# ---- block 1 ----
Fig. 1: block 1, met3 routing
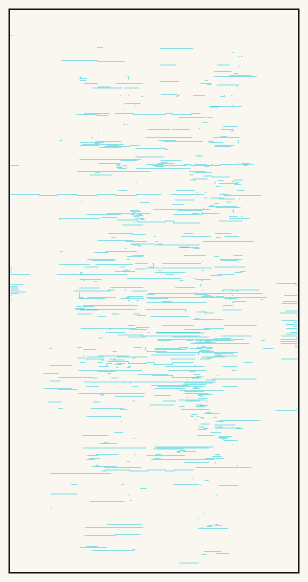

[src/rtl/tile_ram.sv]
// tile_ram: ROWS x COLS tile memory with one write port, one registered read
// port and a background clear engine that fills a row, or the whole tile,
// with CLEAR_VALUE at one element per cycle.
// Optional feature: define TILE_RAM_BYPASS_EN for write-first read-during-write;
// otherwise same-address reads return the old contents (read-first).
module tile_ram #(
    parameter int                    DATA_WIDTH  = 8,
    parameter int                    ROWS        = 4,
    parameter int                    COLS        = 32,
    parameter logic [DATA_WIDTH-1:0] CLEAR_VALUE = '0
) (
    input  logic                      clk,
    input  logic                      rst,
    input  logic                      we,
    input  logic [$clog2(ROWS)-1:0]   w_row,
    input  logic [$clog2(COLS)-1:0]   w_col,
    input  logic [DATA_WIDTH-1:0]     din,
    input  logic                      re,
    input  logic [$clog2(ROWS)-1:0]   r_row,
    input  logic [$clog2(COLS)-1:0]   r_col,
    output logic [DATA_WIDTH-1:0]     dout,
    output logic                      dout_valid,
    input  logic                      clr_start,
    input  logic                      clr_all,
    input  logic [$clog2(ROWS)-1:0]   clr_row,
    output logic                      busy,
    output logic                      clr_done
);

    localparam int RW = $clog2(ROWS);
    localparam int CW = $clog2(COLS);

    typedef enum logic {
        IDLE,
        CLEAR
    } state_t;

    state_t                state_q, state_d;
    logic                  all_q, all_d;
    logic [RW-1:0]         row_q, row_d;
    logic [CW-1:0]         col_q, col_d;
    logic                  done_q, done_d;
    logic [DATA_WIDTH-1:0] dout_q, dout_d;
    logic                  valid_q, valid_d;

    logic [DATA_WIDTH-1:0] mem [ROWS][COLS];

    logic                  w_in_range;
    logic                  r_in_range;
    logic                  port_wr;
    logic                  clr_wr;
    logic                  wr_en;
    logic [RW-1:0]         wr_row;
    logic [CW-1:0]         wr_col;
    logic [DATA_WIDTH-1:0] wr_data;
    logic [DATA_WIDTH-1:0] rd_data;
    logic                  col_last;
    logic                  last_elem;

    // Select the single memory writer: clear engine while busy, else the port
    always_comb begin
        w_in_range = (int'(w_row) < ROWS) && (int'(w_col) < COLS);
        port_wr    = we && (state_q == IDLE) && w_in_range;
        clr_wr     = (state_q == CLEAR) && (int'(row_q) < ROWS);
        wr_en      = port_wr || clr_wr;
        wr_row     = (state_q == CLEAR) ? row_q : w_row;
        wr_col     = (state_q == CLEAR) ? col_q : w_col;
        wr_data    = (state_q == CLEAR) ? CLEAR_VALUE : din;
    end

    // Read mux; out-of-range addresses read as zero
    always_comb begin
        r_in_range = (int'(r_row) < ROWS) && (int'(r_col) < COLS);
        rd_data    = '0;
        if (r_in_range) begin
            rd_data = mem[r_row][r_col];
        end
`ifdef TILE_RAM_BYPASS_EN
        if (wr_en && (wr_row == r_row) && (wr_col == r_col)) begin
            rd_data = wr_data;
        end
`endif
    end

    // Next-state logic for the clear engine and the registered read port
    always_comb begin
        state_d   = state_q;
        all_d     = all_q;
        row_d     = row_q;
        col_d     = col_q;
        done_d    = 1'b0;
        dout_d    = re ? rd_data : dout_q;
        valid_d   = re;
        col_last  = (int'(col_q) == COLS - 1);
        last_elem = col_last && (!all_q || (int'(row_q) == ROWS - 1));
        case (state_q)
            IDLE: begin
                if (clr_start) begin
                    state_d = CLEAR;
                    all_d   = clr_all;
                    row_d   = clr_all ? '0 : clr_row;
                    col_d   = '0;
                end
            end
            CLEAR: begin
                if (last_elem) begin
                    state_d = IDLE;
                    done_d  = 1'b1;
                    row_d   = '0;
                    col_d   = '0;
                end else if (col_last) begin
                    col_d = '0;
                    row_d = row_q + 1'b1;
                end else begin
                    col_d = col_q + 1'b1;
                end
            end
            default: state_d = IDLE;
        endcase
    end

    // Control and output registers; reset aborts any clear in progress
    always_ff @(posedge clk or posedge rst) begin
        if (rst) begin
            state_q <= IDLE;
            all_q   <= 1'b0;
            row_q   <= '0;
            col_q   <= '0;
            done_q  <= 1'b0;
            dout_q  <= '0;
            valid_q <= 1'b0;
        end else begin
            state_q <= state_d;
            all_q   <= all_d;
            row_q   <= row_d;
            col_q   <= col_d;
            done_q  <= done_d;
            dout_q  <= dout_d;
            valid_q <= valid_d;
        end
    end

    // Storage array; contents are deliberately not reset
    always_ff @(posedge clk) begin
        if (wr_en) begin
            mem[wr_row][wr_col] <= wr_data;
        end
    end

    assign dout       = dout_q;
    assign dout_valid = valid_q;
    assign busy       = (state_q == CLEAR);
    assign clr_done   = done_q;

endmodule

[config.mk]
export PLATFORM = sky130hd
export DESIGN_NAME = tile_ram
export DESIGN_NICKNAME = d
export VERILOG_FILES = /design/src/rtl/tile_ram.sv
export SDC_FILE = /design/constraint.sdc
export NUM_CORES = 1
export LEC_CHECK = 0
export CAP_MARGIN = 20
export CORE_ASPECT_RATIO = 2
export CORE_MARGIN = 5
export CORE_UTILIZATION = 55
export CTS_CLUSTER_DIAMETER = 200
export DETAILED_ROUTE_END_ITERATION = 10
export PLACE_DENSITY = 0.74
export SLEW_MARGIN = 20
export SYNTH_ARGS = -nofsm -noshare
export SYNTH_HDL_FRONTEND = slang
export SYNTH_SLANG_ARGS = --single-unit
export TNS_END_PERCENT = 50
[constraint.sdc]
create_clock -name clk -period 10.25 [get_ports clk]
set_clock_uncertainty 0.1 [all_clocks]
set_input_delay 1.5375 -clock clk [delete_from_list [all_inputs] [get_ports clk]]
set_output_delay 1.5375 -clock clk [all_outputs]
set_load 0.05 [all_outputs]
# ---- block 2 ----
**src/rtl/seq_hit_display_pkg.sv**
```systemverilog
// Shared constants for the hit-count display stage: segment codes for the
// 7-segment pad bus (detector bit encoding) and the display FSM state encoding.
package seq_hit_display_pkg;

  localparam logic [7:0] SEG_DASH = 8'h02;
  localparam logic [7:0] SEG_ALL  = 8'hFF;
  localparam logic [7:0] SEG_OFF  = 8'h00;

  localparam logic [7:0] SEG_D0 = 8'hFD;
  localparam logic [7:0] SEG_D1 = 8'hC1;
  localparam logic [7:0] SEG_D2 = 8'h6F;
  localparam logic [7:0] SEG_D3 = 8'hE7;
  localparam logic [7:0] SEG_D4 = 8'hD3;
  localparam logic [7:0] SEG_D5 = 8'hB7;
  localparam logic [7:0] SEG_D6 = 8'hBF;
  localparam logic [7:0] SEG_D7 = 8'hE1;
  localparam logic [7:0] SEG_D8 = 8'hFF;
  localparam logic [7:0] SEG_D9 = 8'hF7;

  // Encoding 2'd3 is unused; the FSM treats it as a fault and returns to IDLE.
  typedef enum logic [1:0] {
    ST_IDLE  = 2'd0,
    ST_FLASH = 2'd1,
    ST_SHOW  = 2'd2
  } state_t;

endpackage

```
**src/rtl/seq_hit_display_bcd_to_seg7.sv**
```systemverilog
// bcd_to_seg7: purely combinational 4-bit BCD to 8-bit segment code.
// Non-BCD inputs (10..15) blank the display.
module bcd_to_seg7
  import seq_hit_display_pkg::*;
(
  input  logic [3:0] bcd_i,
  output logic [7:0] seg_o
);

  // Digit lookup; anything outside 0..9 shows nothing.
  always_comb begin
    seg_o = SEG_OFF;
    case (bcd_i)
      4'd0:    seg_o = SEG_D0;
      4'd1:    seg_o = SEG_D1;
      4'd2:    seg_o = SEG_D2;
      4'd3:    seg_o = SEG_D3;
      4'd4:    seg_o = SEG_D4;
      4'd5:    seg_o = SEG_D5;
      4'd6:    seg_o = SEG_D6;
      4'd7:    seg_o = SEG_D7;
      4'd8:    seg_o = SEG_D8;
      4'd9:    seg_o = SEG_D9;
      default: seg_o = SEG_OFF;
    endcase
  end

endmodule

```
**src/rtl/seq_hit_display.sv**
```systemverilog
// seq_hit_display: counts detector hits modulo 10 and drives the segment bus.
// Shows '-' until the first hit, flashes '8.' for HOLD_CYCLES enabled cycles
// after every hit, then shows the BCD count.
// Build option: define SEQ_HIT_FLASH_EN to include the FLASH state and hold
// timer; without it a hit goes straight to showing the new digit.
//
// Handshake: hit_i is a single-cycle strobe with no back-pressure; every
// enabled edge with hit_i=1 and clr_i=0 is one accepted hit. Outputs are
// decoded from registers only, so nothing combinational reaches uo_out.
module seq_hit_display
  import seq_hit_display_pkg::*;
#(
  parameter int HOLD_CYCLES = 8
) (
  input  logic       clk,
  input  logic       rst_n,
  input  logic       ena,
  input  logic       hit_i,
  input  logic       clr_i,
  output logic [7:0] seg_o,
  output logic [3:0] count_o,
  output logic       ovf_o,
  output logic [1:0] state_o
);

  state_t     state_q, state_d;
  logic [3:0] count_q, count_d;
  logic       ovf_q, ovf_d;
  logic [7:0] digit_seg;

`ifdef SEQ_HIT_FLASH_EN
  localparam int TW = $clog2(HOLD_CYCLES + 1);
  localparam logic [TW-1:0] HOLD_LOAD = TW'(HOLD_CYCLES - 1);
  logic [TW-1:0] timer_q, timer_d;
`else
  // HOLD_CYCLES has no effect without the flash window.
  logic unused_hold;
  assign unused_hold = ^HOLD_CYCLES;
`endif

  // Next-state, counter, overflow and hold-timer logic; clear beats hit.
  always_comb begin
    state_d = state_q;
    count_d = count_q;
    ovf_d   = ovf_q;
`ifdef SEQ_HIT_FLASH_EN
    timer_d = timer_q;
`endif
    if (clr_i) begin
      state_d = ST_IDLE;
      count_d = 4'd0;
      ovf_d   = 1'b0;
`ifdef SEQ_HIT_FLASH_EN
      timer_d = '0;
`endif
    end else if (state_q != ST_IDLE && state_q != ST_FLASH && state_q != ST_SHOW) begin
      state_d = ST_IDLE;
    end else if (hit_i) begin
      if (count_q >= 4'd9) begin
        count_d = 4'd0;
        ovf_d   = 1'b1;
      end else begin
        count_d = count_q + 4'd1;
      end
`ifdef SEQ_HIT_FLASH_EN
      state_d = ST_FLASH;
      timer_d = HOLD_LOAD;
`else
      state_d = ST_SHOW;
`endif
    end else begin
      case (state_q)
        ST_IDLE: state_d = ST_IDLE;
`ifdef SEQ_HIT_FLASH_EN
        ST_FLASH: begin
          if (timer_q == '0) begin
            state_d = ST_SHOW;
          end else begin
            timer_d = timer_q - TW'(1);
          end
        end
`endif
        ST_SHOW: state_d = ST_SHOW;
        default: state_d = ST_IDLE;
      endcase
    end
  end

  // State registers; ena=0 freezes everything.
  always_ff @(posedge clk or negedge rst_n) begin
    if (!rst_n) begin
      state_q <= ST_IDLE;
      count_q <= 4'd0;
      ovf_q   <= 1'b0;
`ifdef SEQ_HIT_FLASH_EN
      timer_q <= '0;
`endif
    end else if (ena) begin
      state_q <= state_d;
      count_q <= count_d;
      ovf_q   <= ovf_d;
`ifdef SEQ_HIT_FLASH_EN
      timer_q <= timer_d;
`endif
    end
  end

  bcd_to_seg7 u_bcd_to_seg7 (
    .bcd_i (count_q),
    .seg_o (digit_seg)
  );

  // Segment bus selection from the registered state.
  always_comb begin
    seg_o = SEG_DASH;
    case (state_q)
      ST_IDLE:  seg_o = SEG_DASH;
      ST_FLASH: seg_o = SEG_ALL;
      ST_SHOW:  seg_o = digit_seg;
      default:  seg_o = SEG_DASH;
    endcase
  end

  assign count_o = count_q;
  assign ovf_o   = ovf_q;
  assign state_o = state_q;

endmodule
```
**config.mk**
```make
export PLATFORM = sky130hd
export DESIGN_NAME = seq_hit_display
export DESIGN_NICKNAME = d
export VERILOG_FILES = /design/src/rtl/seq_hit_display_pkg.sv /design/src/rtl/seq_hit_display_bcd_to_seg7.sv /design/src/rtl/seq_hit_display.sv
export SDC_FILE = /design/constraint.sdc
export NUM_CORES = 1
export LEC_CHECK = 0
export CAP_MARGIN = 20
export CORE_MARGIN = 4
export CORE_UTILIZATION = 37
export CTS_CLUSTER_SIZE = 24
export DETAILED_ROUTE_END_ITERATION = 6
export GPL_ROUTABILITY_DRIVEN = 0
export PLACE_DENSITY = 0.73
export REMOVE_ABC_BUFFERS = 1
export SLEW_MARGIN = 20
export SYNTH_ARGS = -nofsm -noshare
export SYNTH_HDL_FRONTEND = slang
export SYNTH_SLANG_ARGS = --single-unit
export TNS_END_PERCENT = 5
```
**constraint.sdc**
```tcl
create_clock -name clk -period 1.3 [get_ports clk]
set_input_delay 0.13 -clock clk [delete_from_list [all_inputs] [get_ports clk]]
set_output_delay 0.13 -clock clk [all_outputs]
set_load 0.02 [all_outputs]
```
# ---- block 3 ----
$ cat config.mk
export PLATFORM = sky130hd
export DESIGN_NAME = bcd_bounce_counter
export DESIGN_NICKNAME = d
export VERILOG_FILES = /design/src/rtl/bcd_bounce_counter.sv
export SDC_FILE = /design/constraint.sdc
export NUM_CORES = 1
export LEC_CHECK = 0
export CAP_MARGIN = 40
export CORE_MARGIN = 5
export CORE_UTILIZATION = 30
export DETAILED_ROUTE_END_ITERATION = 10
export PLACE_DENSITY = 0.54
export SLEW_MARGIN = 20
export SYNTH_ARGS = -nofsm -noshare
export SYNTH_HDL_FRONTEND = slang
export SYNTH_SLANG_ARGS = --single-unit
$ cat constraint.sdc
create_clock -name clk -period 6.92 [get_ports clk]
set_clock_uncertainty 0.15 [all_clocks]
set_input_delay 1.384 -clock clk [delete_from_list [all_inputs] [get_ports clk]]
set_output_delay 1.384 -clock clk [all_outputs]
set_load 0.01 [all_outputs]
$ cat src/rtl/bcd_bounce_counter.sv
// Multi-digit BCD counter with run-time limits: ping-pong, wrap-up and wrap-down modes,
// synchronous load, turnaround/wrap pulses and configuration-error detection.
module bcd_bounce_counter #(
    parameter int unsigned DIGITS = 2
) (
    input  logic                  clk,
    input  logic                  rst,
    input  logic                  en,
    input  logic [1:0]            mode,
    input  logic [4*DIGITS-1:0]   lo,
    input  logic [4*DIGITS-1:0]   hi,
    input  logic                  load,
    input  logic [4*DIGITS-1:0]   load_val,
    output logic [4*DIGITS-1:0]   count,
    output logic                  dir,
    output logic                  turn,
    output logic                  wrap,
    output logic                  cfg_err
);

    localparam int unsigned W = 4 * DIGITS;

    typedef enum logic [1:0] {
        MODE_PP  = 2'b00,
        MODE_UP  = 2'b01,
        MODE_DN  = 2'b10,
        MODE_FRZ = 2'b11
    } mode_e;

    typedef enum logic {
        DIR_DN = 1'b0,
        DIR_UP = 1'b1
    } dir_e;

    // BCD increment with per-digit carry
    function automatic logic [W-1:0] bcd_inc(input logic [W-1:0] v);
        logic [W-1:0] r;
        logic         c;
        r = v;
        c = 1'b1;
        for (int unsigned i = 0; i < DIGITS; i++) begin
            if (c) begin
                if (v[4*i +: 4] == 4'd9) begin
                    r[4*i +: 4] = 4'd0;
                end else begin
                    r[4*i +: 4] = v[4*i +: 4] + 4'd1;
                    c           = 1'b0;
                end
            end
        end
        return r;
    endfunction

    // BCD decrement with per-digit borrow
    function automatic logic [W-1:0] bcd_dec(input logic [W-1:0] v);
        logic [W-1:0] r;
        logic         b;
        r = v;
        b = 1'b1;
        for (int unsigned i = 0; i < DIGITS; i++) begin
            if (b) begin
                if (v[4*i +: 4] == 4'd0) begin
                    r[4*i +: 4] = 4'd9;
                end else begin
                    r[4*i +: 4] = v[4*i +: 4] - 4'd1;
                    b           = 1'b0;
                end
            end
        end
        return r;
    endfunction

    function automatic logic non_bcd(input logic [W-1:0] v);
        logic bad;
        bad = 1'b0;
        for (int unsigned i = 0; i < DIGITS; i++) begin
            if (v[4*i +: 4] > 4'd9) begin
                bad = 1'b1;
            end
        end
        return bad;
    endfunction

    logic [W-1:0] count_q, count_d;
    dir_e         dir_q, dir_d;
    logic         turn_q, turn_d;
    logic         wrap_q, wrap_d;
    logic         cfg_err_q, cfg_err_d;

    logic [W-1:0] inc_c;
    logic [W-1:0] dec_c;
    logic         cfg_bad_c;
    logic         oor_c;
    logic         go_up_c;
    mode_e        mode_c;

    assign inc_c     = bcd_inc(count_q);
    assign dec_c     = bcd_dec(count_q);
    assign cfg_bad_c = (lo > hi) || non_bcd(lo) || non_bcd(hi);
    assign oor_c     = (count_q < lo) || (count_q > hi) || non_bcd(count_q);
    assign mode_c    = mode_e'(mode);
    // Endpoints are not dwelt on: a count sitting at a limit heads away from it.
    assign go_up_c   = ((dir_q == DIR_UP) && (count_q != hi)) ||
                       ((dir_q == DIR_DN) && (count_q == lo));

    always_ff @(posedge clk or posedge rst) begin
        if (rst) begin
            count_q   <= '0;
            dir_q     <= DIR_UP;
            turn_q    <= 1'b0;
            wrap_q    <= 1'b0;
            cfg_err_q <= 1'b0;
        end else begin
            count_q   <= count_d;
            dir_q     <= dir_d;
            turn_q    <= turn_d;
            wrap_q    <= wrap_d;
            cfg_err_q <= cfg_err_d;
        end
    end

    always_comb begin
        count_d   = count_q;
        dir_d     = dir_q;
        turn_d    = 1'b0;
        wrap_d    = 1'b0;
        cfg_err_d = cfg_bad_c;

        if (load) begin
            count_d = load_val;
            dir_d   = DIR_UP;
        end else if (cfg_bad_c) begin
            count_d = count_q;
        end else if (en && (mode_c != MODE_FRZ)) begin
            if (oor_c) begin
                count_d = lo;
                dir_d   = DIR_UP;
            end else begin
                unique case (mode_c)
                    MODE_PP: begin
                        if (lo == hi) begin
                            dir_d  = (dir_q == DIR_UP) ? DIR_DN : DIR_UP;
                            turn_d = 1'b1;
                        end else if (go_up_c) begin
                            count_d = inc_c;
                            if (inc_c == hi) begin
                                dir_d  = DIR_DN;
                                turn_d = 1'b1;
                            end else begin
                                dir_d  = DIR_UP;
                                turn_d = (dir_q == DIR_DN);
                            end
                        end else begin
                            count_d = dec_c;
                            if (dec_c == lo) begin
                                dir_d  = DIR_UP;
                                turn_d = 1'b1;
                            end else begin
                                dir_d  = DIR_DN;
                                turn_d = (dir_q == DIR_UP);
                            end
                        end
                    end
                    MODE_UP: begin
                        dir_d = DIR_UP;
                        if (count_q == hi) begin
                            count_d = lo;
                            wrap_d  = 1'b1;
                        end else begin
                            count_d = inc_c;
                        end
                    end
                    MODE_DN: begin
                        dir_d = DIR_DN;
                        if (count_q == lo) begin
                            count_d = hi;
                            wrap_d  = 1'b1;
                        end else begin
                            count_d = dec_c;
                        end
                    end
                    default: begin
                        count_d = count_q;
                    end
                endcase
            end
        end
    end

    assign count   = count_q;
    assign dir     = dir_q;
    assign turn    = turn_q;
    assign wrap    = wrap_q;
    assign cfg_err = cfg_err_q;

endmodule

# ---- block 4 ----
`src/rtl/counter_blip_pkg.sv`:
```
// Shared constants and Gray-code helpers for the isolator blip-detection counter.
// gray2bin is provided for receive-side checkers and benches.
package counter_blip_pkg;

    localparam int COUNT_WIDTH_DEFAULT = 8;

    function automatic logic [31:0] bin2gray(input logic [31:0] value);
        return value ^ (value >> 1);
    endfunction

    function automatic logic [31:0] gray2bin(input logic [31:0] gray);
        logic [31:0] bin;
        bin[31] = gray[31];
        for (int i = 30; i >= 0; i--) begin
            bin[i] = bin[i + 1] ^ gray[i];
        end
        return bin;
    endfunction

endpackage

```
`src/rtl/blip_prescaler.sv`:
```
// Step-tick generator: tick is high for one cycle every PRESCALE clk cycles.
// With PRESCALE=1 the tick is tied high and no flops are built.
module blip_prescaler #(
    parameter int PRESCALE = 1
) (
    input  logic clk,
    input  logic reset,
    output logic tick
);

    localparam int CW = (PRESCALE > 1) ? $clog2(PRESCALE) : 1;

    generate
        if (PRESCALE <= 1) begin : g_bypass
            logic unused_inputs;
            assign unused_inputs = clk ^ reset;
            assign tick = 1'b1;
        end else begin : g_divider
            localparam logic [CW-1:0] LAST = CW'(PRESCALE - 1);
            logic [CW-1:0] phase;

            assign tick = (phase == LAST);

            always_ff @(posedge clk or posedge reset) begin
                if (reset) begin
                    phase <= '0;
                end else if (tick) begin
                    phase <= '0;
                end else begin
                    phase <= phase + CW'(1);
                end
            end
        end
    endgenerate

endmodule

```
`src/rtl/counter_for_isolator_blip_detection.sv`:
```
// Free-running pattern counter driven across a galvanic isolator for blip detection.
// Define COUNT_GRAY_EN to emit the Gray-coded count instead of plain binary.
module counter_for_isolator_blip_detection
    import counter_blip_pkg::*;
#(
    parameter int WIDTH    = COUNT_WIDTH_DEFAULT,
    parameter int PRESCALE = 1
) (
    input  logic             clk,
    input  logic             reset,
    output logic [WIDTH-1:0] count
);

    logic             tick;
    logic [WIDTH-1:0] bin_p0;
    logic [WIDTH-1:0] bin_next;
    logic [WIDTH-1:0] count_next;

    blip_prescaler #(
        .PRESCALE(PRESCALE)
    ) u_prescaler (
        .clk  (clk),
        .reset(reset),
        .tick (tick)
    );

    assign bin_next = bin_p0 + {{(WIDTH - 1){1'b0}}, tick};

    // Output encoding is taken from the next binary value so both registers update together.
`ifdef COUNT_GRAY_EN
    assign count_next = WIDTH'(bin2gray(32'(bin_next)));
`else
    assign count_next = bin_next;
`endif

    always_ff @(posedge clk or posedge reset) begin
        if (reset) begin
            bin_p0 <= '0;
            count  <= '0;
        end else begin
            bin_p0 <= bin_next;
            count  <= count_next;
        end
    end

endmodule

```
`config.mk`:
```
export PLATFORM = sky130hd
export DESIGN_NAME = counter_for_isolator_blip_detection
export DESIGN_NICKNAME = d
export VERILOG_FILES = /design/src/rtl/counter_blip_pkg.sv /design/src/rtl/blip_prescaler.sv /design/src/rtl/counter_for_isolator_blip_detection.sv
export SDC_FILE = /design/constraint.sdc
export NUM_CORES = 1
export LEC_CHECK = 0
export ABC_AREA = 1
export CAP_MARGIN = 5
export CORE_AREA = 2 2 39 41
export DETAILED_ROUTE_END_ITERATION = 16
export DIE_AREA = 0 0 41 43
export GPL_ROUTABILITY_DRIVEN = 0
export SYNTH_ARGS = -nofsm -noshare
export SYNTH_HDL_FRONTEND = slang
export SYNTH_SLANG_ARGS = --single-unit
export TNS_END_PERCENT = 20
```
`constraint.sdc`:
```
create_clock -name clk -period 0.9 [get_ports clk]
set_input_delay 0.135 -clock clk [delete_from_list [all_inputs] [get_ports clk]]
set_output_delay 0.135 -clock clk [all_outputs]
set_load 0.03 [all_outputs]
```

==> gallery <==
Met3 routing.
image #1
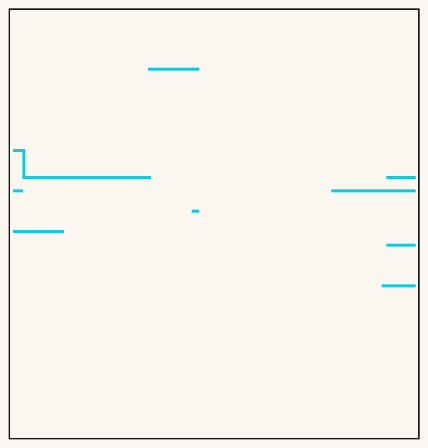
image #2
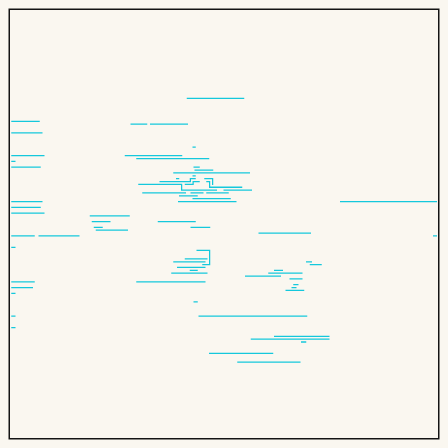
image #3
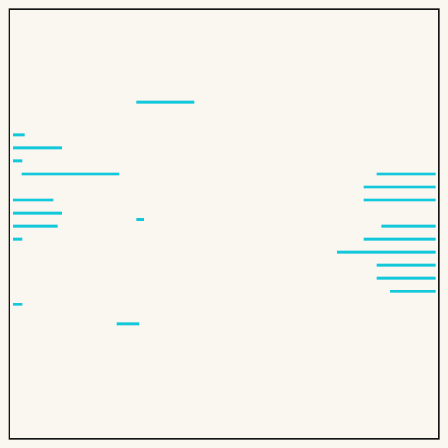
block 2 -> image #3
block 4 -> image #1
block 3 -> image #2

Key to image #2:
share of all routed wire = 5.6%
nets with wire on the layer = 57
longest straight run = 25.5 um

Fig. 2: block 4, metal 1
Bar = 10 um. Supply wires on this layer in gray.
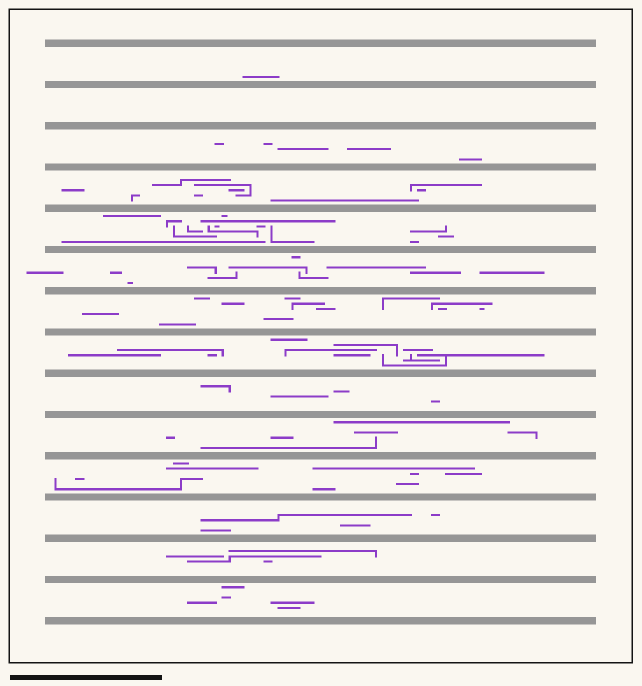
main direction = horizontal
longest straight run = 13.3 um
nets with wire on the layer = 52
share of all routed wire = 42%
wire length on this layer = 305 um

Fig. 3: block 4, placement by cell class
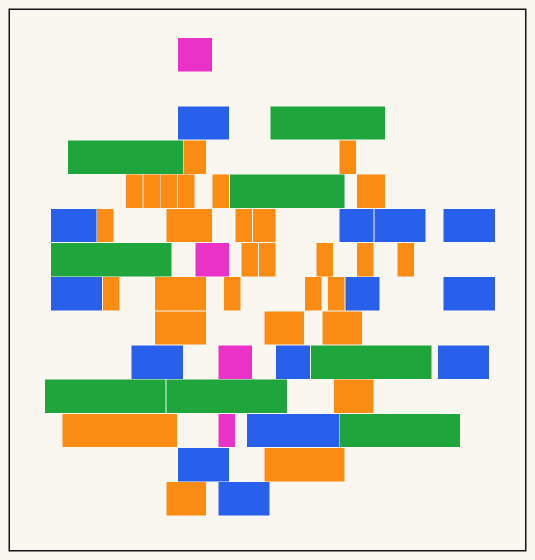
orange -> all other logic  # cells 29, share of their area 33%
magenta -> clock drivers and dummy loads  # cells 4, share of their area 4.6%
green -> flops  # cells 8, share of their area 36%
blue -> other buffers and delay cells  # cells 14, share of their area 27%

==> results.sh, block 4 <==
# physical design summary
export IMPL_post_synth_cell_area_avg_um2=9.16
export IMPL_stage_log_warnings=29
export IMPL_violations="negative setup slack"
export IMPL_htree_levels=1
export IMPL_filler_cell_count=137
export IMPL_synthesis_stage_register_bit_count=8
export IMPL_ys_sh_xor_pct=7.75
export IMPL_setup_viol=12
export IMPL_power_internal_mw=0.534
export IMPL_synth_area_um2=339
export IMPL_worst_setup_startpoint="bin_p0[0]"
export IMPL_yosys_stat_seqShare_pct=59.0
export IMPL_regToRegSetupSlack_ns=-0.07
export IMPL_run_status="complete, but fails checks"
export IMPL_final_setup_worst_slack_ns=-0.0899
export IMPL_maximum_number_of_pins_on_one_net_before_global_route_repair=9
export IMPL_grt_use_met3_pct=3.14
-- block 4: cells in the mapped netlist --
cell      n  area share, %
xnor2_1   2            5.2
nor2_1    4            4.4
ha_1      1            3.7
dfrtp_1   8             59
nand2_1  11             12
inv_1     5            5.5
o21ai_1   2            3.0
nand3_1   3            4.4
xor2_1    1            2.6
-- block 4: what timing repair did --
item / in CTS / in global routing
endpoints found under the hold margin: 0 / 0
endpoints found under the setup margin: 11 / 13
resized: 10 / 7
cloned: 0 / 0
pin swaps: 0 / 5
setup buffers: 5 / 0
Fig. 4: block 3, metal 1
Bar = 20 um. Supply wires on this layer in gray.
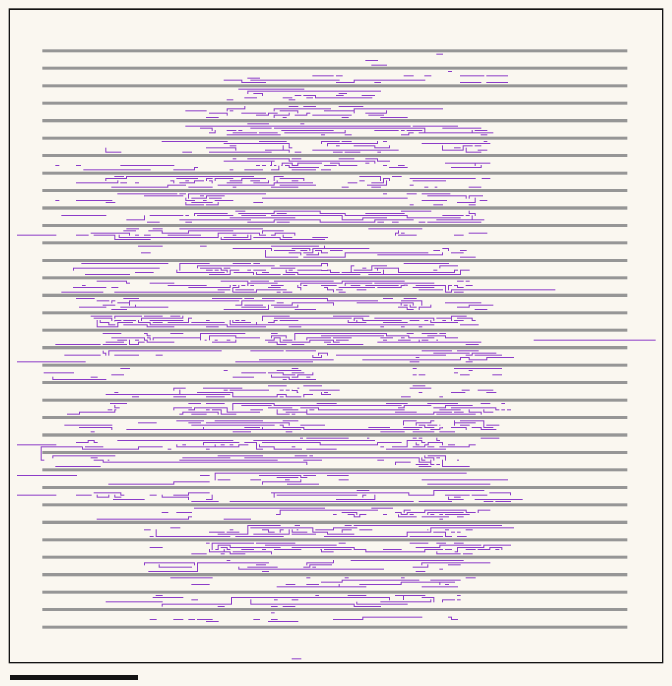
wire length on this layer = 4040 um
nets with wire on the layer = 397
longest straight run = 39.1 um

==> results.sh, block 3 <==
# physical design summary
export IMPL_htree_levels=1
export IMPL_rr_startpoint="count[0]"
export IMPL_final_min_period_over_clock_period_pct=64.9
export IMPL_num_rows=33
export IMPL_worst_path_buf_inv=2
export IMPL_post_synth_cell_area_avg_um2=7.33
export IMPL_synth_area_um2=2510
export IMPL_vias=2741
export IMPL_grt_use_met3_pct=1.86
export IMPL_enable_flop_cells=0
export IMPL_switching_share_pct=43.5
export IMPL_setup_viol=0
export IMPL_grt_total_usage_pct=17.0
export IMPL_hold_end="dir"
export IMPL_max_cap_violations=0
export IMPL_detail_route_wl_per_cell_um=18.6
export IMPL_design_final_nets=433
export IMPL_final_cells=475
export IMPL_worst_setup_path_start_kind="input pin"
export IMPL_globalplace_congestion=0.964
export IMPL_critPathTopFamily="simple AND/OR/NAND/NOR gates"
export IMPL_max_clock_path_buffers=2
export IMPL_timing_worst_setup_path_type="in -> reg"
export IMPL_cts_resized=0
export IMPL_power_internal_mw=0.221
export IMPL_die_width_um=102
export IMPL_endpoint_of_the_worst_register_to_register_path="count[0]"
export IMPL_setup_worst_path_end="count[0]"
export IMPL_worstMarginPinSlew_ns=0.794
export IMPL_drv_slew=0
export IMPL_clkSlewWorstSetupHoldPaths_ns=0.05
export IMPL_whs_ns=0.593
export IMPL_layout_top_cells_excl_fill_tap="clkdlybuf4s50_1 (41), ha_1 (32), nor2_1 (30)"
export IMPL_run_status="finished, final reports clean"
export IMPL_final_setup_worst_slack_ns=2.43
-- block 3: layout make-up --
cell class,count,area (um^2),area share (%)
Clock buffer,4,55.1,1.82
Inverter,26,97.6,3.22
Multi-Input combinational cell,286,2030,66.9
Sequential cell,12,302,9.95
Tap cell,105,131,4.33
Timing Repair Buffer,42,418,13.8
-- block 3: kinds of logic after synthesis --
family	Yosys count	share of synthesized area, %
adder cells (fa/ha/maj)	32	15.9
XOR/XNOR	19	6.62
multiplexers	10	4.23
AND/OR/NAND/NOR	109	22.4
flip-flops	12	12.0
buffers and inverters	45	7.36
AND-OR/OR-AND	116	31.4
Fig. 5: block 2, metal 1
Bar = 10 um. Supply wires on this layer in gray.
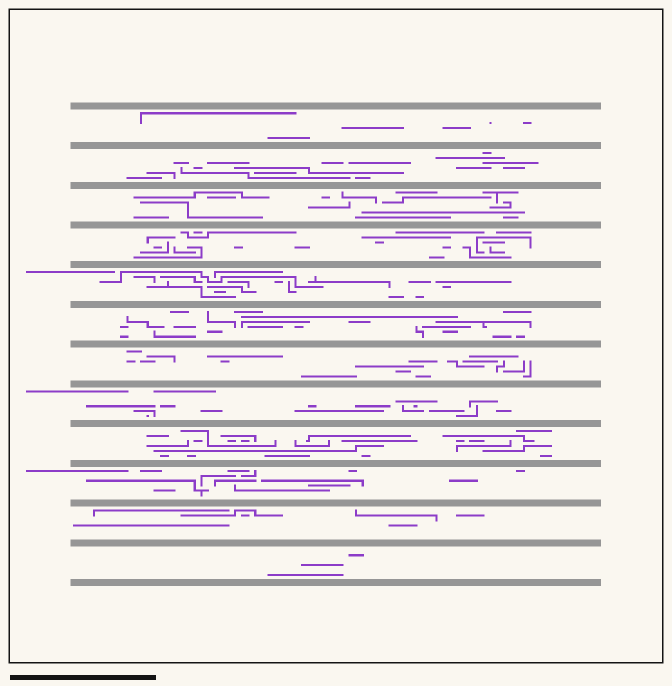
main direction = horizontal
longest straight run = 14.7 um

==> results.sh, block 2 <==
# physical design summary
export IMPL_layout_drive_gt1_share_pct=44.3
export IMPL_seq_power_mw=0.268
export IMPL_layout_top_cells_excl_fill_tap="buf_4 (24), a21oi_1 (6), nor2_1 (5), o21ai_0 (5), dfrtp_1 (5)"
export IMPL_final_setup_worst_slack_ns=-0.287
export IMPL_setup_viol=14
export IMPL_floorplan_core_area_um2=1190
export IMPL_enable_flop_cells=0
export IMPL_synth_adder_area_share_pct=12.6
export IMPL_drt_met1_wl_um=549
export IMPL_filler_cell_count=99
export IMPL_switching_share_pct=41.7
export IMPL_final_period_minus_worst_setup_slack_ns=1.59
export IMPL_power_net_switching_mw=0.520
export IMPL_n_all_buffers=36
export IMPL_final_cells=111
export IMPL_most_common_cell_after_layout_fill_and_taps_aside="buf_4"
export IMPL_hold_viol_final=0
export IMPL_synth_chip_area_um2=497
export IMPL_ys_sh_simple_pct=20.4
export IMPL_dominant_cell_class="combinational gates"
export IMPL_power_internal_mw=0.728
export IMPL_synth_top_area_share_pct=30.2
export IMPL_area_share_combinational_pct=41.1
export IMPL_p_clk_share_pct=14.0
export IMPL_top_cell_type_by_total_area_after_synthesis="dfrtp_1"
export IMPL_avg_vias_per_cell=5.15
export IMPL_worst_setup_path_start_kind="flip-flop"
export IMPL_global_route_peak_usage_layer="met2"
export IMPL_run_status="complete, but fails checks"
export IMPL_tap_cells=14
export IMPL_worstPathMaxFanout=4
export IMPL_ys_warnings_count=0
export IMPL_first_global_vias=572
export IMPL_max_clock_path_buffers=2
export IMPL_max_vdd_ir_drop_v=0.000759
export IMPL_floorplan_initialDensity_pct=41.9
export IMPL_cts_post_setup_buffers_inserted=1
export IMPL_crit_path_max_incr_delay_ns=0.40
export IMPL_postRouteWirelength_um=1380
export IMPL_violations="negative setup slack"
export IMPL_logic_gates=47
-- block 2: per-stage QoR --
stage                     utilization (%)  hold WS [ns]
after floorplan                         -        -0.166
after global routing                 72.0         0.141
after detailed placement             67.9         0.409
after global placement               67.9         0.394
final                                72.0         0.128
after CTS                            70.8         0.127
-- block 2: logic make-up (layout without fill, tap and decap cells) --
group	Yosys count	after routing
mux	1	1
xor+xnor	1	1
flops	6	6
buf+inv	8	44
other cells	1	1
compound gates	20	20
fa+ha+maj	5	5
simple gates	19	19
Fig. 6: block 1, M4 wires
Bar = 50 um. Supply wires on this layer in gray.
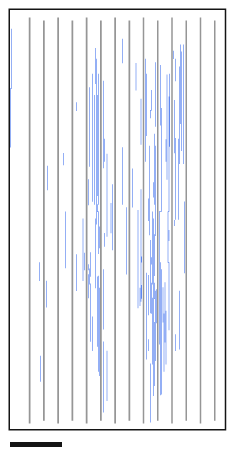
wire length on this layer = 5830 um
main direction = vertical

About Fig. 1:
share of all routed wire = 6.9%
longest straight run = 93.8 um
wire length on this layer = 6680 um

==> results.sh, block 1 <==
# physical design summary
export IMPL_enable_flop_cells=1024
export IMPL_setup_viol=0
export IMPL_most_common_cell_after_layout_fill_and_taps_aside="edfxtp_1"
export IMPL_cts_resized=0
export IMPL_detail_route_iter0_violations=2095
export IMPL_grt_total_usage_pct=24.0
export IMPL_synth_net_count=2137
export IMPL_cts_inserted_buffers=81
export IMPL_worstPathMaxFanout=34
export IMPL_global_route_usage_met1_pct=28.3
export IMPL_cells_after_synth=2104
export IMPL_worst_hold_path_type="reg -> reg"
export IMPL_power_share_of_the_sequential_group_pct=53.5
export IMPL_final_period_minus_worst_setup_slack_ns=4.69
export IMPL_logic_gates=912
export IMPL_drt_met1_wl_um=32400
export IMPL_largest_register_ff_count=1024
export IMPL_run_status="finished, final reports clean"
export IMPL_routed_top_layer="met4"
export IMPL_powerComb_mw=1.19
export IMPL_met3WireLength_um=6680
export IMPL_floorplan_core_area_um2=75000
export IMPL_synthesis_stage_register_bit_count=1043
export IMPL_layout_top_cells_excl_fill_tap="edfxtp_1 (1024), mux4_2 (179), mux2i_1 (153)"
export IMPL_htree_levels=3
export IMPL_placement_io_buffers=40
export IMPL_critPathCaptureType="flip-flop"
export IMPL_max_cap_violations=0
export IMPL_vias=21000
export IMPL_wl_met2_um=51900
export IMPL_timing_worst_setup_path_type="reg -> reg"
export IMPL_globalplace_congestion=0.884
export IMPL_synth_compound_area_share_pct=3.55
export IMPL_flip_flop_and_latch_share_of_the_layout_cell_area_pct=68.1
export IMPL_tap_cells=1008
export IMPL_buf_share_pct=2.14
export IMPL_setup_tns_ns=0
export IMPL_synth_area_um2=41600
export IMPL_setup_worst_path_end="mem[2][181]"
## block 1: stage by stage
| step | util (%) | setup slack [ns] |
|---|---|---|
| global route | 61.2 | 5.35 |
| global placement | 57.3 | 5.15 |
| CTS | 61.0 | 5.56 |
| floorplan | - | 4.67 |
| detailed placement | 57.5 | 5.12 |
| finish | 61.2 | 5.56 |
## block 1: worst max-delay path, cell delays in order, from the launching register on
cell	delay (ns)
dfrtp_2	1.02
clkinv_1	0.60
o32ai_1	0.77
nand2_1	0.71
nor3_1	1.09

# ---- block 5 ----
===== src/rtl/addsub_arbiter.sv =====
// addsub_arbiter: two requesters share one negate unit plus N-bit adder.
// Round-robin grant in IDLE, one operation in flight, registered result
// presented with a valid/ready handshake.

// Two's-complement negate: passes the number through when disabled.
module addsub_arbiter_negate #(
  parameter int unsigned N = 64
) (
  input  logic         i_en,
  input  logic [N-1:0] i_num,
  output logic [N-1:0] o_neg
);

  assign o_neg = i_en ? (~i_num + N'(1)) : i_num;

endmodule

module addsub_arbiter #(
  parameter int unsigned N = 64
) (
  input  logic         clk,
  input  logic         rst,
  input  logic         req0_valid,
  output logic         req0_ready,
  input  logic [N-1:0] req0_a,
  input  logic [N-1:0] req0_b,
  input  logic         req0_sub,
  input  logic         req1_valid,
  output logic         req1_ready,
  input  logic [N-1:0] req1_a,
  input  logic [N-1:0] req1_b,
  input  logic         req1_sub,
  output logic         res_valid,
  input  logic         res_ready,
  output logic [N-1:0] res_data,
  output logic         res_id,
  output logic         res_ovf
);

  typedef enum logic [1:0] {
    S_IDLE = 2'd0,
    S_EXEC = 2'd1,
    S_RESP = 2'd2
  } state_t;

  state_t       r_state;
  state_t       w_state_nxt;

  logic         r_prio;
  logic [N-1:0] r_a;
  logic [N-1:0] r_b;
  logic         r_sub;
  logic         r_id;

  logic [N-1:0] r_res_data;
  logic         r_res_id;
  logic         r_res_ovf;
  logic         r_res_valid;

  logic         w_grant_vld;
  logic         w_grant_id;
  logic [N-1:0] w_sel_a;
  logic [N-1:0] w_sel_b;
  logic         w_sel_sub;
  logic         w_res_take;

  logic [N-1:0] w_neg;
  logic [N-1:0] w_sum;
  logic         w_b_sign_eff;
  logic         w_ovf;

  // Round-robin grant: priority requester first, otherwise the other one.
  // Ready is withheld while reset is asserted and outside IDLE.
  always_comb begin
    w_grant_vld = 1'b0;
    w_grant_id  = r_prio;
    if ((r_state == S_IDLE) && !rst) begin
      if (r_prio ? req1_valid : req0_valid) begin
        w_grant_vld = 1'b1;
        w_grant_id  = r_prio;
      end else if (r_prio ? req0_valid : req1_valid) begin
        w_grant_vld = 1'b1;
        w_grant_id  = ~r_prio;
      end
    end
  end

  assign req0_ready = w_grant_vld && !w_grant_id;
  assign req1_ready = w_grant_vld &&  w_grant_id;

  assign w_sel_a   = w_grant_id ? req1_a   : req0_a;
  assign w_sel_b   = w_grant_id ? req1_b   : req0_b;
  assign w_sel_sub = w_grant_id ? req1_sub : req0_sub;

  assign w_res_take = (r_state == S_RESP) && res_ready;

  // Next-state logic for the IDLE -> EXEC -> RESP sequence.
  always_comb begin
    w_state_nxt = r_state;
    unique case (r_state)
      S_IDLE:  if (w_grant_vld) w_state_nxt = S_EXEC;
      S_EXEC:  w_state_nxt = S_RESP;
      S_RESP:  if (res_ready) w_state_nxt = S_IDLE;
      default: w_state_nxt = S_IDLE;
    endcase
  end

  // State register.
  always_ff @(posedge clk or posedge rst) begin
    if (rst) begin
      r_state <= S_IDLE;
    end else begin
      r_state <= w_state_nxt;
    end
  end

  // Round-robin pointer: the requester just served drops to second place.
  always_ff @(posedge clk or posedge rst) begin
    if (rst) begin
      r_prio <= 1'b0;
    end else if (w_res_take) begin
      r_prio <= ~r_res_id;
    end
  end

  // Operand capture on the accept edge.
  always_ff @(posedge clk or posedge rst) begin
    if (rst) begin
      r_a   <= '0;
      r_b   <= '0;
      r_sub <= 1'b0;
      r_id  <= 1'b0;
    end else if (w_grant_vld) begin
      r_a   <= w_sel_a;
      r_b   <= w_sel_b;
      r_sub <= w_sel_sub;
      r_id  <= w_grant_id;
    end
  end

  addsub_arbiter_negate #(
    .N (N)
  ) u_negate (
    .i_en  (r_sub),
    .i_num (r_b),
    .o_neg (w_neg)
  );

  assign w_sum = r_a + w_neg;

  // Overflow uses the sign of the true second operand (-B for subtract)
  // rather than the negate output, so B = most-negative with subtract
  // still reports the real signed overflow of A - B.
  assign w_b_sign_eff = r_sub ? ~r_b[N-1] : r_b[N-1];
  assign w_ovf        = (r_a[N-1] == w_b_sign_eff) && (w_sum[N-1] != r_a[N-1]);

  // Result register: loaded in EXEC, held through RESP until taken.
  always_ff @(posedge clk or posedge rst) begin
    if (rst) begin
      r_res_data  <= '0;
      r_res_id    <= 1'b0;
      r_res_ovf   <= 1'b0;
      r_res_valid <= 1'b0;
    end else if (r_state == S_EXEC) begin
      r_res_data  <= w_sum;
      r_res_id    <= r_id;
      r_res_ovf   <= w_ovf;
      r_res_valid <= 1'b1;
    end else if (w_res_take) begin
      r_res_valid <= 1'b0;
    end
  end

  assign res_valid = r_res_valid;
  assign res_data  = r_res_data;
  assign res_id    = r_res_id;
  assign res_ovf   = r_res_ovf;

endmodule


===== config.mk =====
export PLATFORM = sky130hd
export DESIGN_NAME = addsub_arbiter
export DESIGN_NICKNAME = d
export VERILOG_FILES = /design/src/rtl/addsub_arbiter.sv
export SDC_FILE = /design/constraint.sdc
export NUM_CORES = 1
export LEC_CHECK = 0
export CORE_ASPECT_RATIO = 0.75
export CORE_MARGIN = 3
export CORE_UTILIZATION = 55
export DETAILED_ROUTE_END_ITERATION = 10
export HOLD_SLACK_MARGIN = 0.03
export PLACE_DENSITY = 0.85
export SLEW_MARGIN = 25
export SYNTH_ARGS = -nofsm -noshare
export SYNTH_HDL_FRONTEND = slang
export SYNTH_SLANG_ARGS = --single-unit
export TNS_END_PERCENT = 100

===== constraint.sdc =====
create_clock -name clk -period 15.9 [get_ports clk]
set_input_delay 1.59 -clock clk [delete_from_list [all_inputs] [get_ports clk]]
set_output_delay 1.59 -clock clk [all_outputs]
set_load 0.01 [all_outputs]

# ---- block 6 ----
$ cat config.mk
export PLATFORM = sky130hd
export DESIGN_NAME = iter_alu
export DESIGN_NICKNAME = d
export VERILOG_FILES = /design/src/rtl/alu_pkg.sv /design/src/rtl/iter_divider.sv /design/src/rtl/iter_alu.sv
export SDC_FILE = /design/constraint.sdc
export NUM_CORES = 2
export LEC_CHECK = 0
export CORE_MARGIN = 4
export CORE_UTILIZATION = 45
export CTS_CLUSTER_SIZE = 12
export DETAILED_ROUTE_END_ITERATION = 16
export MAX_ROUTING_LAYER = met4
export REMOVE_ABC_BUFFERS = 1
export SLEW_MARGIN = 20
export SYNTH_ARGS = -nofsm -noshare
export SYNTH_HDL_FRONTEND = slang
export SYNTH_SLANG_ARGS = --single-unit
$ cat constraint.sdc
create_clock -name clk -period 3.9 [get_ports clk]
set_input_delay 0.78 -clock clk [delete_from_list [all_inputs] [get_ports clk]]
set_output_delay 0.78 -clock clk [all_outputs]
set_load 0.02 [all_outputs]
$ cat src/rtl/alu_pkg.sv
// Shared opcode, state and flag definitions for the iterative ALU.
// Opcodes 1010/1011 are only meaningful when ITER_ALU_MULH_EN is defined.
package alu_pkg;

    typedef enum logic [3:0] {
        OP_ADD   = 4'h0,
        OP_SUB   = 4'h1,
        OP_AND   = 4'h2,
        OP_OR    = 4'h3,
        OP_UMUL  = 4'h4,
        OP_SMUL  = 4'h5,
        OP_UDIV  = 4'h6,
        OP_SDIV  = 4'h7,
        OP_UREM  = 4'h8,
        OP_SREM  = 4'h9,
        OP_UMULH = 4'hA,
        OP_SMULH = 4'hB
    } alu_op_t;

    typedef enum logic [1:0] {
        IDLE = 2'd0,
        DIV  = 2'd1,
        FIX  = 2'd2
    } iter_state_t;

    localparam int FLAG_N = 3;
    localparam int FLAG_Z = 2;
    localparam int FLAG_C = 1;
    localparam int FLAG_V = 0;

    function automatic logic is_div_op(input logic [3:0] code);
        return (code == OP_UDIV) || (code == OP_SDIV) ||
               (code == OP_UREM) || (code == OP_SREM);
    endfunction

endpackage

$ cat src/rtl/iter_divider.sv
// Unsigned radix-2 restoring divider core: one quotient bit per step,
// WIDTH steps after load. Sign handling lives in iter_alu.
module iter_divider #(
    parameter  int WIDTH = 32,
    localparam int CNT_W = $clog2(WIDTH + 1)
) (
    input  logic             clk,
    input  logic             reset,
    input  logic             load,
    input  logic             step,
    input  logic [WIDTH-1:0] dividend,
    input  logic [WIDTH-1:0] divisor,
    output logic [CNT_W-1:0] counter,
    output logic [WIDTH-1:0] quotient,
    output logic [WIDTH-1:0] remainder
);

    logic [WIDTH-1:0] divisor_q;
    logic [WIDTH:0]   shifted;
    logic [WIDTH-1:0] trial;
    logic             fits;

    // Partial remainder always stays below the divisor, so the modular
    // W-bit difference is exact whenever the subtraction is taken.
    assign shifted = {remainder, quotient[WIDTH-1]};
    assign fits    = shifted >= {1'b0, divisor_q};
    assign trial   = shifted[WIDTH-1:0] - divisor_q;

    always_ff @(posedge clk) begin
        if (load) begin
            quotient  <= dividend;
            remainder <= '0;
            divisor_q <= divisor;
        end else if (step) begin
            quotient  <= {quotient[WIDTH-2:0], fits};
            remainder <= fits ? trial : shifted[WIDTH-1:0];
        end
    end

    always_ff @(posedge clk or posedge reset) begin
        if (reset) begin
            counter <= '0;
        end else if (load) begin
            counter <= '0;
        end else if (step) begin
            counter <= counter + 1'b1;
        end
    end

endmodule

$ cat src/rtl/iter_alu.sv
// Multi-cycle ALU: registered single-cycle ops plus an iterative signed/unsigned
// divider. Define ITER_ALU_MULH_EN to enable UMULH/SMULH (opcodes 1010/1011).
module iter_alu
    import alu_pkg::*;
#(
    parameter  int WIDTH = 32,
    localparam int CNT_W = $clog2(WIDTH + 1)
) (
    input  logic             clk,
    input  logic             reset,
    input  logic             start,
    input  logic [3:0]       op,
    input  logic [WIDTH-1:0] a,
    input  logic [WIDTH-1:0] b,
    output logic             busy,
    output logic             done,
    output logic [WIDTH-1:0] result,
    output logic [3:0]       flags,
    output logic             div_by_zero
);

    // Unsigned view of the two's-complement negation: |MIN| = 2^(W-1) fits.
    function automatic logic [WIDTH-1:0] magnitude(input logic [WIDTH-1:0] v, input logic neg);
        return neg ? (~v + 1'b1) : v;
    endfunction

    function automatic logic [3:0] make_flags(input logic [WIDTH-1:0] r, input logic c, input logic v);
        logic [3:0] f;
        f         = '0;
        f[FLAG_N] = r[WIDTH-1];
        f[FLAG_Z] = (r == '0);
        f[FLAG_C] = c;
        f[FLAG_V] = v;
        return f;
    endfunction

    iter_state_t      state;
    logic             accept, div_op, signed_op, sign_a, sign_b;
    logic [WIDTH-1:0] a_mag, b_mag;
    logic [3:0]       op_q;
    logic             sign_a_q, sign_b_q, zero_div_q, ovf_q;
    logic [WIDTH:0]   sum_ext, diff_ext;
    logic [WIDTH-1:0] sc_result;
    logic             sc_c, sc_v;
    logic [CNT_W-1:0] count;
    logic [WIDTH-1:0] quo, rem, fix_quo, fix_rem, fix_result;

    assign accept    = (state == IDLE) && start;
    assign div_op    = is_div_op(op);
    assign signed_op = (op == OP_SDIV) || (op == OP_SREM);
    assign sign_a    = signed_op && a[WIDTH-1];
    assign sign_b    = signed_op && b[WIDTH-1];
    assign a_mag     = magnitude(a, sign_a);
    assign b_mag     = magnitude(b, sign_b);
    assign sum_ext   = {1'b0, a} + {1'b0, b};
    assign diff_ext  = {1'b0, a} + {1'b0, ~b} + 1'b1;

`ifdef ITER_ALU_MULH_EN
    logic        [2*WIDTH-1:0] umul_full;
    logic signed [2*WIDTH-1:0] smul_full;
    assign umul_full = {{WIDTH{1'b0}}, a} * {{WIDTH{1'b0}}, b};
    assign smul_full = $signed(a) * $signed(b);
`endif

    always_comb begin
        sc_result = '0;
        sc_c      = 1'b0;
        sc_v      = 1'b0;
        case (op)
            OP_ADD: begin
                sc_result = sum_ext[WIDTH-1:0];
                sc_c      = sum_ext[WIDTH];
                sc_v      = (a[WIDTH-1] == b[WIDTH-1]) && (sum_ext[WIDTH-1] != a[WIDTH-1]);
            end
            OP_SUB: begin
                sc_result = diff_ext[WIDTH-1:0];
                sc_c      = diff_ext[WIDTH];
                sc_v      = (a[WIDTH-1] != b[WIDTH-1]) && (diff_ext[WIDTH-1] != a[WIDTH-1]);
            end
            OP_AND:           sc_result = a & b;
            OP_OR:            sc_result = a | b;
            OP_UMUL, OP_SMUL: sc_result = a * b;
`ifdef ITER_ALU_MULH_EN
            OP_UMULH:         sc_result = umul_full[2*WIDTH-1:WIDTH];
            OP_SMULH:         sc_result = smul_full[2*WIDTH-1:WIDTH];
`endif
            default:          sc_result = '0;
        endcase
    end

    // Divide operand capture: data only, no reset needed.
    always_ff @(posedge clk) begin
        if (accept && div_op) begin
            op_q       <= op;
            sign_a_q   <= sign_a;
            sign_b_q   <= sign_b;
            zero_div_q <= (b == '0);
            ovf_q      <= (op == OP_SDIV) && (a == {1'b1, {(WIDTH-1){1'b0}}}) && (b == '1);
        end
    end

    iter_divider #(.WIDTH(WIDTH)) u_div (
        .clk       (clk),
        .reset     (reset),
        .load      (accept && div_op),
        .step      (state == DIV),
        .dividend  (a_mag),
        .divisor   (b_mag),
        .counter   (count),
        .quotient  (quo),
        .remainder (rem)
    );

    // Sign correction stage: quotient sign = sign(a)^sign(b), remainder follows a.
    assign fix_quo    = zero_div_q ? '1 : magnitude(quo, (op_q == OP_SDIV) && (sign_a_q ^ sign_b_q));
    assign fix_rem    = magnitude(rem, (op_q == OP_SREM) && sign_a_q);
    assign fix_result = ((op_q == OP_UREM) || (op_q == OP_SREM)) ? fix_rem : fix_quo;

    always_ff @(posedge clk or posedge reset) begin
        if (reset) begin
            state       <= IDLE;
            busy        <= 1'b0;
            done        <= 1'b0;
            result      <= '0;
            flags       <= '0;
            div_by_zero <= 1'b0;
        end else begin
            done <= 1'b0;
            case (state)
                IDLE: begin
                    if (accept && div_op) begin
                        state <= DIV;
                        busy  <= 1'b1;
                    end else if (accept) begin
                        result      <= sc_result;
                        flags       <= make_flags(sc_result, sc_c, sc_v);
                        div_by_zero <= 1'b0;
                        done        <= 1'b1;
                    end
                end
                DIV: begin
                    if (count == CNT_W'(WIDTH - 1)) begin
                        state <= FIX;
                    end
                end
                FIX: begin
                    result      <= fix_result;
                    flags       <= make_flags(fix_result, 1'b0, zero_div_q || ovf_q);
                    div_by_zero <= zero_div_q;
                    done        <= 1'b1;
                    busy        <= 1'b0;
                    state       <= IDLE;
                end
                default: begin
                    state <= IDLE;
                    busy  <= 1'b0;
                end
            endcase
        end
    end

endmodule

# ---- block 7 ----
**config.mk**
```make
export PLATFORM = sky130hd
export DESIGN_NAME = load_store_queue
export DESIGN_NICKNAME = d
export VERILOG_FILES = /design/src/rtl/load_store_queue.sv
export SDC_FILE = /design/constraint.sdc
export NUM_CORES = 1
export LEC_CHECK = 0
export ABC_AREA = 1
export CAP_MARGIN = 20
export CORE_ASPECT_RATIO = 0.9
export CORE_UTILIZATION = 50
export DETAILED_ROUTE_END_ITERATION = 8
export MAX_ROUTING_LAYER = met4
export PLACE_DENSITY_LB_ADDON = 0.2
export SLEW_MARGIN = 20
export SYNTH_ARGS = -nofsm -noshare
export SYNTH_HDL_FRONTEND = slang
export SYNTH_SLANG_ARGS = --single-unit
```
**constraint.sdc**
```tcl
create_clock -name clock -period 3.7 [get_ports clock]
set_input_delay 0.74 -clock clock [delete_from_list [all_inputs] [get_ports clock]]
set_output_delay 0.74 -clock clock [all_outputs]
set_load 0.1 [all_outputs]
```
**src/rtl/load_store_queue.sv**
```systemverilog
// In-order load/store queue: FIFO of memory ops, one outstanding request, CDB broadcast of load data.
// Optional WAIT watchdog with timeout_err port when LSQ_TIMEOUT_EN is defined.
module load_store_queue #(
  parameter int DEPTH = 4
) (
  input  logic        clock,
  input  logic        reset,
  input  logic        issue_valid,
  input  logic [42:0] issue_instr,
  output logic        issue_ready,
  output logic        key_mem,
  output logic [42:0] mem_instr,
  input  logic        mem_done,
  input  logic [22:0] mem_solution,
  output logic        cdb_valid,
  output logic [2:0]  cdb_tag,
  output logic [3:0]  cdb_reg,
  output logic [15:0] cdb_data,
  input  logic        cdb_grant,
`ifdef LSQ_TIMEOUT_EN
  output logic        timeout_err,
`endif
  output logic        busy
);

  localparam int AW = $clog2(DEPTH);
  localparam int CW = AW + 1;

  typedef enum logic [1:0] {
    IDLE,
    SEND,
    WAIT,
    BCAST
  } state_t;

  logic [42:0]   fifo_q [DEPTH];
  logic [AW-1:0] head_q, head_d;
  logic [AW-1:0] tail_q, tail_d;
  logic [CW-1:0] count_q, count_d;
  state_t        state_q, state_d;
  logic [2:0]    tag_q, tag_d;
  logic [3:0]    reg_q, reg_d;
  logic [15:0]   data_q, data_d;

  logic [42:0] head_ent;
  logic        push;
  logic        pop;
  logic        match;
  logic        tmo;

  assign head_ent    = fifo_q[head_q];
  assign issue_ready = (count_q != CW'(DEPTH));
  assign push        = issue_valid && issue_ready && issue_instr[39];
  assign match       = mem_done && (mem_solution[18:16] == head_ent[42:40]);

`ifdef LSQ_TIMEOUT_EN
  logic [3:0] wdog_q, wdog_d;

  // Fires on the 15th consecutive WAIT cycle without a matching response
  assign tmo         = (state_q == WAIT) && !match && (wdog_q == 4'd14);
  assign timeout_err = tmo;
  assign wdog_d      = (state_q == WAIT) ? wdog_q + 4'd1 : 4'd0;

  always_ff @(posedge clock or posedge reset) begin
    if (reset) wdog_q <= 4'd0;
    else       wdog_q <= wdog_d;
  end
`else
  assign tmo = 1'b0;
`endif

  always_comb begin
    state_d = state_q;
    pop     = 1'b0;
    tag_d   = tag_q;
    reg_d   = reg_q;
    data_d  = data_q;
    unique case (state_q)
      IDLE: begin
        if (count_q != '0) state_d = SEND;
      end
      SEND: begin
        if (head_ent[38]) begin
          pop     = 1'b1;
          state_d = IDLE;
        end else begin
          state_d = WAIT;
        end
      end
      WAIT: begin
        if (match) begin
          pop     = 1'b1;
          tag_d   = head_ent[42:40];
          reg_d   = mem_solution[22:19];
          data_d  = mem_solution[15:0];
          state_d = BCAST;
        end else if (tmo) begin
          pop     = 1'b1;
          state_d = IDLE;
        end
      end
      BCAST: begin
        if (cdb_grant) state_d = IDLE;
      end
    endcase
  end

  assign head_d  = pop  ? head_q + AW'(1) : head_q;
  assign tail_d  = push ? tail_q + AW'(1) : tail_q;
  assign count_d = count_q + CW'(push) - CW'(pop);

  always_ff @(posedge clock or posedge reset) begin
    if (reset) begin
      state_q <= IDLE;
      head_q  <= '0;
      tail_q  <= '0;
      count_q <= '0;
      tag_q   <= '0;
      reg_q   <= '0;
      data_q  <= '0;
    end else begin
      state_q <= state_d;
      head_q  <= head_d;
      tail_q  <= tail_d;
      count_q <= count_d;
      tag_q   <= tag_d;
      reg_q   <= reg_d;
      data_q  <= data_d;
    end
  end

  // Entry storage needs no reset: only slots covered by count_q are ever read
  always_ff @(posedge clock) begin
    if (push) fifo_q[tail_q] <= issue_instr;
  end

  assign key_mem   = (state_q == SEND);
  assign mem_instr = key_mem ? head_ent : '0;
  assign cdb_valid = (state_q == BCAST);
  assign cdb_tag   = tag_q;
  assign cdb_reg   = reg_q;
  assign cdb_data  = data_q;
  assign busy      = (count_q != '0) || (state_q != IDLE);

endmodule
```
# ---- block 8 ----
$ cat src/rtl/fir_pkg.sv
// Shared definitions for the FIR filter chain: default sizes and the
// accumulator width rule used by the decimator.
package fir_pkg;

  localparam int FIR_WIDTH      = 8;
  localparam int FIR_DECIM      = 4;
  localparam int FIR_FIFO_DEPTH = 4;

  // A sum of decim unsigned width-bit samples needs $clog2(decim) extra bits.
  function automatic int acc_width(input int width, input int decim);
    return width + $clog2(decim);
  endfunction

endpackage

$ cat src/rtl/sync_fifo.sv
// Single-clock first-word-fall-through FIFO with occupancy count.
// A push into a full FIFO is accepted only when a pop frees the slot on the same edge.
module sync_fifo #(
  parameter int WIDTH = 8,
  parameter int DEPTH = 4
) (
  input  logic                     clk,
  input  logic                     reset_n,
  input  logic                     clear,
  input  logic                     push,
  input  logic                     pop,
  input  logic [WIDTH-1:0]         wdata,
  output logic [WIDTH-1:0]         rdata,
  output logic                     empty,
  output logic                     full,
  output logic [$clog2(DEPTH):0]   level
);

  localparam int AW = $clog2(DEPTH);

  logic [WIDTH-1:0] mem [DEPTH];
  logic [AW-1:0]    wr_ptr;
  logic [AW-1:0]    rd_ptr;
  logic             do_push;
  logic             do_pop;

  assign empty   = (level == '0);
  assign full    = (level == (AW+1)'(DEPTH));
  assign do_pop  = pop && !empty;
  assign do_push = push && (!full || do_pop);
  assign rdata   = empty ? '0 : mem[rd_ptr];

  always_ff @(posedge clk or negedge reset_n) begin
    if (!reset_n) begin
      wr_ptr <= '0;
      rd_ptr <= '0;
      level  <= '0;
    end else if (clear) begin
      wr_ptr <= '0;
      rd_ptr <= '0;
      level  <= '0;
    end else begin
      if (do_push) wr_ptr <= wr_ptr + AW'(1);
      if (do_pop)  rd_ptr <= rd_ptr + AW'(1);
      case ({do_push, do_pop})
        2'b10:   level <= level + (AW+1)'(1);
        2'b01:   level <= level - (AW+1)'(1);
        default: level <= level;
      endcase
    end
  end

  // Storage carries no reset; rdata is masked to zero while empty.
  always_ff @(posedge clk) begin
    if (do_push && !clear) mem[wr_ptr] <= wdata;
  end

endmodule

$ cat src/rtl/fir_decimator.sv
// Accumulate-and-dump decimator: sums each group of DECIM valid samples and
// queues the sum for a valid/ready consumer, flagging sums lost to a full FIFO.
module fir_decimator
  import fir_pkg::*;
#(
  parameter  int WIDTH     = FIR_WIDTH,
  parameter  int DECIM     = FIR_DECIM,
  parameter  int DEPTH     = FIR_FIFO_DEPTH,
  localparam int OUT_WIDTH = acc_width(WIDTH, DECIM)
) (
  input  logic                   clk,
  input  logic                   reset_n,
  input  logic                   clear,
  input  logic [WIDTH-1:0]       data_in,
  input  logic                   valid_in,
  output logic [OUT_WIDTH-1:0]   data_out,
  output logic                   valid_out,
  input  logic                   ready_in,
  output logic [$clog2(DEPTH):0] level,
  output logic                   overflow
);

  localparam int              PH_W = (DECIM > 1) ? $clog2(DECIM) : 1;
  localparam logic [PH_W-1:0] LAST = PH_W'(DECIM - 1);

  logic [PH_W-1:0]      phase;
  logic [OUT_WIDTH-1:0] acc;
  logic [OUT_WIDTH-1:0] sum;
  logic                 push;
  logic                 pop;
  logic                 empty;
  logic                 full;

  assign sum       = acc + OUT_WIDTH'(data_in);
  assign push      = valid_in && (phase == LAST);
  assign valid_out = !empty;
  assign pop       = valid_out && ready_in;

  always_ff @(posedge clk or negedge reset_n) begin
    if (!reset_n) begin
      phase <= '0;
      acc   <= '0;
    end else if (clear) begin
      phase <= '0;
      acc   <= '0;
    end else if (valid_in) begin
      if (phase == LAST) begin
        phase <= '0;
        acc   <= '0;
      end else begin
        phase <= phase + PH_W'(1);
        acc   <= sum;
      end
    end
  end

  // A same-edge pop makes room, so only an unrelieved full FIFO loses the sum.
  always_ff @(posedge clk or negedge reset_n) begin
    if (!reset_n)                     overflow <= 1'b0;
    else if (clear)                   overflow <= 1'b0;
    else if (push && full && !pop)    overflow <= 1'b1;
  end

  sync_fifo #(
    .WIDTH (OUT_WIDTH),
    .DEPTH (DEPTH)
  ) u_fifo (
    .clk     (clk),
    .reset_n (reset_n),
    .clear   (clear),
    .push    (push),
    .pop     (pop),
    .wdata   (sum),
    .rdata   (data_out),
    .empty   (empty),
    .full    (full),
    .level   (level)
  );

endmodule

$ cat config.mk
export PLATFORM = sky130hd
export DESIGN_NAME = fir_decimator
export DESIGN_NICKNAME = d
export VERILOG_FILES = /design/src/rtl/fir_pkg.sv /design/src/rtl/sync_fifo.sv /design/src/rtl/fir_decimator.sv
export SDC_FILE = /design/constraint.sdc
export NUM_CORES = 1
export LEC_CHECK = 0
export ABC_AREA = 1
export CAP_MARGIN = 30
export CORE_UTILIZATION = 41
export DETAILED_ROUTE_END_ITERATION = 10
export PLACE_DENSITY = 0.58
export SLEW_MARGIN = 0
export SYNTH_ARGS = -nofsm -noshare
export SYNTH_HDL_FRONTEND = slang
export SYNTH_HIERARCHICAL = 1
export SYNTH_SLANG_ARGS = --single-unit
export TNS_END_PERCENT = 30
$ cat constraint.sdc
create_clock -name clk -period 2.9 [get_ports clk]
set_input_delay 0.435 -clock clk [delete_from_list [all_inputs] [get_ports clk]]
set_output_delay 0.435 -clock clk [all_outputs]
set_load 0.01 [all_outputs]
Fig. 7: block 8, track usage over the die
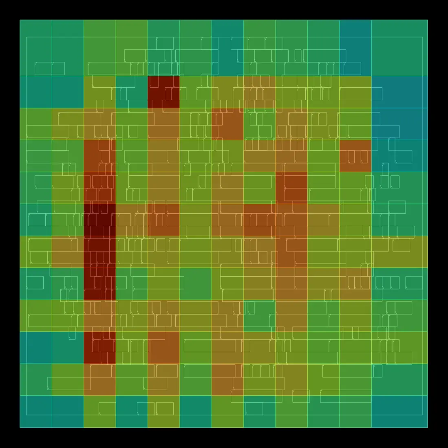
average wire per cell in the routed design: 13.3 um
Tot GR Track Use: 17.9%
Finished Core Util: 52.2%
most congested layer reported by global routing: met2

Fig. 8: block 8, metal 2
Cells faint in the background.
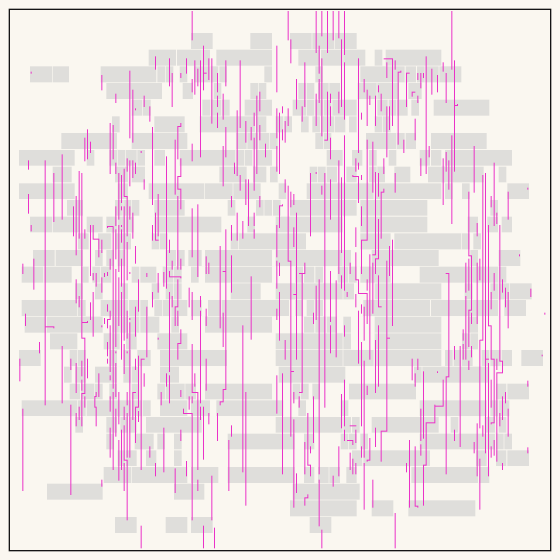
nets with wire on the layer = 289
main direction = vertical
longest straight run = 45.6 um
wire length on this layer = 2750 um

==> results.sh, block 8 <==
# physical design summary
export IMPL_multi_input_comb_area_um2=1140
export IMPL_first_global_vias=2126
export IMPL_final_min_period_over_clock_period_pct=94.1
export IMPL_largestRegisters="u_fifo/mem (40), acc (10), u_fifo/level (3)"
export IMPL_clock_sink_count=60
export IMPL_netlist_logic_family_top="simple AND/OR/NAND/NOR gates"
export IMPL_timing_worst_setup_path_type="reg -> out"
export IMPL_routed_top_layer="met4"
export IMPL_tritoncts="yes"
export IMPL_synth_area_top_cells="edfxtp_1 (40%), dfrtp_1 (17%), nand2_1 (6.9%), nor2_1 (6.7%), ha_1 (5.4%)"
export IMPL_cts_inserted_buffers=9
export IMPL_timing_critical_path_arrival_ns=2.29
export IMPL_stage_log_warnings=29
export IMPL_ys_warnings_count=6
export IMPL_setup_tns_ns=0
export IMPL_antenna_violations_before_repair=0
export IMPL_run_status="finished, final reports clean"
export IMPL_detail_route_iter0_violations=130
export IMPL_detailed_place_hpwl_um=4340
export IMPL_area_share_combinational_pct=31.4
export IMPL_worstMarginPinSlew_ns=0.932
export IMPL_synthesis_stage_register_bit_count=60
export IMPL_seq_cell_count=60
export IMPL_top_register="u_fifo/mem"
export IMPL_die_width_um=88.0
export IMPL_filler_cell_count=673
export IMPL_grt_use_met3_pct=2.92
export IMPL_yosysCellCount=322
export IMPL_yosys_stat_seqShare_pct=56.1
export IMPL_setup_viol=0
export IMPL_clock_insertion_delay_worst_skew_ns=0.33
-- block 8: metrics by stage --
step / worst slack, ns / hold slack (ns) / util [%] / instances / instance area, um^2
after global routing: 0.0633 / 0.492 / 52.2 / 457 / 3640
final: 0.170 / 0.446 / 52.2 / 457 / 3640
after global placement: 0.412 / 0.457 / 48.9 / 441 / 3410
after CTS: 0.180 / 0.445 / 52.2 / 457 / 3640
after detailed placement: 0.370 / 0.467 / 48.9 / 441 / 3410
after floorplan: 0.628 / 0.139 / - / 322 / 3030
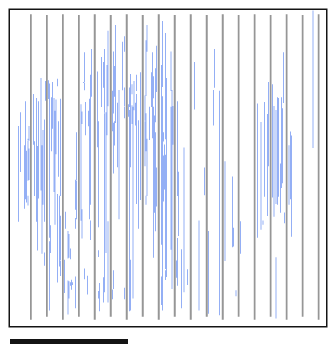
Fig. 9. M4 wires (block 6).
Bar = 100 um. Supply wires on this layer in gray.
main direction = vertical
share of all routed wire = 7.2%
wire length on this layer = 9440 um

Fig. 10: block 6, metal 1
Bar = 100 um. Supply wires on this layer in gray.
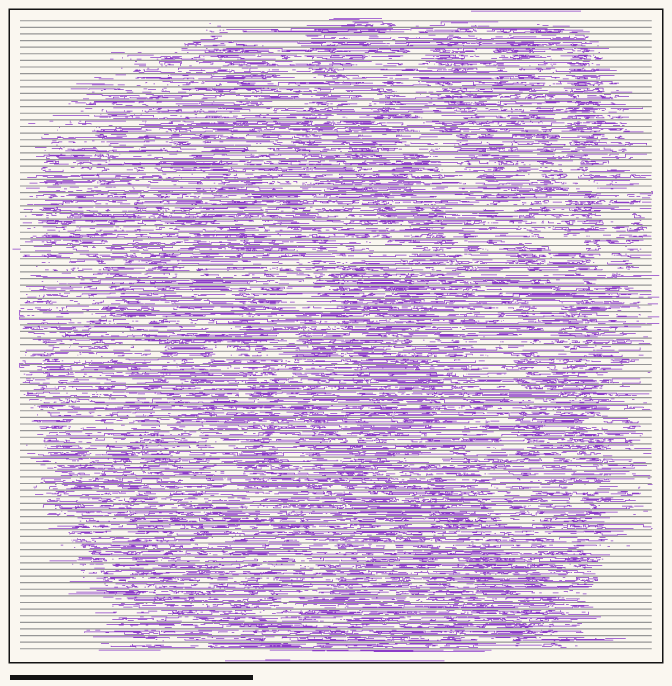
main direction = horizontal
wire length on this layer = 53.6 mm

==> results.sh, block 6 <==
# physical design summary
export IMPL_flip_flop_and_latch_share_of_the_layout_cell_area_pct=9.31
export IMPL_yosys_stat_seqShare_pct=13.0
export IMPL_filler_cell_count=5726
export IMPL_drv_slew=0
export IMPL_timing_max_slew_rel_slack_pct=40.8
export IMPL_unique_masters_post_synth=100
export IMPL_htree_levels=4
export IMPL_vias=30800
export IMPL_antenna_violations_before_repair=1
export IMPL_maximum_number_of_pins_on_one_net_before_global_route_repair=62
export IMPL_drt_met1_wl_um=53600
export IMPL_die_height_um=268
export IMPL_synth_area_um2=30500
export IMPL_final_period_minus_worst_setup_slack_ns=7.41
export IMPL_chipArea_um2=72000
export IMPL_crit_path_max_incr_delay_ns=0.57
export IMPL_run_status="complete, but fails checks"
export IMPL_setup_viol=31
export IMPL_critical_path_s_most_frequent_cell="fa_1"
export IMPL_buf_share_pct=19.9
export IMPL_inv_count=534
export IMPL_unrepaired_setup_endpoints_after_global_routing="yes"
export IMPL_global_route_peak_usage_layer="met2"
export IMPL_postRouteAntennaNets=0
export IMPL_cts_resized=659
export IMPL_slowest_stage="fa_1"
export IMPL_ys_sh_xor_pct=7.27
export IMPL_critPathTopFamily="adder cells"
export IMPL_final_layout_clock_buffer_total=17
export IMPL_final_setup_worst_slack_ns=-3.51
export IMPL_dominant_cell_class="combinational gates"
export IMPL_cts_post_setup_buffers_inserted=97
export IMPL_areaGrowthSynthToFinish_pct=39.3
export IMPL_finalInstanceArea_um2=42500
export IMPL_final_min_period_over_clock_period_pct=190
export IMPL_netlist_logic_family_top="adder cells"
export IMPL_post_synth_most_frequent_cells="inv_1 (514), nor2_1 (486), fa_1 (411), nand2_1 (386), ha_1 (257)"
export IMPL_finalClockSkew_ns=0.0137
export IMPL_violations="negative setup slack"
export IMPL_synth_area_top_cells="fa_1 (27%), ha_1 (11%), edfxtp_1 (7.1%), inv_1 (6.3%), nor2_1 (6.0%)"
export IMPL_setup_tns_ns=-75.62
## block 6: placed cells by master (no fill, tap or decap), types with 24 or more instances in the layout
cell and n:
xnor2_1 176, inv_1 445, buf_4 666, xor2_1 54, o211ai_1 24, nand2_1 368
inv_2 54, buf_12 36, buf_8 27, fa_1 361, nor3_1 55, ha_1 191
nor2_2 66, nand3_1 31, o21ai_0 151, nor4_1 24, nand4_1 34, nor2_4 30
nor2_1 391, ha_4 56, a21oi_1 140, dfxtp_1 32, buf_6 119, o31ai_1 30
edfxtp_1 72, a22oi_1 24, a21o_1 39, clkdlybuf4s50_1 56, dfrtp_1 46, fa_2 50
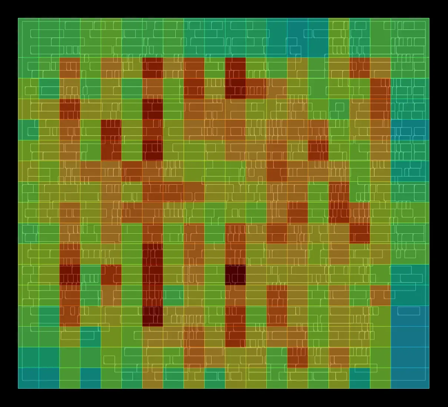
Fig. 11. Track usage over the die (block 7).
met3 track demand over resource in global routing: 3.65%
GR met2 Demand/Resource: 38.5%
average wire per cell in the routed design: 16.9 um

Fig. 12: block 7, M4 wires
Bar = 50 um. Supply wires on this layer in gray.
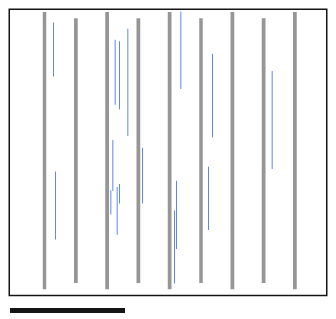
nets with wire on the layer = 10
main direction = vertical
wire length on this layer = 439 um

==> results.sh, block 7 <==
# physical design summary
export IMPL_run_status="finished, final reports clean"
export IMPL_layout_drive_gt1_share_pct=12.4
export IMPL_synth_chip_area_um2=8200
export IMPL_wl_met2_um=9030
export IMPL_min_delay_path_depth=2
export IMPL_setup_viol=0
export IMPL_num_rows=44
export IMPL_avg_vias_per_cell=5.24
export IMPL_routed_top_layer="met4"
export IMPL_critPathTopFamily="buffers and inverters"
export IMPL_globalRoute_totalOverflow=0
export IMPL_timing_worst_setup_path_type="reg -> out"
export IMPL_synth_adder_area_share_pct=1.92
export IMPL_floorplan_initialDensity_pct=51.0
export IMPL_ys_sh_simple_pct=14.2
export IMPL_vias=5558
export IMPL_unique_masters_post_synth=27
export IMPL_synth_net_count=780
export IMPL_synth_area_um2=8200
export IMPL_worst_hold_path_type="reg -> reg"
export IMPL_max_clock_path_buffers=3
export IMPL_htree_levels=1
export IMPL_netlist_logic_family_top="simple AND/OR/NAND/NOR gates"
export IMPL_floorplan_core_area_um2=16100
export IMPL_areaGrowthSynthToFinish_pct=33.8
export IMPL_clock_sink_count=204
export IMPL_max_freq_ghz=0.291
export IMPL_layout_top_cells_excl_fill_tap="edfxtp_1 (172), nor2_1 (164), nand2_1 (104)"
export IMPL_post_synth_cell_area_avg_um2=11.8
export IMPL_worstMarginPinSlew_ns=0.985
export IMPL_setup_tns_ns=0
export IMPL_timing_max_slew_rel_slack_pct=34.1
export IMPL_detailed_place_hpwl_um=11000
export IMPL_grt_total_usage_pct=22.3
export IMPL_antenna_violations_before_repair=0
export IMPL_placement_io_buffers=140
export IMPL_synth_top_area_share_pct=63.0
export IMPL_worst_path_buf_inv=2
export IMPL_crit_path_max_incr_delay_ns=0.74
export IMPL_enable_flop_cells=172
export IMPL_worstHoldStart="cdb_data[12]"
export IMPL_chipArea_um2=16900
export IMPL_maximum_number_of_pins_on_one_net_before_global_route_repair=57
export IMPL_depth_of_the_worst_register_to_register_path=16
export IMPL_slowest_stage="dfrtp_4"
export IMPL_die_height_um=123
export IMPL_synth_area_mux_share_pct=0
block 7: area by class of cell:
type	count	area, um^2
Antenna cell	1	2.50
Clock buffer	26	566
Clock inverter	14	129
Fill cell	1142	5100
Inverter	23	91.3
Multi-Input combinational cell	434	2000
Sequential cell	204	5970
Tap cell	207	259
Timing Repair Buffer	152	1950
block 7: through the flow:
step                util (%)  hold slack (ns)  area (um^2)  worst slack, ns
floorplan                  -            0.479         8210           -0.498
global placement        63.9            0.461        10300            0.576
detailed placement      63.9            0.472        10300            0.526
CTS                     68.2            0.485        11000            0.242
global route            68.2            0.507        11000            0.133
finish                  68.2            0.484        11000            0.259
Fig. 13: block 5, met3 routing
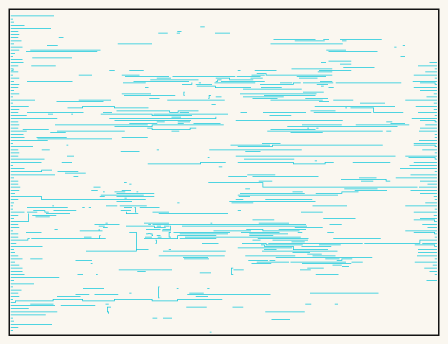
main direction = horizontal
nets with wire on the layer = 414
wire length on this layer = 5400 um
longest straight run = 69.5 um

==> results.sh, block 5 <==
# physical design summary
export IMPL_dominant_cell_class="combinational gates"
export IMPL_avg_vias_per_cell=6.34
export IMPL_setup_tns_ns=0
export IMPL_seq_cell_count=200
export IMPL_first_global_vias=13500
export IMPL_flop_cell="dfrtp_1"
export IMPL_grt_pass1_wl_um=75800
export IMPL_pre_cts_slack_ns=9.60
export IMPL_layout_area_seq_um2=5010
export IMPL_final_util_pct=74.5
export IMPL_chipArea_um2=26500
export IMPL_worstPathCellList="or4_4, or3_1, or3_1, or4_1, or2_4, o41a_4, a21oi_4, xnor2_1, ha_1, nand2_1, o21ai_0, a2111oi_0, nor2_1, nor3_1, a21o_1, a211o_1, o21ai_0, a221o_1"
export IMPL_antenna_violations_before_repair=0
export IMPL_ys_warnings_count=0
export IMPL_run_status="finished, final reports clean"
export IMPL_die_width_um=187
export IMPL_post_synth_most_frequent_cells="nand2_1 (282), dfrtp_1 (200), o21ai_0 (169), nand3_1 (103), clkbuf_1 (90)"
export IMPL_whs_ns=0.477
export IMPL_dpl_instance_area_um2=16900
export IMPL_detail_route_iter0_violations=1692
export IMPL_critPathCaptureType="flip-flop"
export IMPL_floorplan_initialDensity_pct=57.3
export IMPL_clock_sink_count=200
export IMPL_n_all_buffers=340
export IMPL_drt_met1_wl_um=21100
export IMPL_wl_met2_um=20600
export IMPL_floorplan_core_area_um2=23500
export IMPL_inv_count=32
export IMPL_synthesis_stage_register_bit_count=200
export IMPL_depth_of_the_worst_register_to_register_path=18
export IMPL_num_rows=48
export IMPL_synth_area_um2=13500
export IMPL_detailed_place_hpwl_um=36800
export IMPL_flip_flop_and_latch_share_of_the_layout_cell_area_pct=28.5
export IMPL_n_antenna_cell=0
export IMPL_top_cell="nand2_1"
export IMPL_timing_max_slew_rel_slack_pct=31.3
export IMPL_netlist_logic_family_top="AND-OR/OR-AND gates"
export IMPL_rr_startpoint="r_b[6]"
export IMPL_final_layout_clock_buffer_total=23
export IMPL_globalRoute_totalOverflow=0
export IMPL_dp_cells=2172
export IMPL_clock_tree_root_cell="clkbuf_16"
export IMPL_io_pins=332
export IMPL_htree_levels=4
export IMPL_synth_async_reset_ratio_pct=100
export IMPL_ys_sh_xor_pct=7.47
export IMPL_synth_net_count=1940
export IMPL_global_route_usage_met1_pct=52.0
export IMPL_areaGrowthSynthToFinish_pct=30.0
export IMPL_maximum_number_of_pins_on_one_net_before_global_route_repair=129
-- block 5: how the worst max path moves through the flow --
stage                   end  cells past startpoint
3_5_place_dp   res_data[58]                     18
4_1_cts        res_data[58]                     18
6_report       res_data[58]                     18
5_1_grt        res_data[62]                     18
3_3_place_gp   res_data[58]                     18
2_1_floorplan        r_a[0]                      1

# ---- block 9 ----
File: src/rtl/mem_master_pkg.sv
// Shared definitions for the memory initiator: FSM state encoding,
// default bus widths and the instruction-word field layout used by the core.
package mem_master_pkg;

    // Default address and data widths of the single-port memory bus
    localparam int AW_DEF = 12;
    localparam int DW_DEF = 12;

    // Instruction-word field positions shared with the accumulator core
    localparam int OPC_MSB  = 11;
    localparam int OPC_LSB  = 9;
    localparam int IND_BIT  = 8;
    localparam int PAGE_BIT = 7;
    localparam int OFF_MSB  = 6;
    localparam int OFF_LSB  = 0;

    localparam int OPC_W = OPC_MSB - OPC_LSB + 1;
    localparam int OFF_W = OFF_MSB - OFF_LSB + 1;

    // Request sequencing: IDLE -> [PTR] -> ACCESS -> RESP -> IDLE
    typedef enum logic [1:0] {
        IDLE   = 2'd0,
        PTR    = 2'd1,
        ACCESS = 2'd2,
        RESP   = 2'd3
    } state_t;

    // Field extractors for a 12-bit instruction word
    function automatic logic [OPC_W-1:0] instr_opcode(input logic [11:0] instr);
        return instr[OPC_MSB:OPC_LSB];
    endfunction

    function automatic logic instr_indirect(input logic [11:0] instr);
        return instr[IND_BIT];
    endfunction

    function automatic logic instr_page(input logic [11:0] instr);
        return instr[PAGE_BIT];
    endfunction

    function automatic logic [OFF_W-1:0] instr_offset(input logic [11:0] instr);
        return instr[OFF_MSB:OFF_LSB];
    endfunction

endpackage

File: src/rtl/mem_master.sv
// Initiator for the single-port memory: accepts one load/store at a time,
// resolves one level of indirection with a pointer read, drives the memory
// strobes and returns the result over a response handshake.
module mem_master
    import mem_master_pkg::*;
#(
    parameter int AW = AW_DEF,
    parameter int DW = DW_DEF
) (
    input  logic          clk,
    input  logic          rst,
    // request channel
    input  logic          req_valid,
    output logic          req_ready,
    input  logic          req_write,
    input  logic          req_indirect,
    input  logic [AW-1:0] req_addr,
    input  logic [DW-1:0] req_wdata,
    // response channel
    output logic          rsp_valid,
    input  logic          rsp_ready,
    output logic [DW-1:0] rsp_data,
    output logic [AW-1:0] rsp_ea,
    // memory port
    output logic          rden,
    output logic          wren,
    output logic [AW-1:0] addr,
    output logic [DW-1:0] writeData,
    input  logic [DW-1:0] readData
);

    state_t        state_q;
    logic          write_q;
    logic [AW-1:0] addr_q;
    logic [AW-1:0] ea_q;
    logic [DW-1:0] wdata_q;
    logic [DW-1:0] data_q;
    logic          req_ready_q;
    logic          rsp_valid_q;

    // Sequencer and datapath registers; handshake flags are registered
    // alongside the state so they change on the same edge as the state.
    // readData is only captured in PTR and load-ACCESS, the only cycles
    // in which rden is driven high, so a floating bus is never latched.
    always_ff @(posedge clk) begin
        if (!rst) begin
            state_q     <= IDLE;
            write_q     <= 1'b0;
            addr_q      <= '0;
            ea_q        <= '0;
            wdata_q     <= '0;
            data_q      <= '0;
            req_ready_q <= 1'b1;
            rsp_valid_q <= 1'b0;
        end else begin
            case (state_q)
                IDLE: begin
                    if (req_valid) begin
                        write_q     <= req_write;
                        addr_q      <= req_addr;
                        wdata_q     <= req_wdata;
                        req_ready_q <= 1'b0;
                        if (req_indirect) begin
                            state_q <= PTR;
                        end else begin
                            ea_q    <= req_addr;
                            state_q <= ACCESS;
                        end
                    end
                end
                PTR: begin
                    // pointer value is used verbatim, no further nesting
                    ea_q    <= readData[AW-1:0];
                    state_q <= ACCESS;
                end
                ACCESS: begin
                    data_q      <= write_q ? wdata_q : readData;
                    rsp_valid_q <= 1'b1;
                    state_q     <= RESP;
                end
                RESP: begin
                    if (rsp_ready) begin
                        rsp_valid_q <= 1'b0;
                        req_ready_q <= 1'b1;
                        state_q     <= IDLE;
                    end
                end
                default: begin
                    state_q     <= IDLE;
                    req_ready_q <= 1'b1;
                    rsp_valid_q <= 1'b0;
                end
            endcase
        end
    end

    // Memory strobes decoded from state only; bus is idle (all zero)
    // outside PTR and ACCESS, and rden/wren are mutually exclusive.
    always_comb begin
        rden      = 1'b0;
        wren      = 1'b0;
        addr      = '0;
        writeData = '0;
        case (state_q)
            PTR: begin
                rden = 1'b1;
                addr = addr_q;
            end
            ACCESS: begin
                rden      = ~write_q;
                wren      = write_q;
                addr      = ea_q;
                writeData = wdata_q;
            end
            default: begin
            end
        endcase
    end

    assign req_ready = req_ready_q;
    assign rsp_valid = rsp_valid_q;
    assign rsp_data  = data_q;
    assign rsp_ea    = ea_q;

endmodule

File: config.mk
export PLATFORM = sky130hd
export DESIGN_NAME = mem_master
export DESIGN_NICKNAME = d
export VERILOG_FILES = /design/src/rtl/mem_master_pkg.sv /design/src/rtl/mem_master.sv
export SDC_FILE = /design/constraint.sdc
export NUM_CORES = 1
export LEC_CHECK = 0
export ABC_CLOCK_PERIOD_IN_PS = 1700
export CAP_MARGIN = 10
export CORE_UTILIZATION = 41
export CTS_BUF_LIST = sky130_fd_sc_hd__clkbuf_8
export DETAILED_ROUTE_END_ITERATION = 7
export GPL_TIMING_DRIVEN = 1
export PLACE_DENSITY = 0.82
export SLEW_MARGIN = 20
export SYNTH_ARGS = -nofsm -noshare
export SYNTH_HDL_FRONTEND = slang
export SYNTH_SLANG_ARGS = --single-unit
File: constraint.sdc
create_clock -name clk -period 1.7 [get_ports clk]
set_input_delay 0.51 -clock clk [delete_from_list [all_inputs] [get_ports clk]]
set_output_delay 0.51 -clock clk [all_outputs]
set_load 0.005 [all_outputs]
# ---- block 10 ----
[config.mk]
export PLATFORM = sky130hd
export DESIGN_NAME = vd_loopback_sequencer
export DESIGN_NICKNAME = d
export VERILOG_FILES = /design/src/rtl/vd_seq_pkg.sv /design/src/rtl/vd_seq_watchdog.sv /design/src/rtl/vd_loopback_sequencer.sv
export SDC_FILE = /design/constraint.sdc
export NUM_CORES = 1
export LEC_CHECK = 0
export CAP_MARGIN = 20
export CORE_UTILIZATION = 58
export CTS_BUF_LIST = sky130_fd_sc_hd__clkbuf_8
export CTS_CLUSTER_DIAMETER = 100
export CTS_CLUSTER_SIZE = 28
export DETAILED_ROUTE_END_ITERATION = 7
export GPL_ROUTABILITY_DRIVEN = 0
export MAX_ROUTING_LAYER = met4
export PLACE_DENSITY = 0.86
export SLEW_MARGIN = 20
export SYNTH_ARGS = -nofsm -noshare
export SYNTH_HDL_FRONTEND = slang
export SYNTH_SLANG_ARGS = --single-unit
[constraint.sdc]
create_clock -name i_clk -period 5.25 [get_ports i_clk]
set_input_delay 0.7875 -clock i_clk [delete_from_list [all_inputs] [get_ports i_clk]]
set_output_delay 0.7875 -clock i_clk [all_outputs]
set_load 0.01 [all_outputs]
[src/rtl/vd_seq_pkg.sv]
// Purpose : shared types and constants for the loopback frame sequencer.
// Latency : n/a (types and constants only).
// Backpressure: n/a.
package vd_seq_pkg;

   // Sequencer states; the 3-bit encoding leaves no spare codes.
   typedef enum logic [2:0] {
      ST_IDLE    = 3'd0,
      ST_FLUSH   = 3'd1,
      ST_LOAD    = 3'd2,
      ST_SEND    = 3'd3,
      ST_WAIT_TX = 3'd4,
      ST_WAIT_RX = 3'd5,
      ST_CHECK   = 3'd6,
      ST_DONE    = 3'd7
   } state_e;

   localparam int VD_CNT_W        = 8;
   localparam int VD_FLUSH_CYCLES = 4;

   // The flush counter must hold the value FLUSH_CYCLES itself.
   function automatic int flush_cnt_w(input int cycles);
      return $clog2(cycles + 1);
   endfunction

   localparam int FLUSH_CNT_W = flush_cnt_w(VD_FLUSH_CYCLES);

   // Saturation value of the error counter.
   localparam logic [VD_CNT_W-1:0] ERR_MAX = {VD_CNT_W{1'b1}};

endpackage

[src/rtl/vd_seq_watchdog.sv]
// Purpose : receive watchdog; loadable down-counter, expires TIMEOUT_CYCLES-1
//           cycles after the clear cycle when enabled every cycle in between.
// Latency : o_expire is combinational from the counter state.
// Backpressure: none; i_en simply pauses counting.
// Ports   : i_clk, i_rst_n  clock / async active-low reset
//           i_clr            reload the counter (issued in the launch cycle)
//           i_en             count down this cycle
//           o_expire         counter exhausted while enabled
module vd_seq_watchdog #(
   parameter int TIMEOUT_W      = 20,
   parameter int TIMEOUT_CYCLES = 200000
) (
   input  logic i_clk,
   input  logic i_rst_n,
   input  logic i_clr,
   input  logic i_en,
   output logic o_expire
);

   // The clear cycle is elapsed count 0 and the first enabled cycle is 1, so
   // loading TIMEOUT_CYCLES-2 hits zero exactly at elapsed TIMEOUT_CYCLES-1.
   localparam logic [TIMEOUT_W-1:0] LOAD_VAL = TIMEOUT_W'(TIMEOUT_CYCLES - 2);

   logic [TIMEOUT_W-1:0] cnt_q, cnt_d;

   always_comb begin
      cnt_d = cnt_q;
      if (i_clr) begin
         cnt_d = LOAD_VAL;
      end else if (i_en && (cnt_q != '0)) begin
         cnt_d = cnt_q - TIMEOUT_W'(1);
      end
   end

   always_ff @(posedge i_clk or negedge i_rst_n) begin
      if (!i_rst_n) begin
         cnt_q <= LOAD_VAL;
      end else begin
         cnt_q <= cnt_d;
      end
   end

   assign o_expire = i_en && (cnt_q == '0);

endmodule

[src/rtl/vd_loopback_sequencer.sv]
// Purpose : per-byte loopback sequencer: flush codec, launch TX, await RX with
//           watchdog, compare, count bytes / errors / timeouts.
// Latency : all outputs registered; o_done appears one cycle after DONE state.
// Backpressure: o_byte_ready only in LOAD; waits indefinitely for i_byte_valid.
// Ports   : i_start/i_abort/i_num_bytes run control; i_byte_valid/i_byte_data
//           with o_byte_ready source stream; o_tx_en/o_tx_data/i_tx_done TX;
//           o_rx_en/i_rx_done/i_rx_data RX; o_codec_rst_n codec flush;
//           o_busy/o_done/o_byte_cnt/o_err_cnt/o_timeout/o_last_rx status.
module vd_loopback_sequencer
   import vd_seq_pkg::*;
#(
   parameter int SIZE_DATA      = 8,
   parameter int CNT_W          = VD_CNT_W,
   parameter int FLUSH_CYCLES   = VD_FLUSH_CYCLES,
   parameter int TIMEOUT_W      = 20,
   parameter int TIMEOUT_CYCLES = 200000
) (
   input  logic                 i_clk,
   input  logic                 i_rst_n,
   input  logic                 i_start,
   input  logic                 i_abort,
   input  logic [CNT_W-1:0]     i_num_bytes,
   input  logic                 i_byte_valid,
   input  logic [SIZE_DATA-1:0] i_byte_data,
   output logic                 o_byte_ready,
   output logic                 o_tx_en,
   output logic [SIZE_DATA-1:0] o_tx_data,
   input  logic                 i_tx_done,
   output logic                 o_rx_en,
   input  logic                 i_rx_done,
   input  logic [SIZE_DATA-1:0] i_rx_data,
   output logic                 o_codec_rst_n,
   output logic                 o_busy,
   output logic                 o_done,
   output logic [CNT_W-1:0]     o_byte_cnt,
   output logic [CNT_W-1:0]     o_err_cnt,
   output logic                 o_timeout,
   output logic [SIZE_DATA-1:0] o_last_rx
);

   localparam int               FCW        = flush_cnt_w(FLUSH_CYCLES);
   localparam logic [FCW-1:0]   FLUSH_LAST = FCW'(FLUSH_CYCLES - 1);
   localparam logic [CNT_W-1:0] CNT_MAX    = {CNT_W{1'b1}};

   state_e state_q, state_d;

   logic codec_rst_n_q, codec_rst_n_d;
   logic tx_en_q, tx_en_d;
   logic rx_en_q, rx_en_d;
   logic byte_ready_q, byte_ready_d;
   logic busy_q, busy_d;
   logic done_q, done_d;

   logic [CNT_W-1:0]     num_q, num_d;
   logic [CNT_W-1:0]     byte_cnt_q, byte_cnt_d;
   logic [CNT_W-1:0]     err_cnt_q, err_cnt_d;
   logic                 timeout_q, timeout_d;
   logic [SIZE_DATA-1:0] tx_data_q, tx_data_d;
   logic [SIZE_DATA-1:0] last_rx_q, last_rx_d;
   logic                 rx_pend_q, rx_pend_d;
   logic [SIZE_DATA-1:0] rx_pend_dat_q, rx_pend_dat_d;
   logic                 tmo_frm_q, tmo_frm_d;
   logic [FCW-1:0]       flush_cnt_q;

   logic                 wd_clr, wd_en, wd_expire;
   logic                 rx_hit;
   logic [SIZE_DATA-1:0] rx_byte;
   logic [CNT_W-1:0]     err_inc;

   // A done pulse latched during WAIT_TX takes priority over a fresh one.
   assign rx_hit  = i_rx_done | rx_pend_q;
   assign rx_byte = rx_pend_q ? rx_pend_dat_q : i_rx_data;
   assign err_inc = (err_cnt_q == CNT_MAX) ? err_cnt_q : err_cnt_q + CNT_W'(1);

   assign wd_clr = (state_q == ST_SEND);
   assign wd_en  = (state_q == ST_WAIT_TX) || (state_q == ST_WAIT_RX);

   vd_seq_watchdog #(
      .TIMEOUT_W      (TIMEOUT_W),
      .TIMEOUT_CYCLES (TIMEOUT_CYCLES)
   ) u_watchdog (
      .i_clk    (i_clk),
      .i_rst_n  (i_rst_n),
      .i_clr    (wd_clr),
      .i_en     (wd_en),
      .o_expire (wd_expire)
   );

   // ---------------- FSM: state register ----------------
   always_ff @(posedge i_clk or negedge i_rst_n) begin
      if (!i_rst_n) begin
         state_q <= ST_IDLE;
      end else begin
         state_q <= state_d;
      end
   end

   // ---------------- FSM: next state ----------------
   always_comb begin
      state_d = state_q;
      if (i_abort) begin
         state_d = ST_IDLE;
      end else begin
         case (state_q)
            ST_IDLE:    if (i_start) state_d = (i_num_bytes == '0) ? ST_DONE : ST_FLUSH;
            ST_FLUSH:   if (flush_cnt_q == FLUSH_LAST) state_d = ST_LOAD;
            ST_LOAD:    if (i_byte_valid) state_d = ST_SEND;
            ST_SEND:    state_d = ST_WAIT_TX;
            ST_WAIT_TX: begin
               if (wd_expire)      state_d = ST_CHECK;
               else if (i_tx_done) state_d = ST_WAIT_RX;
            end
            ST_WAIT_RX: if (rx_hit || wd_expire) state_d = ST_CHECK;
            ST_CHECK:   state_d = ((byte_cnt_q + CNT_W'(1)) == num_q) ? ST_DONE : ST_FLUSH;
            ST_DONE:    state_d = ST_IDLE;
            default:    state_d = ST_IDLE;
         endcase
      end
   end

   // ---------------- FSM: outputs ----------------
   // Decoded from the next state so each registered output lines up with the
   // state it belongs to; o_done is the exception and trails DONE by a cycle.
   always_comb begin
      codec_rst_n_d = 1'b0;
      tx_en_d       = 1'b0;
      rx_en_d       = 1'b0;
      byte_ready_d  = 1'b0;
      busy_d        = 1'b1;
      done_d        = (state_q == ST_DONE) && !i_abort;
      case (state_d)
         ST_IDLE, ST_DONE: busy_d = 1'b0;
         ST_FLUSH:   codec_rst_n_d = 1'b0;
         ST_LOAD:    begin codec_rst_n_d = 1'b1; byte_ready_d = 1'b1; end
         ST_SEND:    begin codec_rst_n_d = 1'b1; tx_en_d = 1'b1; rx_en_d = 1'b1; end
         ST_WAIT_TX, ST_WAIT_RX: begin codec_rst_n_d = 1'b1; rx_en_d = 1'b1; end
         ST_CHECK:   codec_rst_n_d = 1'b1;
         default:    busy_d = 1'b0;
      endcase
   end

   // ---------------- Datapath: counters, capture, compare ----------------
   always_comb begin
      num_d         = num_q;
      byte_cnt_d    = byte_cnt_q;
      err_cnt_d     = err_cnt_q;
      timeout_d     = timeout_q;
      tx_data_d     = tx_data_q;
      last_rx_d     = last_rx_q;
      rx_pend_d     = rx_pend_q;
      rx_pend_dat_d = rx_pend_dat_q;
      tmo_frm_d     = tmo_frm_q;
      if (!i_abort) begin
         case (state_q)
            ST_IDLE: begin
               if (i_start) begin
                  num_d      = i_num_bytes;
                  byte_cnt_d = '0;
                  err_cnt_d  = '0;
                  timeout_d  = 1'b0;
               end
            end
            ST_LOAD: if (i_byte_valid) tx_data_d = i_byte_data;
            ST_SEND: begin
               rx_pend_d = 1'b0;
               tmo_frm_d = 1'b0;
            end
            ST_WAIT_TX: begin
               if (wd_expire) begin
                  timeout_d = 1'b1;
                  tmo_frm_d = 1'b1;
                  err_cnt_d = err_inc;
               end else if (i_rx_done && !rx_pend_q) begin
                  rx_pend_d     = 1'b1;
                  rx_pend_dat_d = i_rx_data;
               end
            end
            ST_WAIT_RX: begin
               // A receive completing in the expiry cycle beats the watchdog.
               if (rx_hit) begin
                  last_rx_d = rx_byte;
               end else if (wd_expire) begin
                  timeout_d = 1'b1;
                  tmo_frm_d = 1'b1;
                  err_cnt_d = err_inc;
               end
            end
            ST_CHECK: begin
               byte_cnt_d = byte_cnt_q + CNT_W'(1);
               if (!tmo_frm_q && (last_rx_q != tx_data_q)) err_cnt_d = err_inc;
            end
            default: ;
         endcase
      end
   end

   always_ff @(posedge i_clk or negedge i_rst_n) begin
      if (!i_rst_n) begin
         codec_rst_n_q <= 1'b0;
         tx_en_q       <= 1'b0;
         rx_en_q       <= 1'b0;
         byte_ready_q  <= 1'b0;
         busy_q        <= 1'b0;
         done_q        <= 1'b0;
         num_q         <= '0;
         byte_cnt_q    <= '0;
         err_cnt_q     <= '0;
         timeout_q     <= 1'b0;
         tx_data_q     <= '0;
         last_rx_q     <= '0;
         rx_pend_q     <= 1'b0;
         rx_pend_dat_q <= '0;
         tmo_frm_q     <= 1'b0;
         flush_cnt_q   <= '0;
      end else begin
         codec_rst_n_q <= codec_rst_n_d;
         tx_en_q       <= tx_en_d;
         rx_en_q       <= rx_en_d;
         byte_ready_q  <= byte_ready_d;
         busy_q        <= busy_d;
         done_q        <= done_d;
         num_q         <= num_d;
         byte_cnt_q    <= byte_cnt_d;
         err_cnt_q     <= err_cnt_d;
         timeout_q     <= timeout_d;
         tx_data_q     <= tx_data_d;
         last_rx_q     <= last_rx_d;
         rx_pend_q     <= rx_pend_d;
         rx_pend_dat_q <= rx_pend_dat_d;
         tmo_frm_q     <= tmo_frm_d;
         flush_cnt_q   <= (state_q == ST_FLUSH) ? flush_cnt_q + FCW'(1) : '0;
      end
   end

   assign o_codec_rst_n = codec_rst_n_q;
   assign o_tx_en       = tx_en_q;
   assign o_rx_en       = rx_en_q;
   assign o_byte_ready  = byte_ready_q;
   assign o_busy        = busy_q;
   assign o_done        = done_q;
   assign o_tx_data     = tx_data_q;
   assign o_last_rx     = last_rx_q;
   assign o_byte_cnt    = byte_cnt_q;
   assign o_err_cnt     = err_cnt_q;
   assign o_timeout     = timeout_q;

endmodule

# ---- block 11 ----
File: config.mk
export PLATFORM = sky130hd
export DESIGN_NAME = load_store_unit
export DESIGN_NICKNAME = d
export VERILOG_FILES = /design/src/rtl/load_store_unit.sv
export SDC_FILE = /design/constraint.sdc
export NUM_CORES = 1
export LEC_CHECK = 0
export CELL_PAD_IN_SITES_DETAIL_PLACEMENT = 2
export CELL_PAD_IN_SITES_GLOBAL_PLACEMENT = 2
export CORE_ASPECT_RATIO = 0.75
export CORE_UTILIZATION = 29
export DETAILED_ROUTE_END_ITERATION = 6
export HOLD_SLACK_MARGIN = 0.15
export PLACE_DENSITY = 0.91
export SLEW_MARGIN = 5
export SYNTH_ARGS = -nofsm -noshare
export SYNTH_HDL_FRONTEND = slang
export SYNTH_SLANG_ARGS = --single-unit
File: constraint.sdc
create_clock -name clk -period 5.4 [get_ports clk]
set_clock_uncertainty 0.1 [all_clocks]
set_input_delay 1.08 -clock clk [delete_from_list [all_inputs] [get_ports clk]]
set_output_delay 1.08 -clock clk [all_outputs]
set_load 0.01 [all_outputs]
File: src/rtl/load_store_unit.sv
// load_store_unit: data-memory initiator for RV32I loads/stores over a word-only memory port,
// with read-modify-write for byte and half stores.
module load_store_unit #(
    parameter int MEM_BYTES  = 20,
    parameter int RD_LATENCY = 1
) (
    input  logic        clk,
    input  logic        reset,
    input  logic        req_valid,
    output logic        req_ready,
    input  logic        req_store,
    input  logic [2:0]  req_funct3,
    input  logic [31:0] req_addr,
    input  logic [31:0] req_wdata,
    output logic        rsp_valid,
    input  logic        rsp_ready,
    output logic [31:0] rsp_data,
    output logic        rsp_fault,
    output logic [31:0] address,
    output logic [31:0] memWriteData,
    output logic        memWrite,
    output logic        memRead,
    input  logic [31:0] readData
);
    typedef enum logic [1:0] {IDLE, RD, WR, RSP} state_t;
    localparam int CW = $clog2(RD_LATENCY + 1);

    state_t        state_q, state_d;
    logic          store_q, store_d;
    logic [2:0]    funct3_q, funct3_d;
    logic [31:0]   addr_q, addr_d;
    logic [31:0]   wr_word_q, wr_word_d;
    logic [31:0]   rsp_data_q, rsp_data_d;
    logic          rsp_fault_q, rsp_fault_d;
    logic [CW-1:0] cnt_q, cnt_d;

    logic        bad_f3, misaligned, out_of_range, req_fault;
    logic [4:0]  sh;
    logic [7:0]  lane_b;
    logic [15:0] lane_h;
    logic [31:0] ld_val, mask, merged;

    assign bad_f3 = !(req_funct3 inside {3'b000, 3'b001, 3'b010, 3'b100, 3'b101}) ||
                    (req_store && req_funct3[2]);
    assign misaligned = (req_funct3[1:0] == 2'b01 && req_addr[0]) ||
                        (req_funct3 == 3'b010 && req_addr[1:0] != 2'b00);
    // 33-bit sum so addresses near 2^32 cannot wrap back into range
    assign out_of_range = ({1'b0, req_addr[31:2], 2'b00} + 33'd3) >= 33'(MEM_BYTES);
    assign req_fault = bad_f3 || misaligned || out_of_range;

    // half accesses are 2-aligned, so the byte shift also selects the half lane
    assign sh     = {addr_q[1:0], 3'b000};
    assign lane_b = 8'(readData >> sh);
    assign lane_h = 16'(readData >> sh);
    assign ld_val = funct3_q == 3'b000 ? {{24{lane_b[7]}}, lane_b} :
                    funct3_q == 3'b100 ? {24'b0, lane_b} :
                    funct3_q == 3'b001 ? {{16{lane_h[15]}}, lane_h} :
                    funct3_q == 3'b101 ? {16'b0, lane_h} : readData;
    assign mask   = funct3_q[0] ? 32'h0000_FFFF : 32'h0000_00FF;
    assign merged = (readData & ~(mask << sh)) | ((wr_word_q & mask) << sh);

    always_comb begin
        state_d     = state_q;
        store_d     = store_q;
        funct3_d    = funct3_q;
        addr_d      = addr_q;
        wr_word_d   = wr_word_q;
        rsp_data_d  = rsp_data_q;
        rsp_fault_d = rsp_fault_q;
        cnt_d       = cnt_q;
        case (state_q)
            IDLE: if (req_valid) begin
                store_d     = req_store;
                funct3_d    = req_funct3;
                addr_d      = req_addr;
                wr_word_d   = req_wdata;
                rsp_data_d  = '0;
                rsp_fault_d = req_fault;
                cnt_d       = '0;
                state_d     = req_fault ? RSP : (req_store && req_funct3 == 3'b010) ? WR : RD;
            end
            RD: if (cnt_q == CW'(RD_LATENCY - 1)) begin
                wr_word_d  = store_q ? merged : wr_word_q;
                rsp_data_d = store_q ? '0 : ld_val;
                state_d    = store_q ? WR : RSP;
            end else begin
                cnt_d = cnt_q + CW'(1);
            end
            WR:      state_d = RSP;
            RSP:     state_d = rsp_ready ? IDLE : RSP;
            default: state_d = IDLE;
        endcase
    end

    always_ff @(posedge clk or negedge reset) begin
        if (!reset) begin
            state_q     <= IDLE;
            store_q     <= 1'b0;
            funct3_q    <= '0;
            addr_q      <= '0;
            wr_word_q   <= '0;
            rsp_data_q  <= '0;
            rsp_fault_q <= 1'b0;
            cnt_q       <= '0;
        end else begin
            state_q     <= state_d;
            store_q     <= store_d;
            funct3_q    <= funct3_d;
            addr_q      <= addr_d;
            wr_word_q   <= wr_word_d;
            rsp_data_q  <= rsp_data_d;
            rsp_fault_q <= rsp_fault_d;
            cnt_q       <= cnt_d;
        end
    end

    assign req_ready    = state_q == IDLE;
    assign rsp_valid    = state_q == RSP;
    assign memRead      = state_q == RD;
    assign memWrite     = state_q == WR;
    assign address      = (memRead || memWrite) ? {addr_q[31:2], 2'b00} : '0;
    assign memWriteData = memWrite ? wr_word_q : '0;
    assign rsp_data     = rsp_data_q;
    assign rsp_fault    = rsp_fault_q;
endmodule

Fig. 14: block 11, track usage over the die
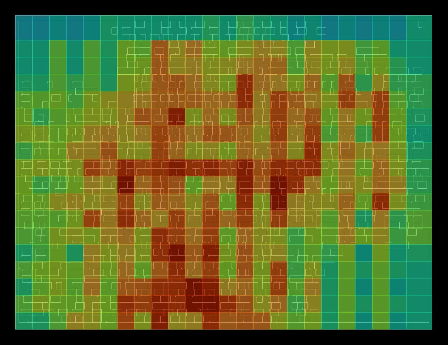
met1 track demand over resource in global routing: 33.8%
GR met2 Demand/Resource: 38.2%
Finished Core Util: 42.1%
met3 track demand over resource in global routing: 4.43%

==> results.sh, block 11 <==
# physical design summary
export IMPL_post_layout_total_power_mw=5.26
export IMPL_max_cap_violations=0
export IMPL_floorplan_core_area_um2=20400
export IMPL_run_status="finished, final reports clean"
export IMPL_maximum_number_of_pins_on_one_net_before_global_route_repair=74
export IMPL_postRouteAntennaNets=0
export IMPL_setup_tns_ns=0
export IMPL_synthesis_stage_register_bit_count=103
export IMPL_postRouteWirelength_um=25700
export IMPL_placement_io_buffers=202
export IMPL_stage_log_warnings=29
export IMPL_worst_path_buf_inv=2
export IMPL_clkSlewWorstSetupHoldPaths_ns=0.07
export IMPL_crit_path_max_incr_delay_ns=0.85
export IMPL_globalplace_congestion=0.865
export IMPL_detailed_place_hpwl_um=19500
export IMPL_cts_post_setup_buffers_inserted=0
export IMPL_yosysCellCount=655
export IMPL_finalInstanceArea_um2=8570
export IMPL_final_setup_worst_slack_ns=1.66
export IMPL_synth_adder_area_share_pct=0.824
export IMPL_crit_required_ns=4.22
export IMPL_dp_cells=1097
export IMPL_max_vdd_ir_drop_v=0.000220
export IMPL_p_clk_mw=0.690
export IMPL_critical_path_cell_count=4
export IMPL_detail_route_first_pass_iterations=4
export IMPL_detail_route_iter0_violations=391
export IMPL_synth_compound_area_share_pct=20.9
export IMPL_post_synth_cell_area_avg_um2=9.28
export IMPL_timing_max_slew_rel_slack_pct=22.9
==> block 11: final cells by class <==
class	count	area, um^2
Fill cell	2231	11800
Timing Repair Buffer	210	2080
Multi-Input combinational cell	487	3200
Inverter	15	56.3
Clock buffer	12	246
Clock inverter	4	53.8
Sequential cell	103	2580
Tap cell	282	353
Antenna cell	2	5.00
==> block 11: layer usage <==
layer	part of all wire (%)	track usage (%)
met1	46	33.8
met3	6.1	4.43
met4	2.2	6.84
met5	0	0
met2	45	38.2
Fig. 15: block 10, track usage over the die
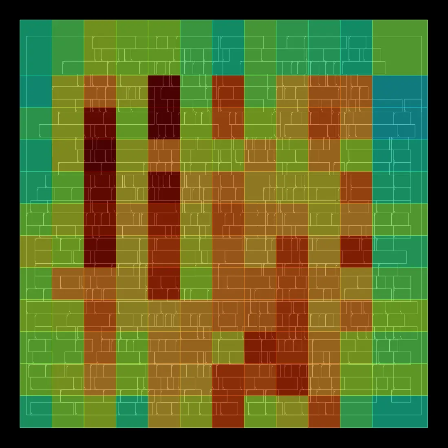
average wire per cell in the routed design: 16.3 um
Tot GR Track Use: 28.5%
met3 track demand over resource in global routing: 4.52%
GR met2 Demand/Resource: 44.8%
most congested layer reported by global routing: met2

==> results.sh, block 10 <==
# physical design summary
export IMPL_cellLeakagePower_nw=2.20
export IMPL_cts_inserted_buffers=9
export IMPL_netlist_logic_family_top="simple AND/OR/NAND/NOR gates"
export IMPL_synthesis_stage_register_bit_count=83
export IMPL_synth_async_reset_ratio_pct=100
export IMPL_clkSlewWorstSetupHoldPaths_ns=0.08
export IMPL_area_share_combinational_pct=39.8
export IMPL_buf_share_pct=13.3
export IMPL_clock_sink_count=83
export IMPL_num_rows=30
export IMPL_synth_chip_area_um2=4270
export IMPL_first_global_vias=3438
export IMPL_synth_area_um2=4270
export IMPL_crit_required_ns=5.47
export IMPL_avg_vias_per_cell=5.85
export IMPL_vias=3495
export IMPL_max_clock_path_buffers=2
export IMPL_flop_cell="dfrtp_1"
export IMPL_power_density_nw_per_um2=395
export IMPL_ys_sh_simple_pct=21.4
export IMPL_unrepaired_setup_endpoints_after_global_routing="no"
export IMPL_combPwrFrac_pct=28.9
export IMPL_dp_cells=581
export IMPL_logic_gates=326
export IMPL_worstMarginPinSlew_ns=0.934
export IMPL_setup_worst_path_end="o_byte_cnt[5]"
export IMPL_max_vdd_ir_drop_v=0.000294
export IMPL_grt_pass1_wl_um=16100
export IMPL_run_status="finished, final reports clean"
export IMPL_worst_path_buf_inv=1
export IMPL_setup_tns_ns=0
## block 10: power by group through the flow
stage	Combinational (mW)	Clock, mW	Sequential (mW)
after CTS	0.597	0.474	0.991
after floorplan	0.371	0	0.967
after global routing	0.649	0.498	1.01
after detailed placement	0.589	0	1.00
final	0.593	0.467	0.994
after global placement	0.562	0	0.989
## block 10: per-layer routing
layer | part of all wire (%) | track usage [%]
met2 | 49 | 44.8
met3 | 4.3 | 4.52
met1 | 44 | 36.0
met4 | 2.7 | 13.9
met5 | 0 | -
Fig. 16: block 9, M4 wires
Bar = 20 um. Supply wires on this layer in gray.
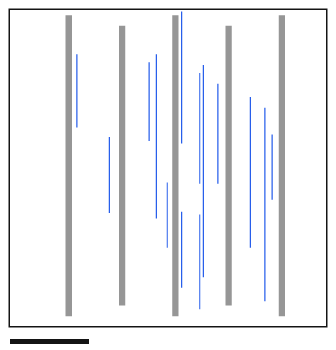
wire length on this layer = 401 um
longest straight run = 53.7 um
nets with wire on the layer = 12
main direction = vertical

==> results.sh, block 9 <==
# physical design summary
export IMPL_hold_end="addr_q[2]"
export IMPL_n_antenna_cell=0
export IMPL_drv_slew=0
export IMPL_violations="negative setup slack"
export IMPL_areaGrowthSynthToFinish_pct=75.9
export IMPL_logic_gates=214
export IMPL_inv_count=4
export IMPL_rr_startpoint="state_q[0]"
export IMPL_yosys_stat_seqShare_pct=42.1
export IMPL_detail_route_first_pass_iterations=4
export IMPL_dp_cells=469
export IMPL_hold_viol_final=0
export IMPL_setup_worst_path_end="addr[3]"
export IMPL_clkSlewWorstSetupHoldPaths_ns=0.09
export IMPL_buf_share_pct=35.6
export IMPL_setup_viol=28
export IMPL_synth_net_count=342
export IMPL_dominant_cell_class="buffers"
export IMPL_floorplan_initialDensity_pct=42.6
export IMPL_critical_path_cell_count=7
export IMPL_final_setup_worst_slack_ns=-0.449
export IMPL_grt_met2_usage_pct=47.5
export IMPL_flip_flop_and_latch_share_of_the_layout_cell_area_pct=24.7
export IMPL_area_share_combinational_pct=34.5
export IMPL_max_cap_violations=0
export IMPL_run_status="complete, but fails checks"
export IMPL_timing_max_slew_rel_slack_pct=78.2
export IMPL_max_vdd_ir_drop_v=0.000755
export IMPL_htree_levels=2
-- block 9: kinds of logic after synthesis --
| kind of cell | synth area share (%) |
|---|---|
| AND-OR/OR-AND | 20.3 |
| adder cells (fa/ha/maj) | 3.47 |
| buffers and inverters | 5.56 |
| flip-flops | 42.1 |
| multiplexers | 10.8 |
| AND/OR/NAND/NOR | 17.8 |
-- block 9: where the power goes --
group	internal [mW]	switching (mW)
Clock	0.475	0.406
Combinational	1.80	1.33
Sequential	1.55	0.214

==> notes/layouts.md <==
Pictures saved along the way, in no particular order.

Met3 routing.
panel A
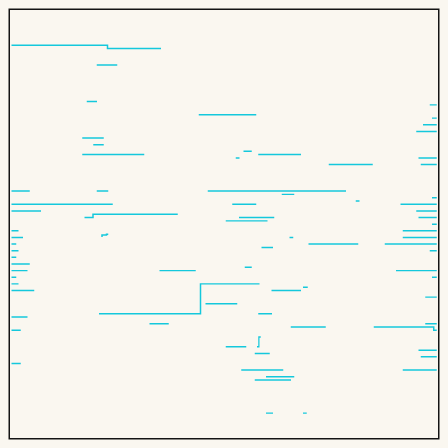
panel B
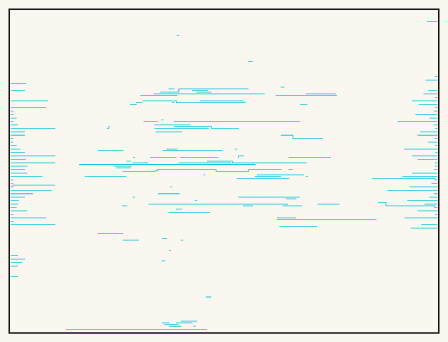
panel C
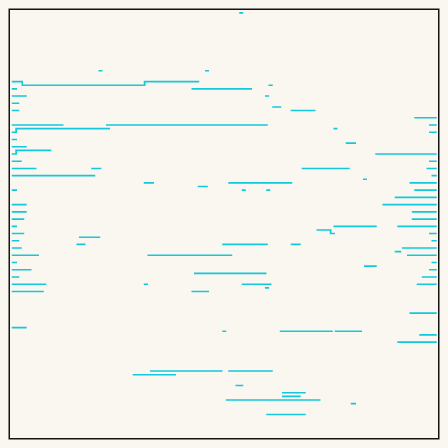
Panel B is block 11.
Panel C is block 9.
Panel A is block 10.


# ---- block 12 ----
Fig. 17: block 12, M4 wires
Bar = 20 um. Supply wires on this layer in gray.
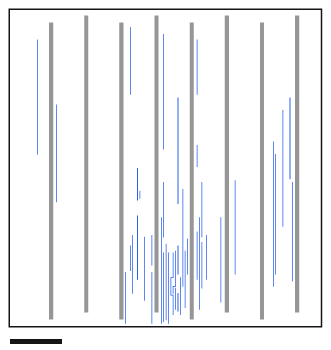
Fig. 18: block 12, metal 2
Cells faint in the background.
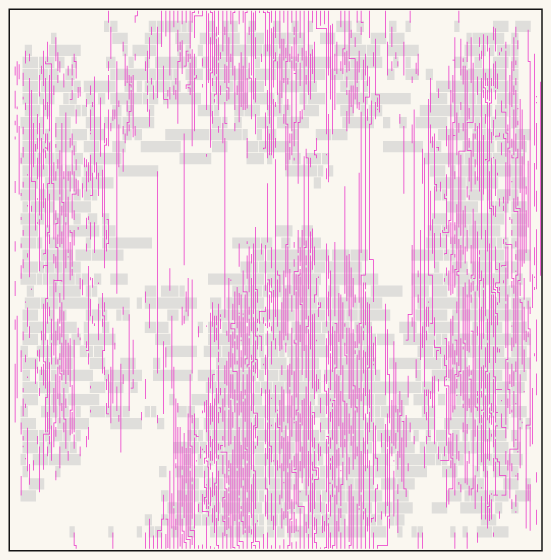
$ cat src/rtl/clint.sv
// Core-local interrupt/trap controller: detects ecall/ebreak/mret/external interrupts,
// sequences mepc/mcause/mstatus CSR writes, then redirects the PC. Option: CLINT_VECTORED_EN.
module clint #(
  parameter int          INT_W     = 8,
  parameter logic [31:0] CAUSE_EXT = 32'h8000000B
) (
  input  logic             clk,
  input  logic             rst,
  input  logic [INT_W-1:0] int_flag_i,
  input  logic [31:0]      inst_i,
  input  logic [31:0]      inst_addr_i,
  input  logic             jump_flag_i,
  input  logic [31:0]      jump_addr_i,
  input  logic             hold_flag_i,
  input  logic             ex_csr_we_i,
  input  logic             global_int_en_i,
  input  logic [31:0]      csr_mtvec_i,
  input  logic [31:0]      csr_mepc_i,
  input  logic [31:0]      csr_mstatus_i,
  output logic             csr_we_o,
  output logic [31:0]      csr_waddr_o,
  output logic [31:0]      csr_wdata_o,
  output logic             hold_flag_o,
  output logic             int_assert_o,
  output logic [31:0]      int_addr_o
);

  localparam logic [31:0] INST_ECALL  = 32'h00000073;
  localparam logic [31:0] INST_EBREAK = 32'h00100073;
  localparam logic [31:0] INST_MRET   = 32'h30200073;

  typedef enum logic [2:0] {
    IDLE,
    W_MEPC,
    W_MCAUSE,
    W_MSTATUS,
    W_MRET,
    ASSERT
  } state_t;

  state_t      state;
  logic [31:0] mepc_q;
  logic [31:0] cause_q;
  logic [31:0] target_q;
  logic [31:0] trap_target;
  logic        is_ecall;
  logic        is_ebreak;
  logic        is_mret;
  logic        async_req;
  logic        detect;
  logic        write_state;
  logic        unused_inputs;

  // The redirect target is taken from the decode path only; execute redirects just suppress detection.
  assign unused_inputs = ^jump_addr_i;

  assign is_ecall    = (inst_i == INST_ECALL);
  assign is_ebreak   = (inst_i == INST_EBREAK);
  assign is_mret     = (inst_i == INST_MRET);
  assign async_req   = (|int_flag_i) & global_int_en_i & ~hold_flag_i;
  assign detect      = (state == IDLE) & ~rst & ~jump_flag_i & (is_ecall | is_ebreak | is_mret | async_req);
  assign write_state = (state inside {W_MEPC, W_MCAUSE, W_MSTATUS, W_MRET});

  assign csr_we_o     = write_state & ~ex_csr_we_i & ~rst;
  assign hold_flag_o  = ~rst & (detect | (state != IDLE));
  assign int_assert_o = ~rst & (state == ASSERT);
  assign int_addr_o   = int_assert_o ? target_q : 32'h0;

  always_comb begin
    trap_target = csr_mtvec_i;
`ifdef CLINT_VECTORED_EN
    // Only asynchronous causes (bit 31 set) use the vector table; sync traps land on the base.
    trap_target = {csr_mtvec_i[31:2], 2'b00};
    if (csr_mtvec_i[1:0] == 2'b01 && cause_q[31])
      trap_target = {csr_mtvec_i[31:2], 2'b00} + {cause_q[28:0], 2'b00};
`endif
  end

  // mstatus is taken live from the CSR file in the write cycle itself.
  always_comb begin
    csr_waddr_o = 32'h0;
    csr_wdata_o = 32'h0;
    case (state)
      W_MEPC: begin
        csr_waddr_o = 32'h341;
        csr_wdata_o = mepc_q;
      end
      W_MCAUSE: begin
        csr_waddr_o = 32'h342;
        csr_wdata_o = cause_q;
      end
      W_MSTATUS: begin
        csr_waddr_o    = 32'h300;
        csr_wdata_o    = csr_mstatus_i;
        csr_wdata_o[7] = csr_mstatus_i[3];
        csr_wdata_o[3] = 1'b0;
      end
      W_MRET: begin
        csr_waddr_o    = 32'h300;
        csr_wdata_o    = csr_mstatus_i;
        csr_wdata_o[3] = csr_mstatus_i[7];
        csr_wdata_o[7] = 1'b1;
      end
      default: ;
    endcase
  end

  always_ff @(posedge clk) begin
    if (rst) begin
      state    <= IDLE;
      mepc_q   <= 32'h0;
      cause_q  <= 32'h0;
      target_q <= 32'h0;
    end else begin
      case (state)
        IDLE: begin
          if (!jump_flag_i) begin
            if (is_ecall) begin
              mepc_q  <= inst_addr_i;
              cause_q <= 32'd11;
              state   <= W_MEPC;
            end else if (is_ebreak) begin
              mepc_q  <= inst_addr_i;
              cause_q <= 32'd3;
              state   <= W_MEPC;
            end else if (is_mret) begin
              state <= W_MRET;
            end else if (async_req) begin
              mepc_q  <= inst_addr_i;
              cause_q <= CAUSE_EXT;
              state   <= W_MEPC;
            end
          end
        end
        // Each write state holds while execute owns the CSR port, so no write is dropped.
        W_MEPC: if (!ex_csr_we_i) state <= W_MCAUSE;
        W_MCAUSE: if (!ex_csr_we_i) state <= W_MSTATUS;
        W_MSTATUS: begin
          if (!ex_csr_we_i) begin
            target_q <= trap_target;
            state    <= ASSERT;
          end
        end
        W_MRET: begin
          if (!ex_csr_we_i) begin
            target_q <= csr_mepc_i;
            state    <= ASSERT;
          end
        end
        ASSERT: state <= IDLE;
        default: state <= IDLE;
      endcase
    end
  end

endmodule

$ cat config.mk
export PLATFORM = sky130hd
export DESIGN_NAME = clint
export DESIGN_NICKNAME = d
export VERILOG_FILES = /design/src/rtl/clint.sv
export SDC_FILE = /design/constraint.sdc
export NUM_CORES = 1
export LEC_CHECK = 0
export ABC_AREA = 1
export CORE_AREA = 2 2 118 120
export CTS_CLUSTER_SIZE = 10
export DETAILED_ROUTE_END_ITERATION = 6
export DIE_AREA = 0 0 120 122
export PLACE_DENSITY = 0.8
export SYNTH_ARGS = -nofsm -noshare
export SYNTH_HDL_FRONTEND = slang
export SYNTH_SLANG_ARGS = --single-unit
$ cat constraint.sdc
create_clock -name clk -period 2.2 [get_ports clk]
set_input_delay 0.55 -clock clk [delete_from_list [all_inputs] [get_ports clk]]
set_output_delay 0.55 -clock clk [all_outputs]
set_load 0.005 [all_outputs]
==> results.sh <==
# physical design summary
export IMPL_postRouteAntennaNets=0
export IMPL_filler_cell_count=1129
export IMPL_grt_pass1_wl_um=28400
export IMPL_ys_sh_xor_pct=0
export IMPL_setup_viol=59
export IMPL_final_setup_worst_slack_ns=-0.241
export IMPL_largestRegisters="mepc_q (32), target_q (32)"
export IMPL_n_all_buffers=393
export IMPL_setup_worst_path_end="hold_flag_o"
export IMPL_seq_power_mw=1.65
export IMPL_flop_cell="dfxtp_1"
export IMPL_run_status="complete, but fails checks"
export IMPL_cellLeakagePower_nw=3.78
export IMPL_synth_area_mux_share_pct=0
export IMPL_enable_flop_cells=0
export IMPL_area_share_combinational_pct=31.2
export IMPL_depth_of_the_worst_register_to_register_path=13
export IMPL_inv_count=65
export IMPL_wl_met2_um=9930
export IMPL_power_top_consumer="combinational logic"
export IMPL_buf_share_pct=42.5
export IMPL_hold_viol_final=0
export IMPL_worst_setup_startpoint="inst_i[16]"
export IMPL_synth_async_reset_ratio_pct=0
export IMPL_combPwrFrac_pct=55.9
export IMPL_synth_adder_area_share_pct=0
export IMPL_post_synth_most_frequent_cells="nor2_1 (142), nand2_1 (115), dfxtp_1 (70), inv_1 (59), o21ai_0 (59)"
export IMPL_cts_inserted_buffers=9
export IMPL_final_period_minus_worst_setup_slack_ns=2.44
export IMPL_dpl_instance_area_um2=6830
export IMPL_worstHoldStart="cause_q[3]"
export IMPL_max_clock_path_buffers=2
export IMPL_violations="negative setup slack"
export IMPL_globalplace_congestion=0.821
export IMPL_setup_tns_ns=-2.59
export IMPL_clock_tree_root_cell="clkbuf_16"
export IMPL_synthesis_stage_register_bit_count=70
export IMPL_dominant_cell_class="buffers"
export IMPL_met3WireLength_um=1720
export IMPL_critical_path_s_most_frequent_cell="nand2_1"
export IMPL_drt_met1_wl_um=7120
export IMPL_regToRegSetupSlack_ns=0.08
export IMPL_power_internal_mw=4.22
export IMPL_clock_sink_count=70
export IMPL_final_min_period_over_clock_period_pct=111
export IMPL_cts_post_setup_buffers_inserted=90
About Fig. 17:
main direction = vertical
wire length on this layer = 1060 um
share of all routed wire = 5.4%
nets with wire on the layer = 40

About Fig. 18:
share of all routed wire = 50%
wire length on this layer = 9930 um
nets with wire on the layer = 989
main direction = vertical
longest straight run = 52.4 um

-- through the flow --
| step | utilization [%] | total power, mW | hold WS [ns] | setup slack [ns] | std cells |
|---|---|---|---|---|---|
| after floorplan | - | 3.01 | 0.427 | 0.216 | 633 |
| after global placement | 50.6 | 4.40 | 0.436 | -0.675 | 1045 |
| after detailed placement | 50.6 | 4.44 | 0.444 | -0.726 | 1045 |
| after CTS | 58.6 | 6.38 | 0.453 | -0.383 | 1159 |
| after global routing | 61.4 | 7.19 | 0.490 | -0.325 | 1161 |
| final | 61.4 | 6.81 | 0.467 | -0.241 | 1161 |


==> gallery <==
Track usage over the die.
(a)
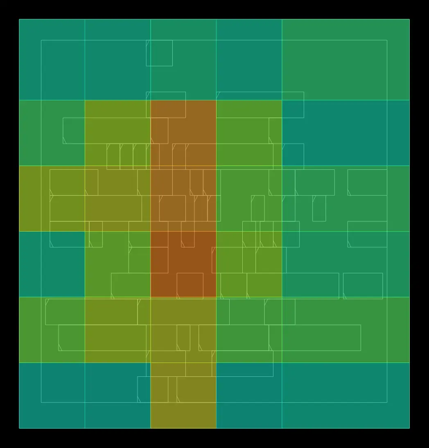
(b)
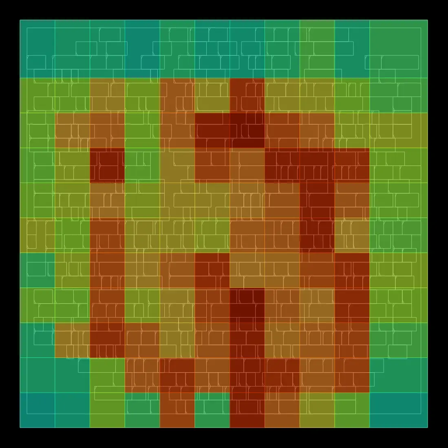
(c)
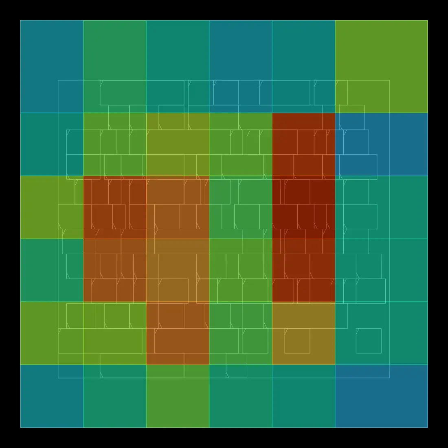
(d)
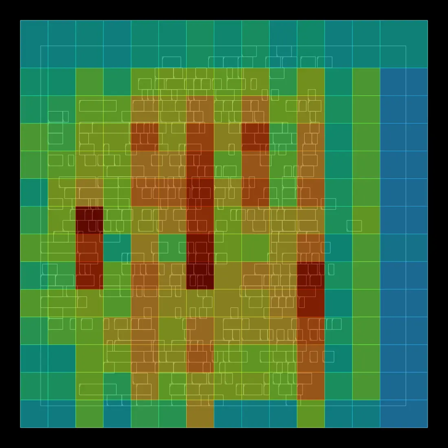
(e)
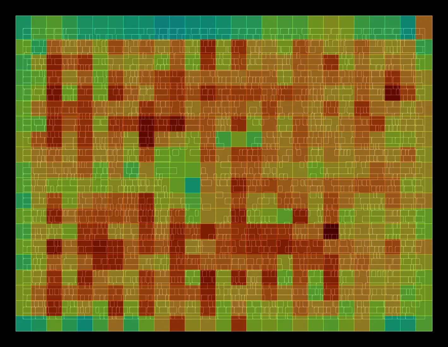
(f)
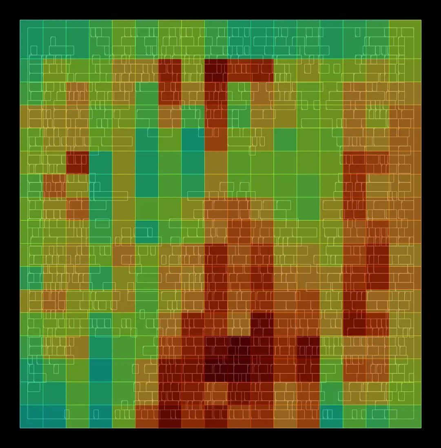
The one with the least wire per cell is (a).
The one with the highest track usage is (e).
(a) is block 4.
(c) is block 2.
(f) is block 12.
(b) is block 9.
(d) is block 3.
(e) is block 5.


==> layout pictures side by side <==
Met3 routing.
shot_01.png
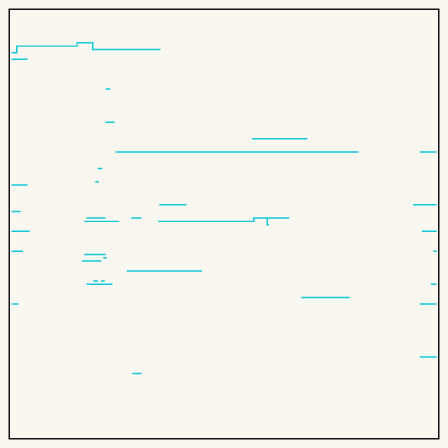
shot_02.png
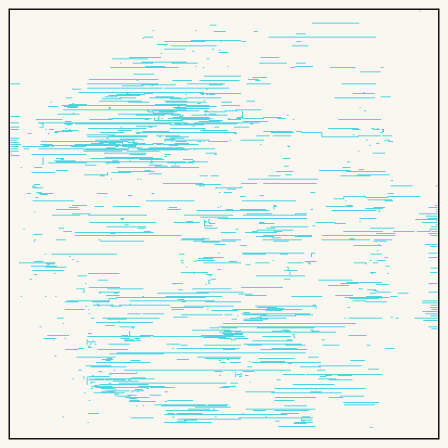
shot_03.png
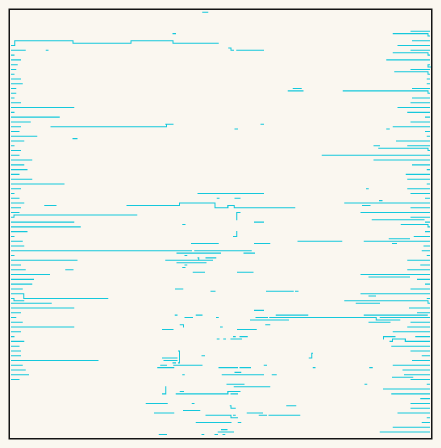
shot_04.png
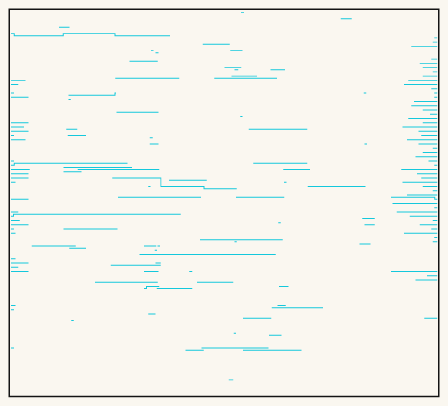
- shot_04.png = block 7
- shot_02.png = block 6
- shot_01.png = block 8
- shot_03.png = block 12

Key to shot_02.png:
wire length on this layer = 10600 um
share of all routed wire = 8.1%

No activity file was given, so power comes from the tool's default toggle rates.
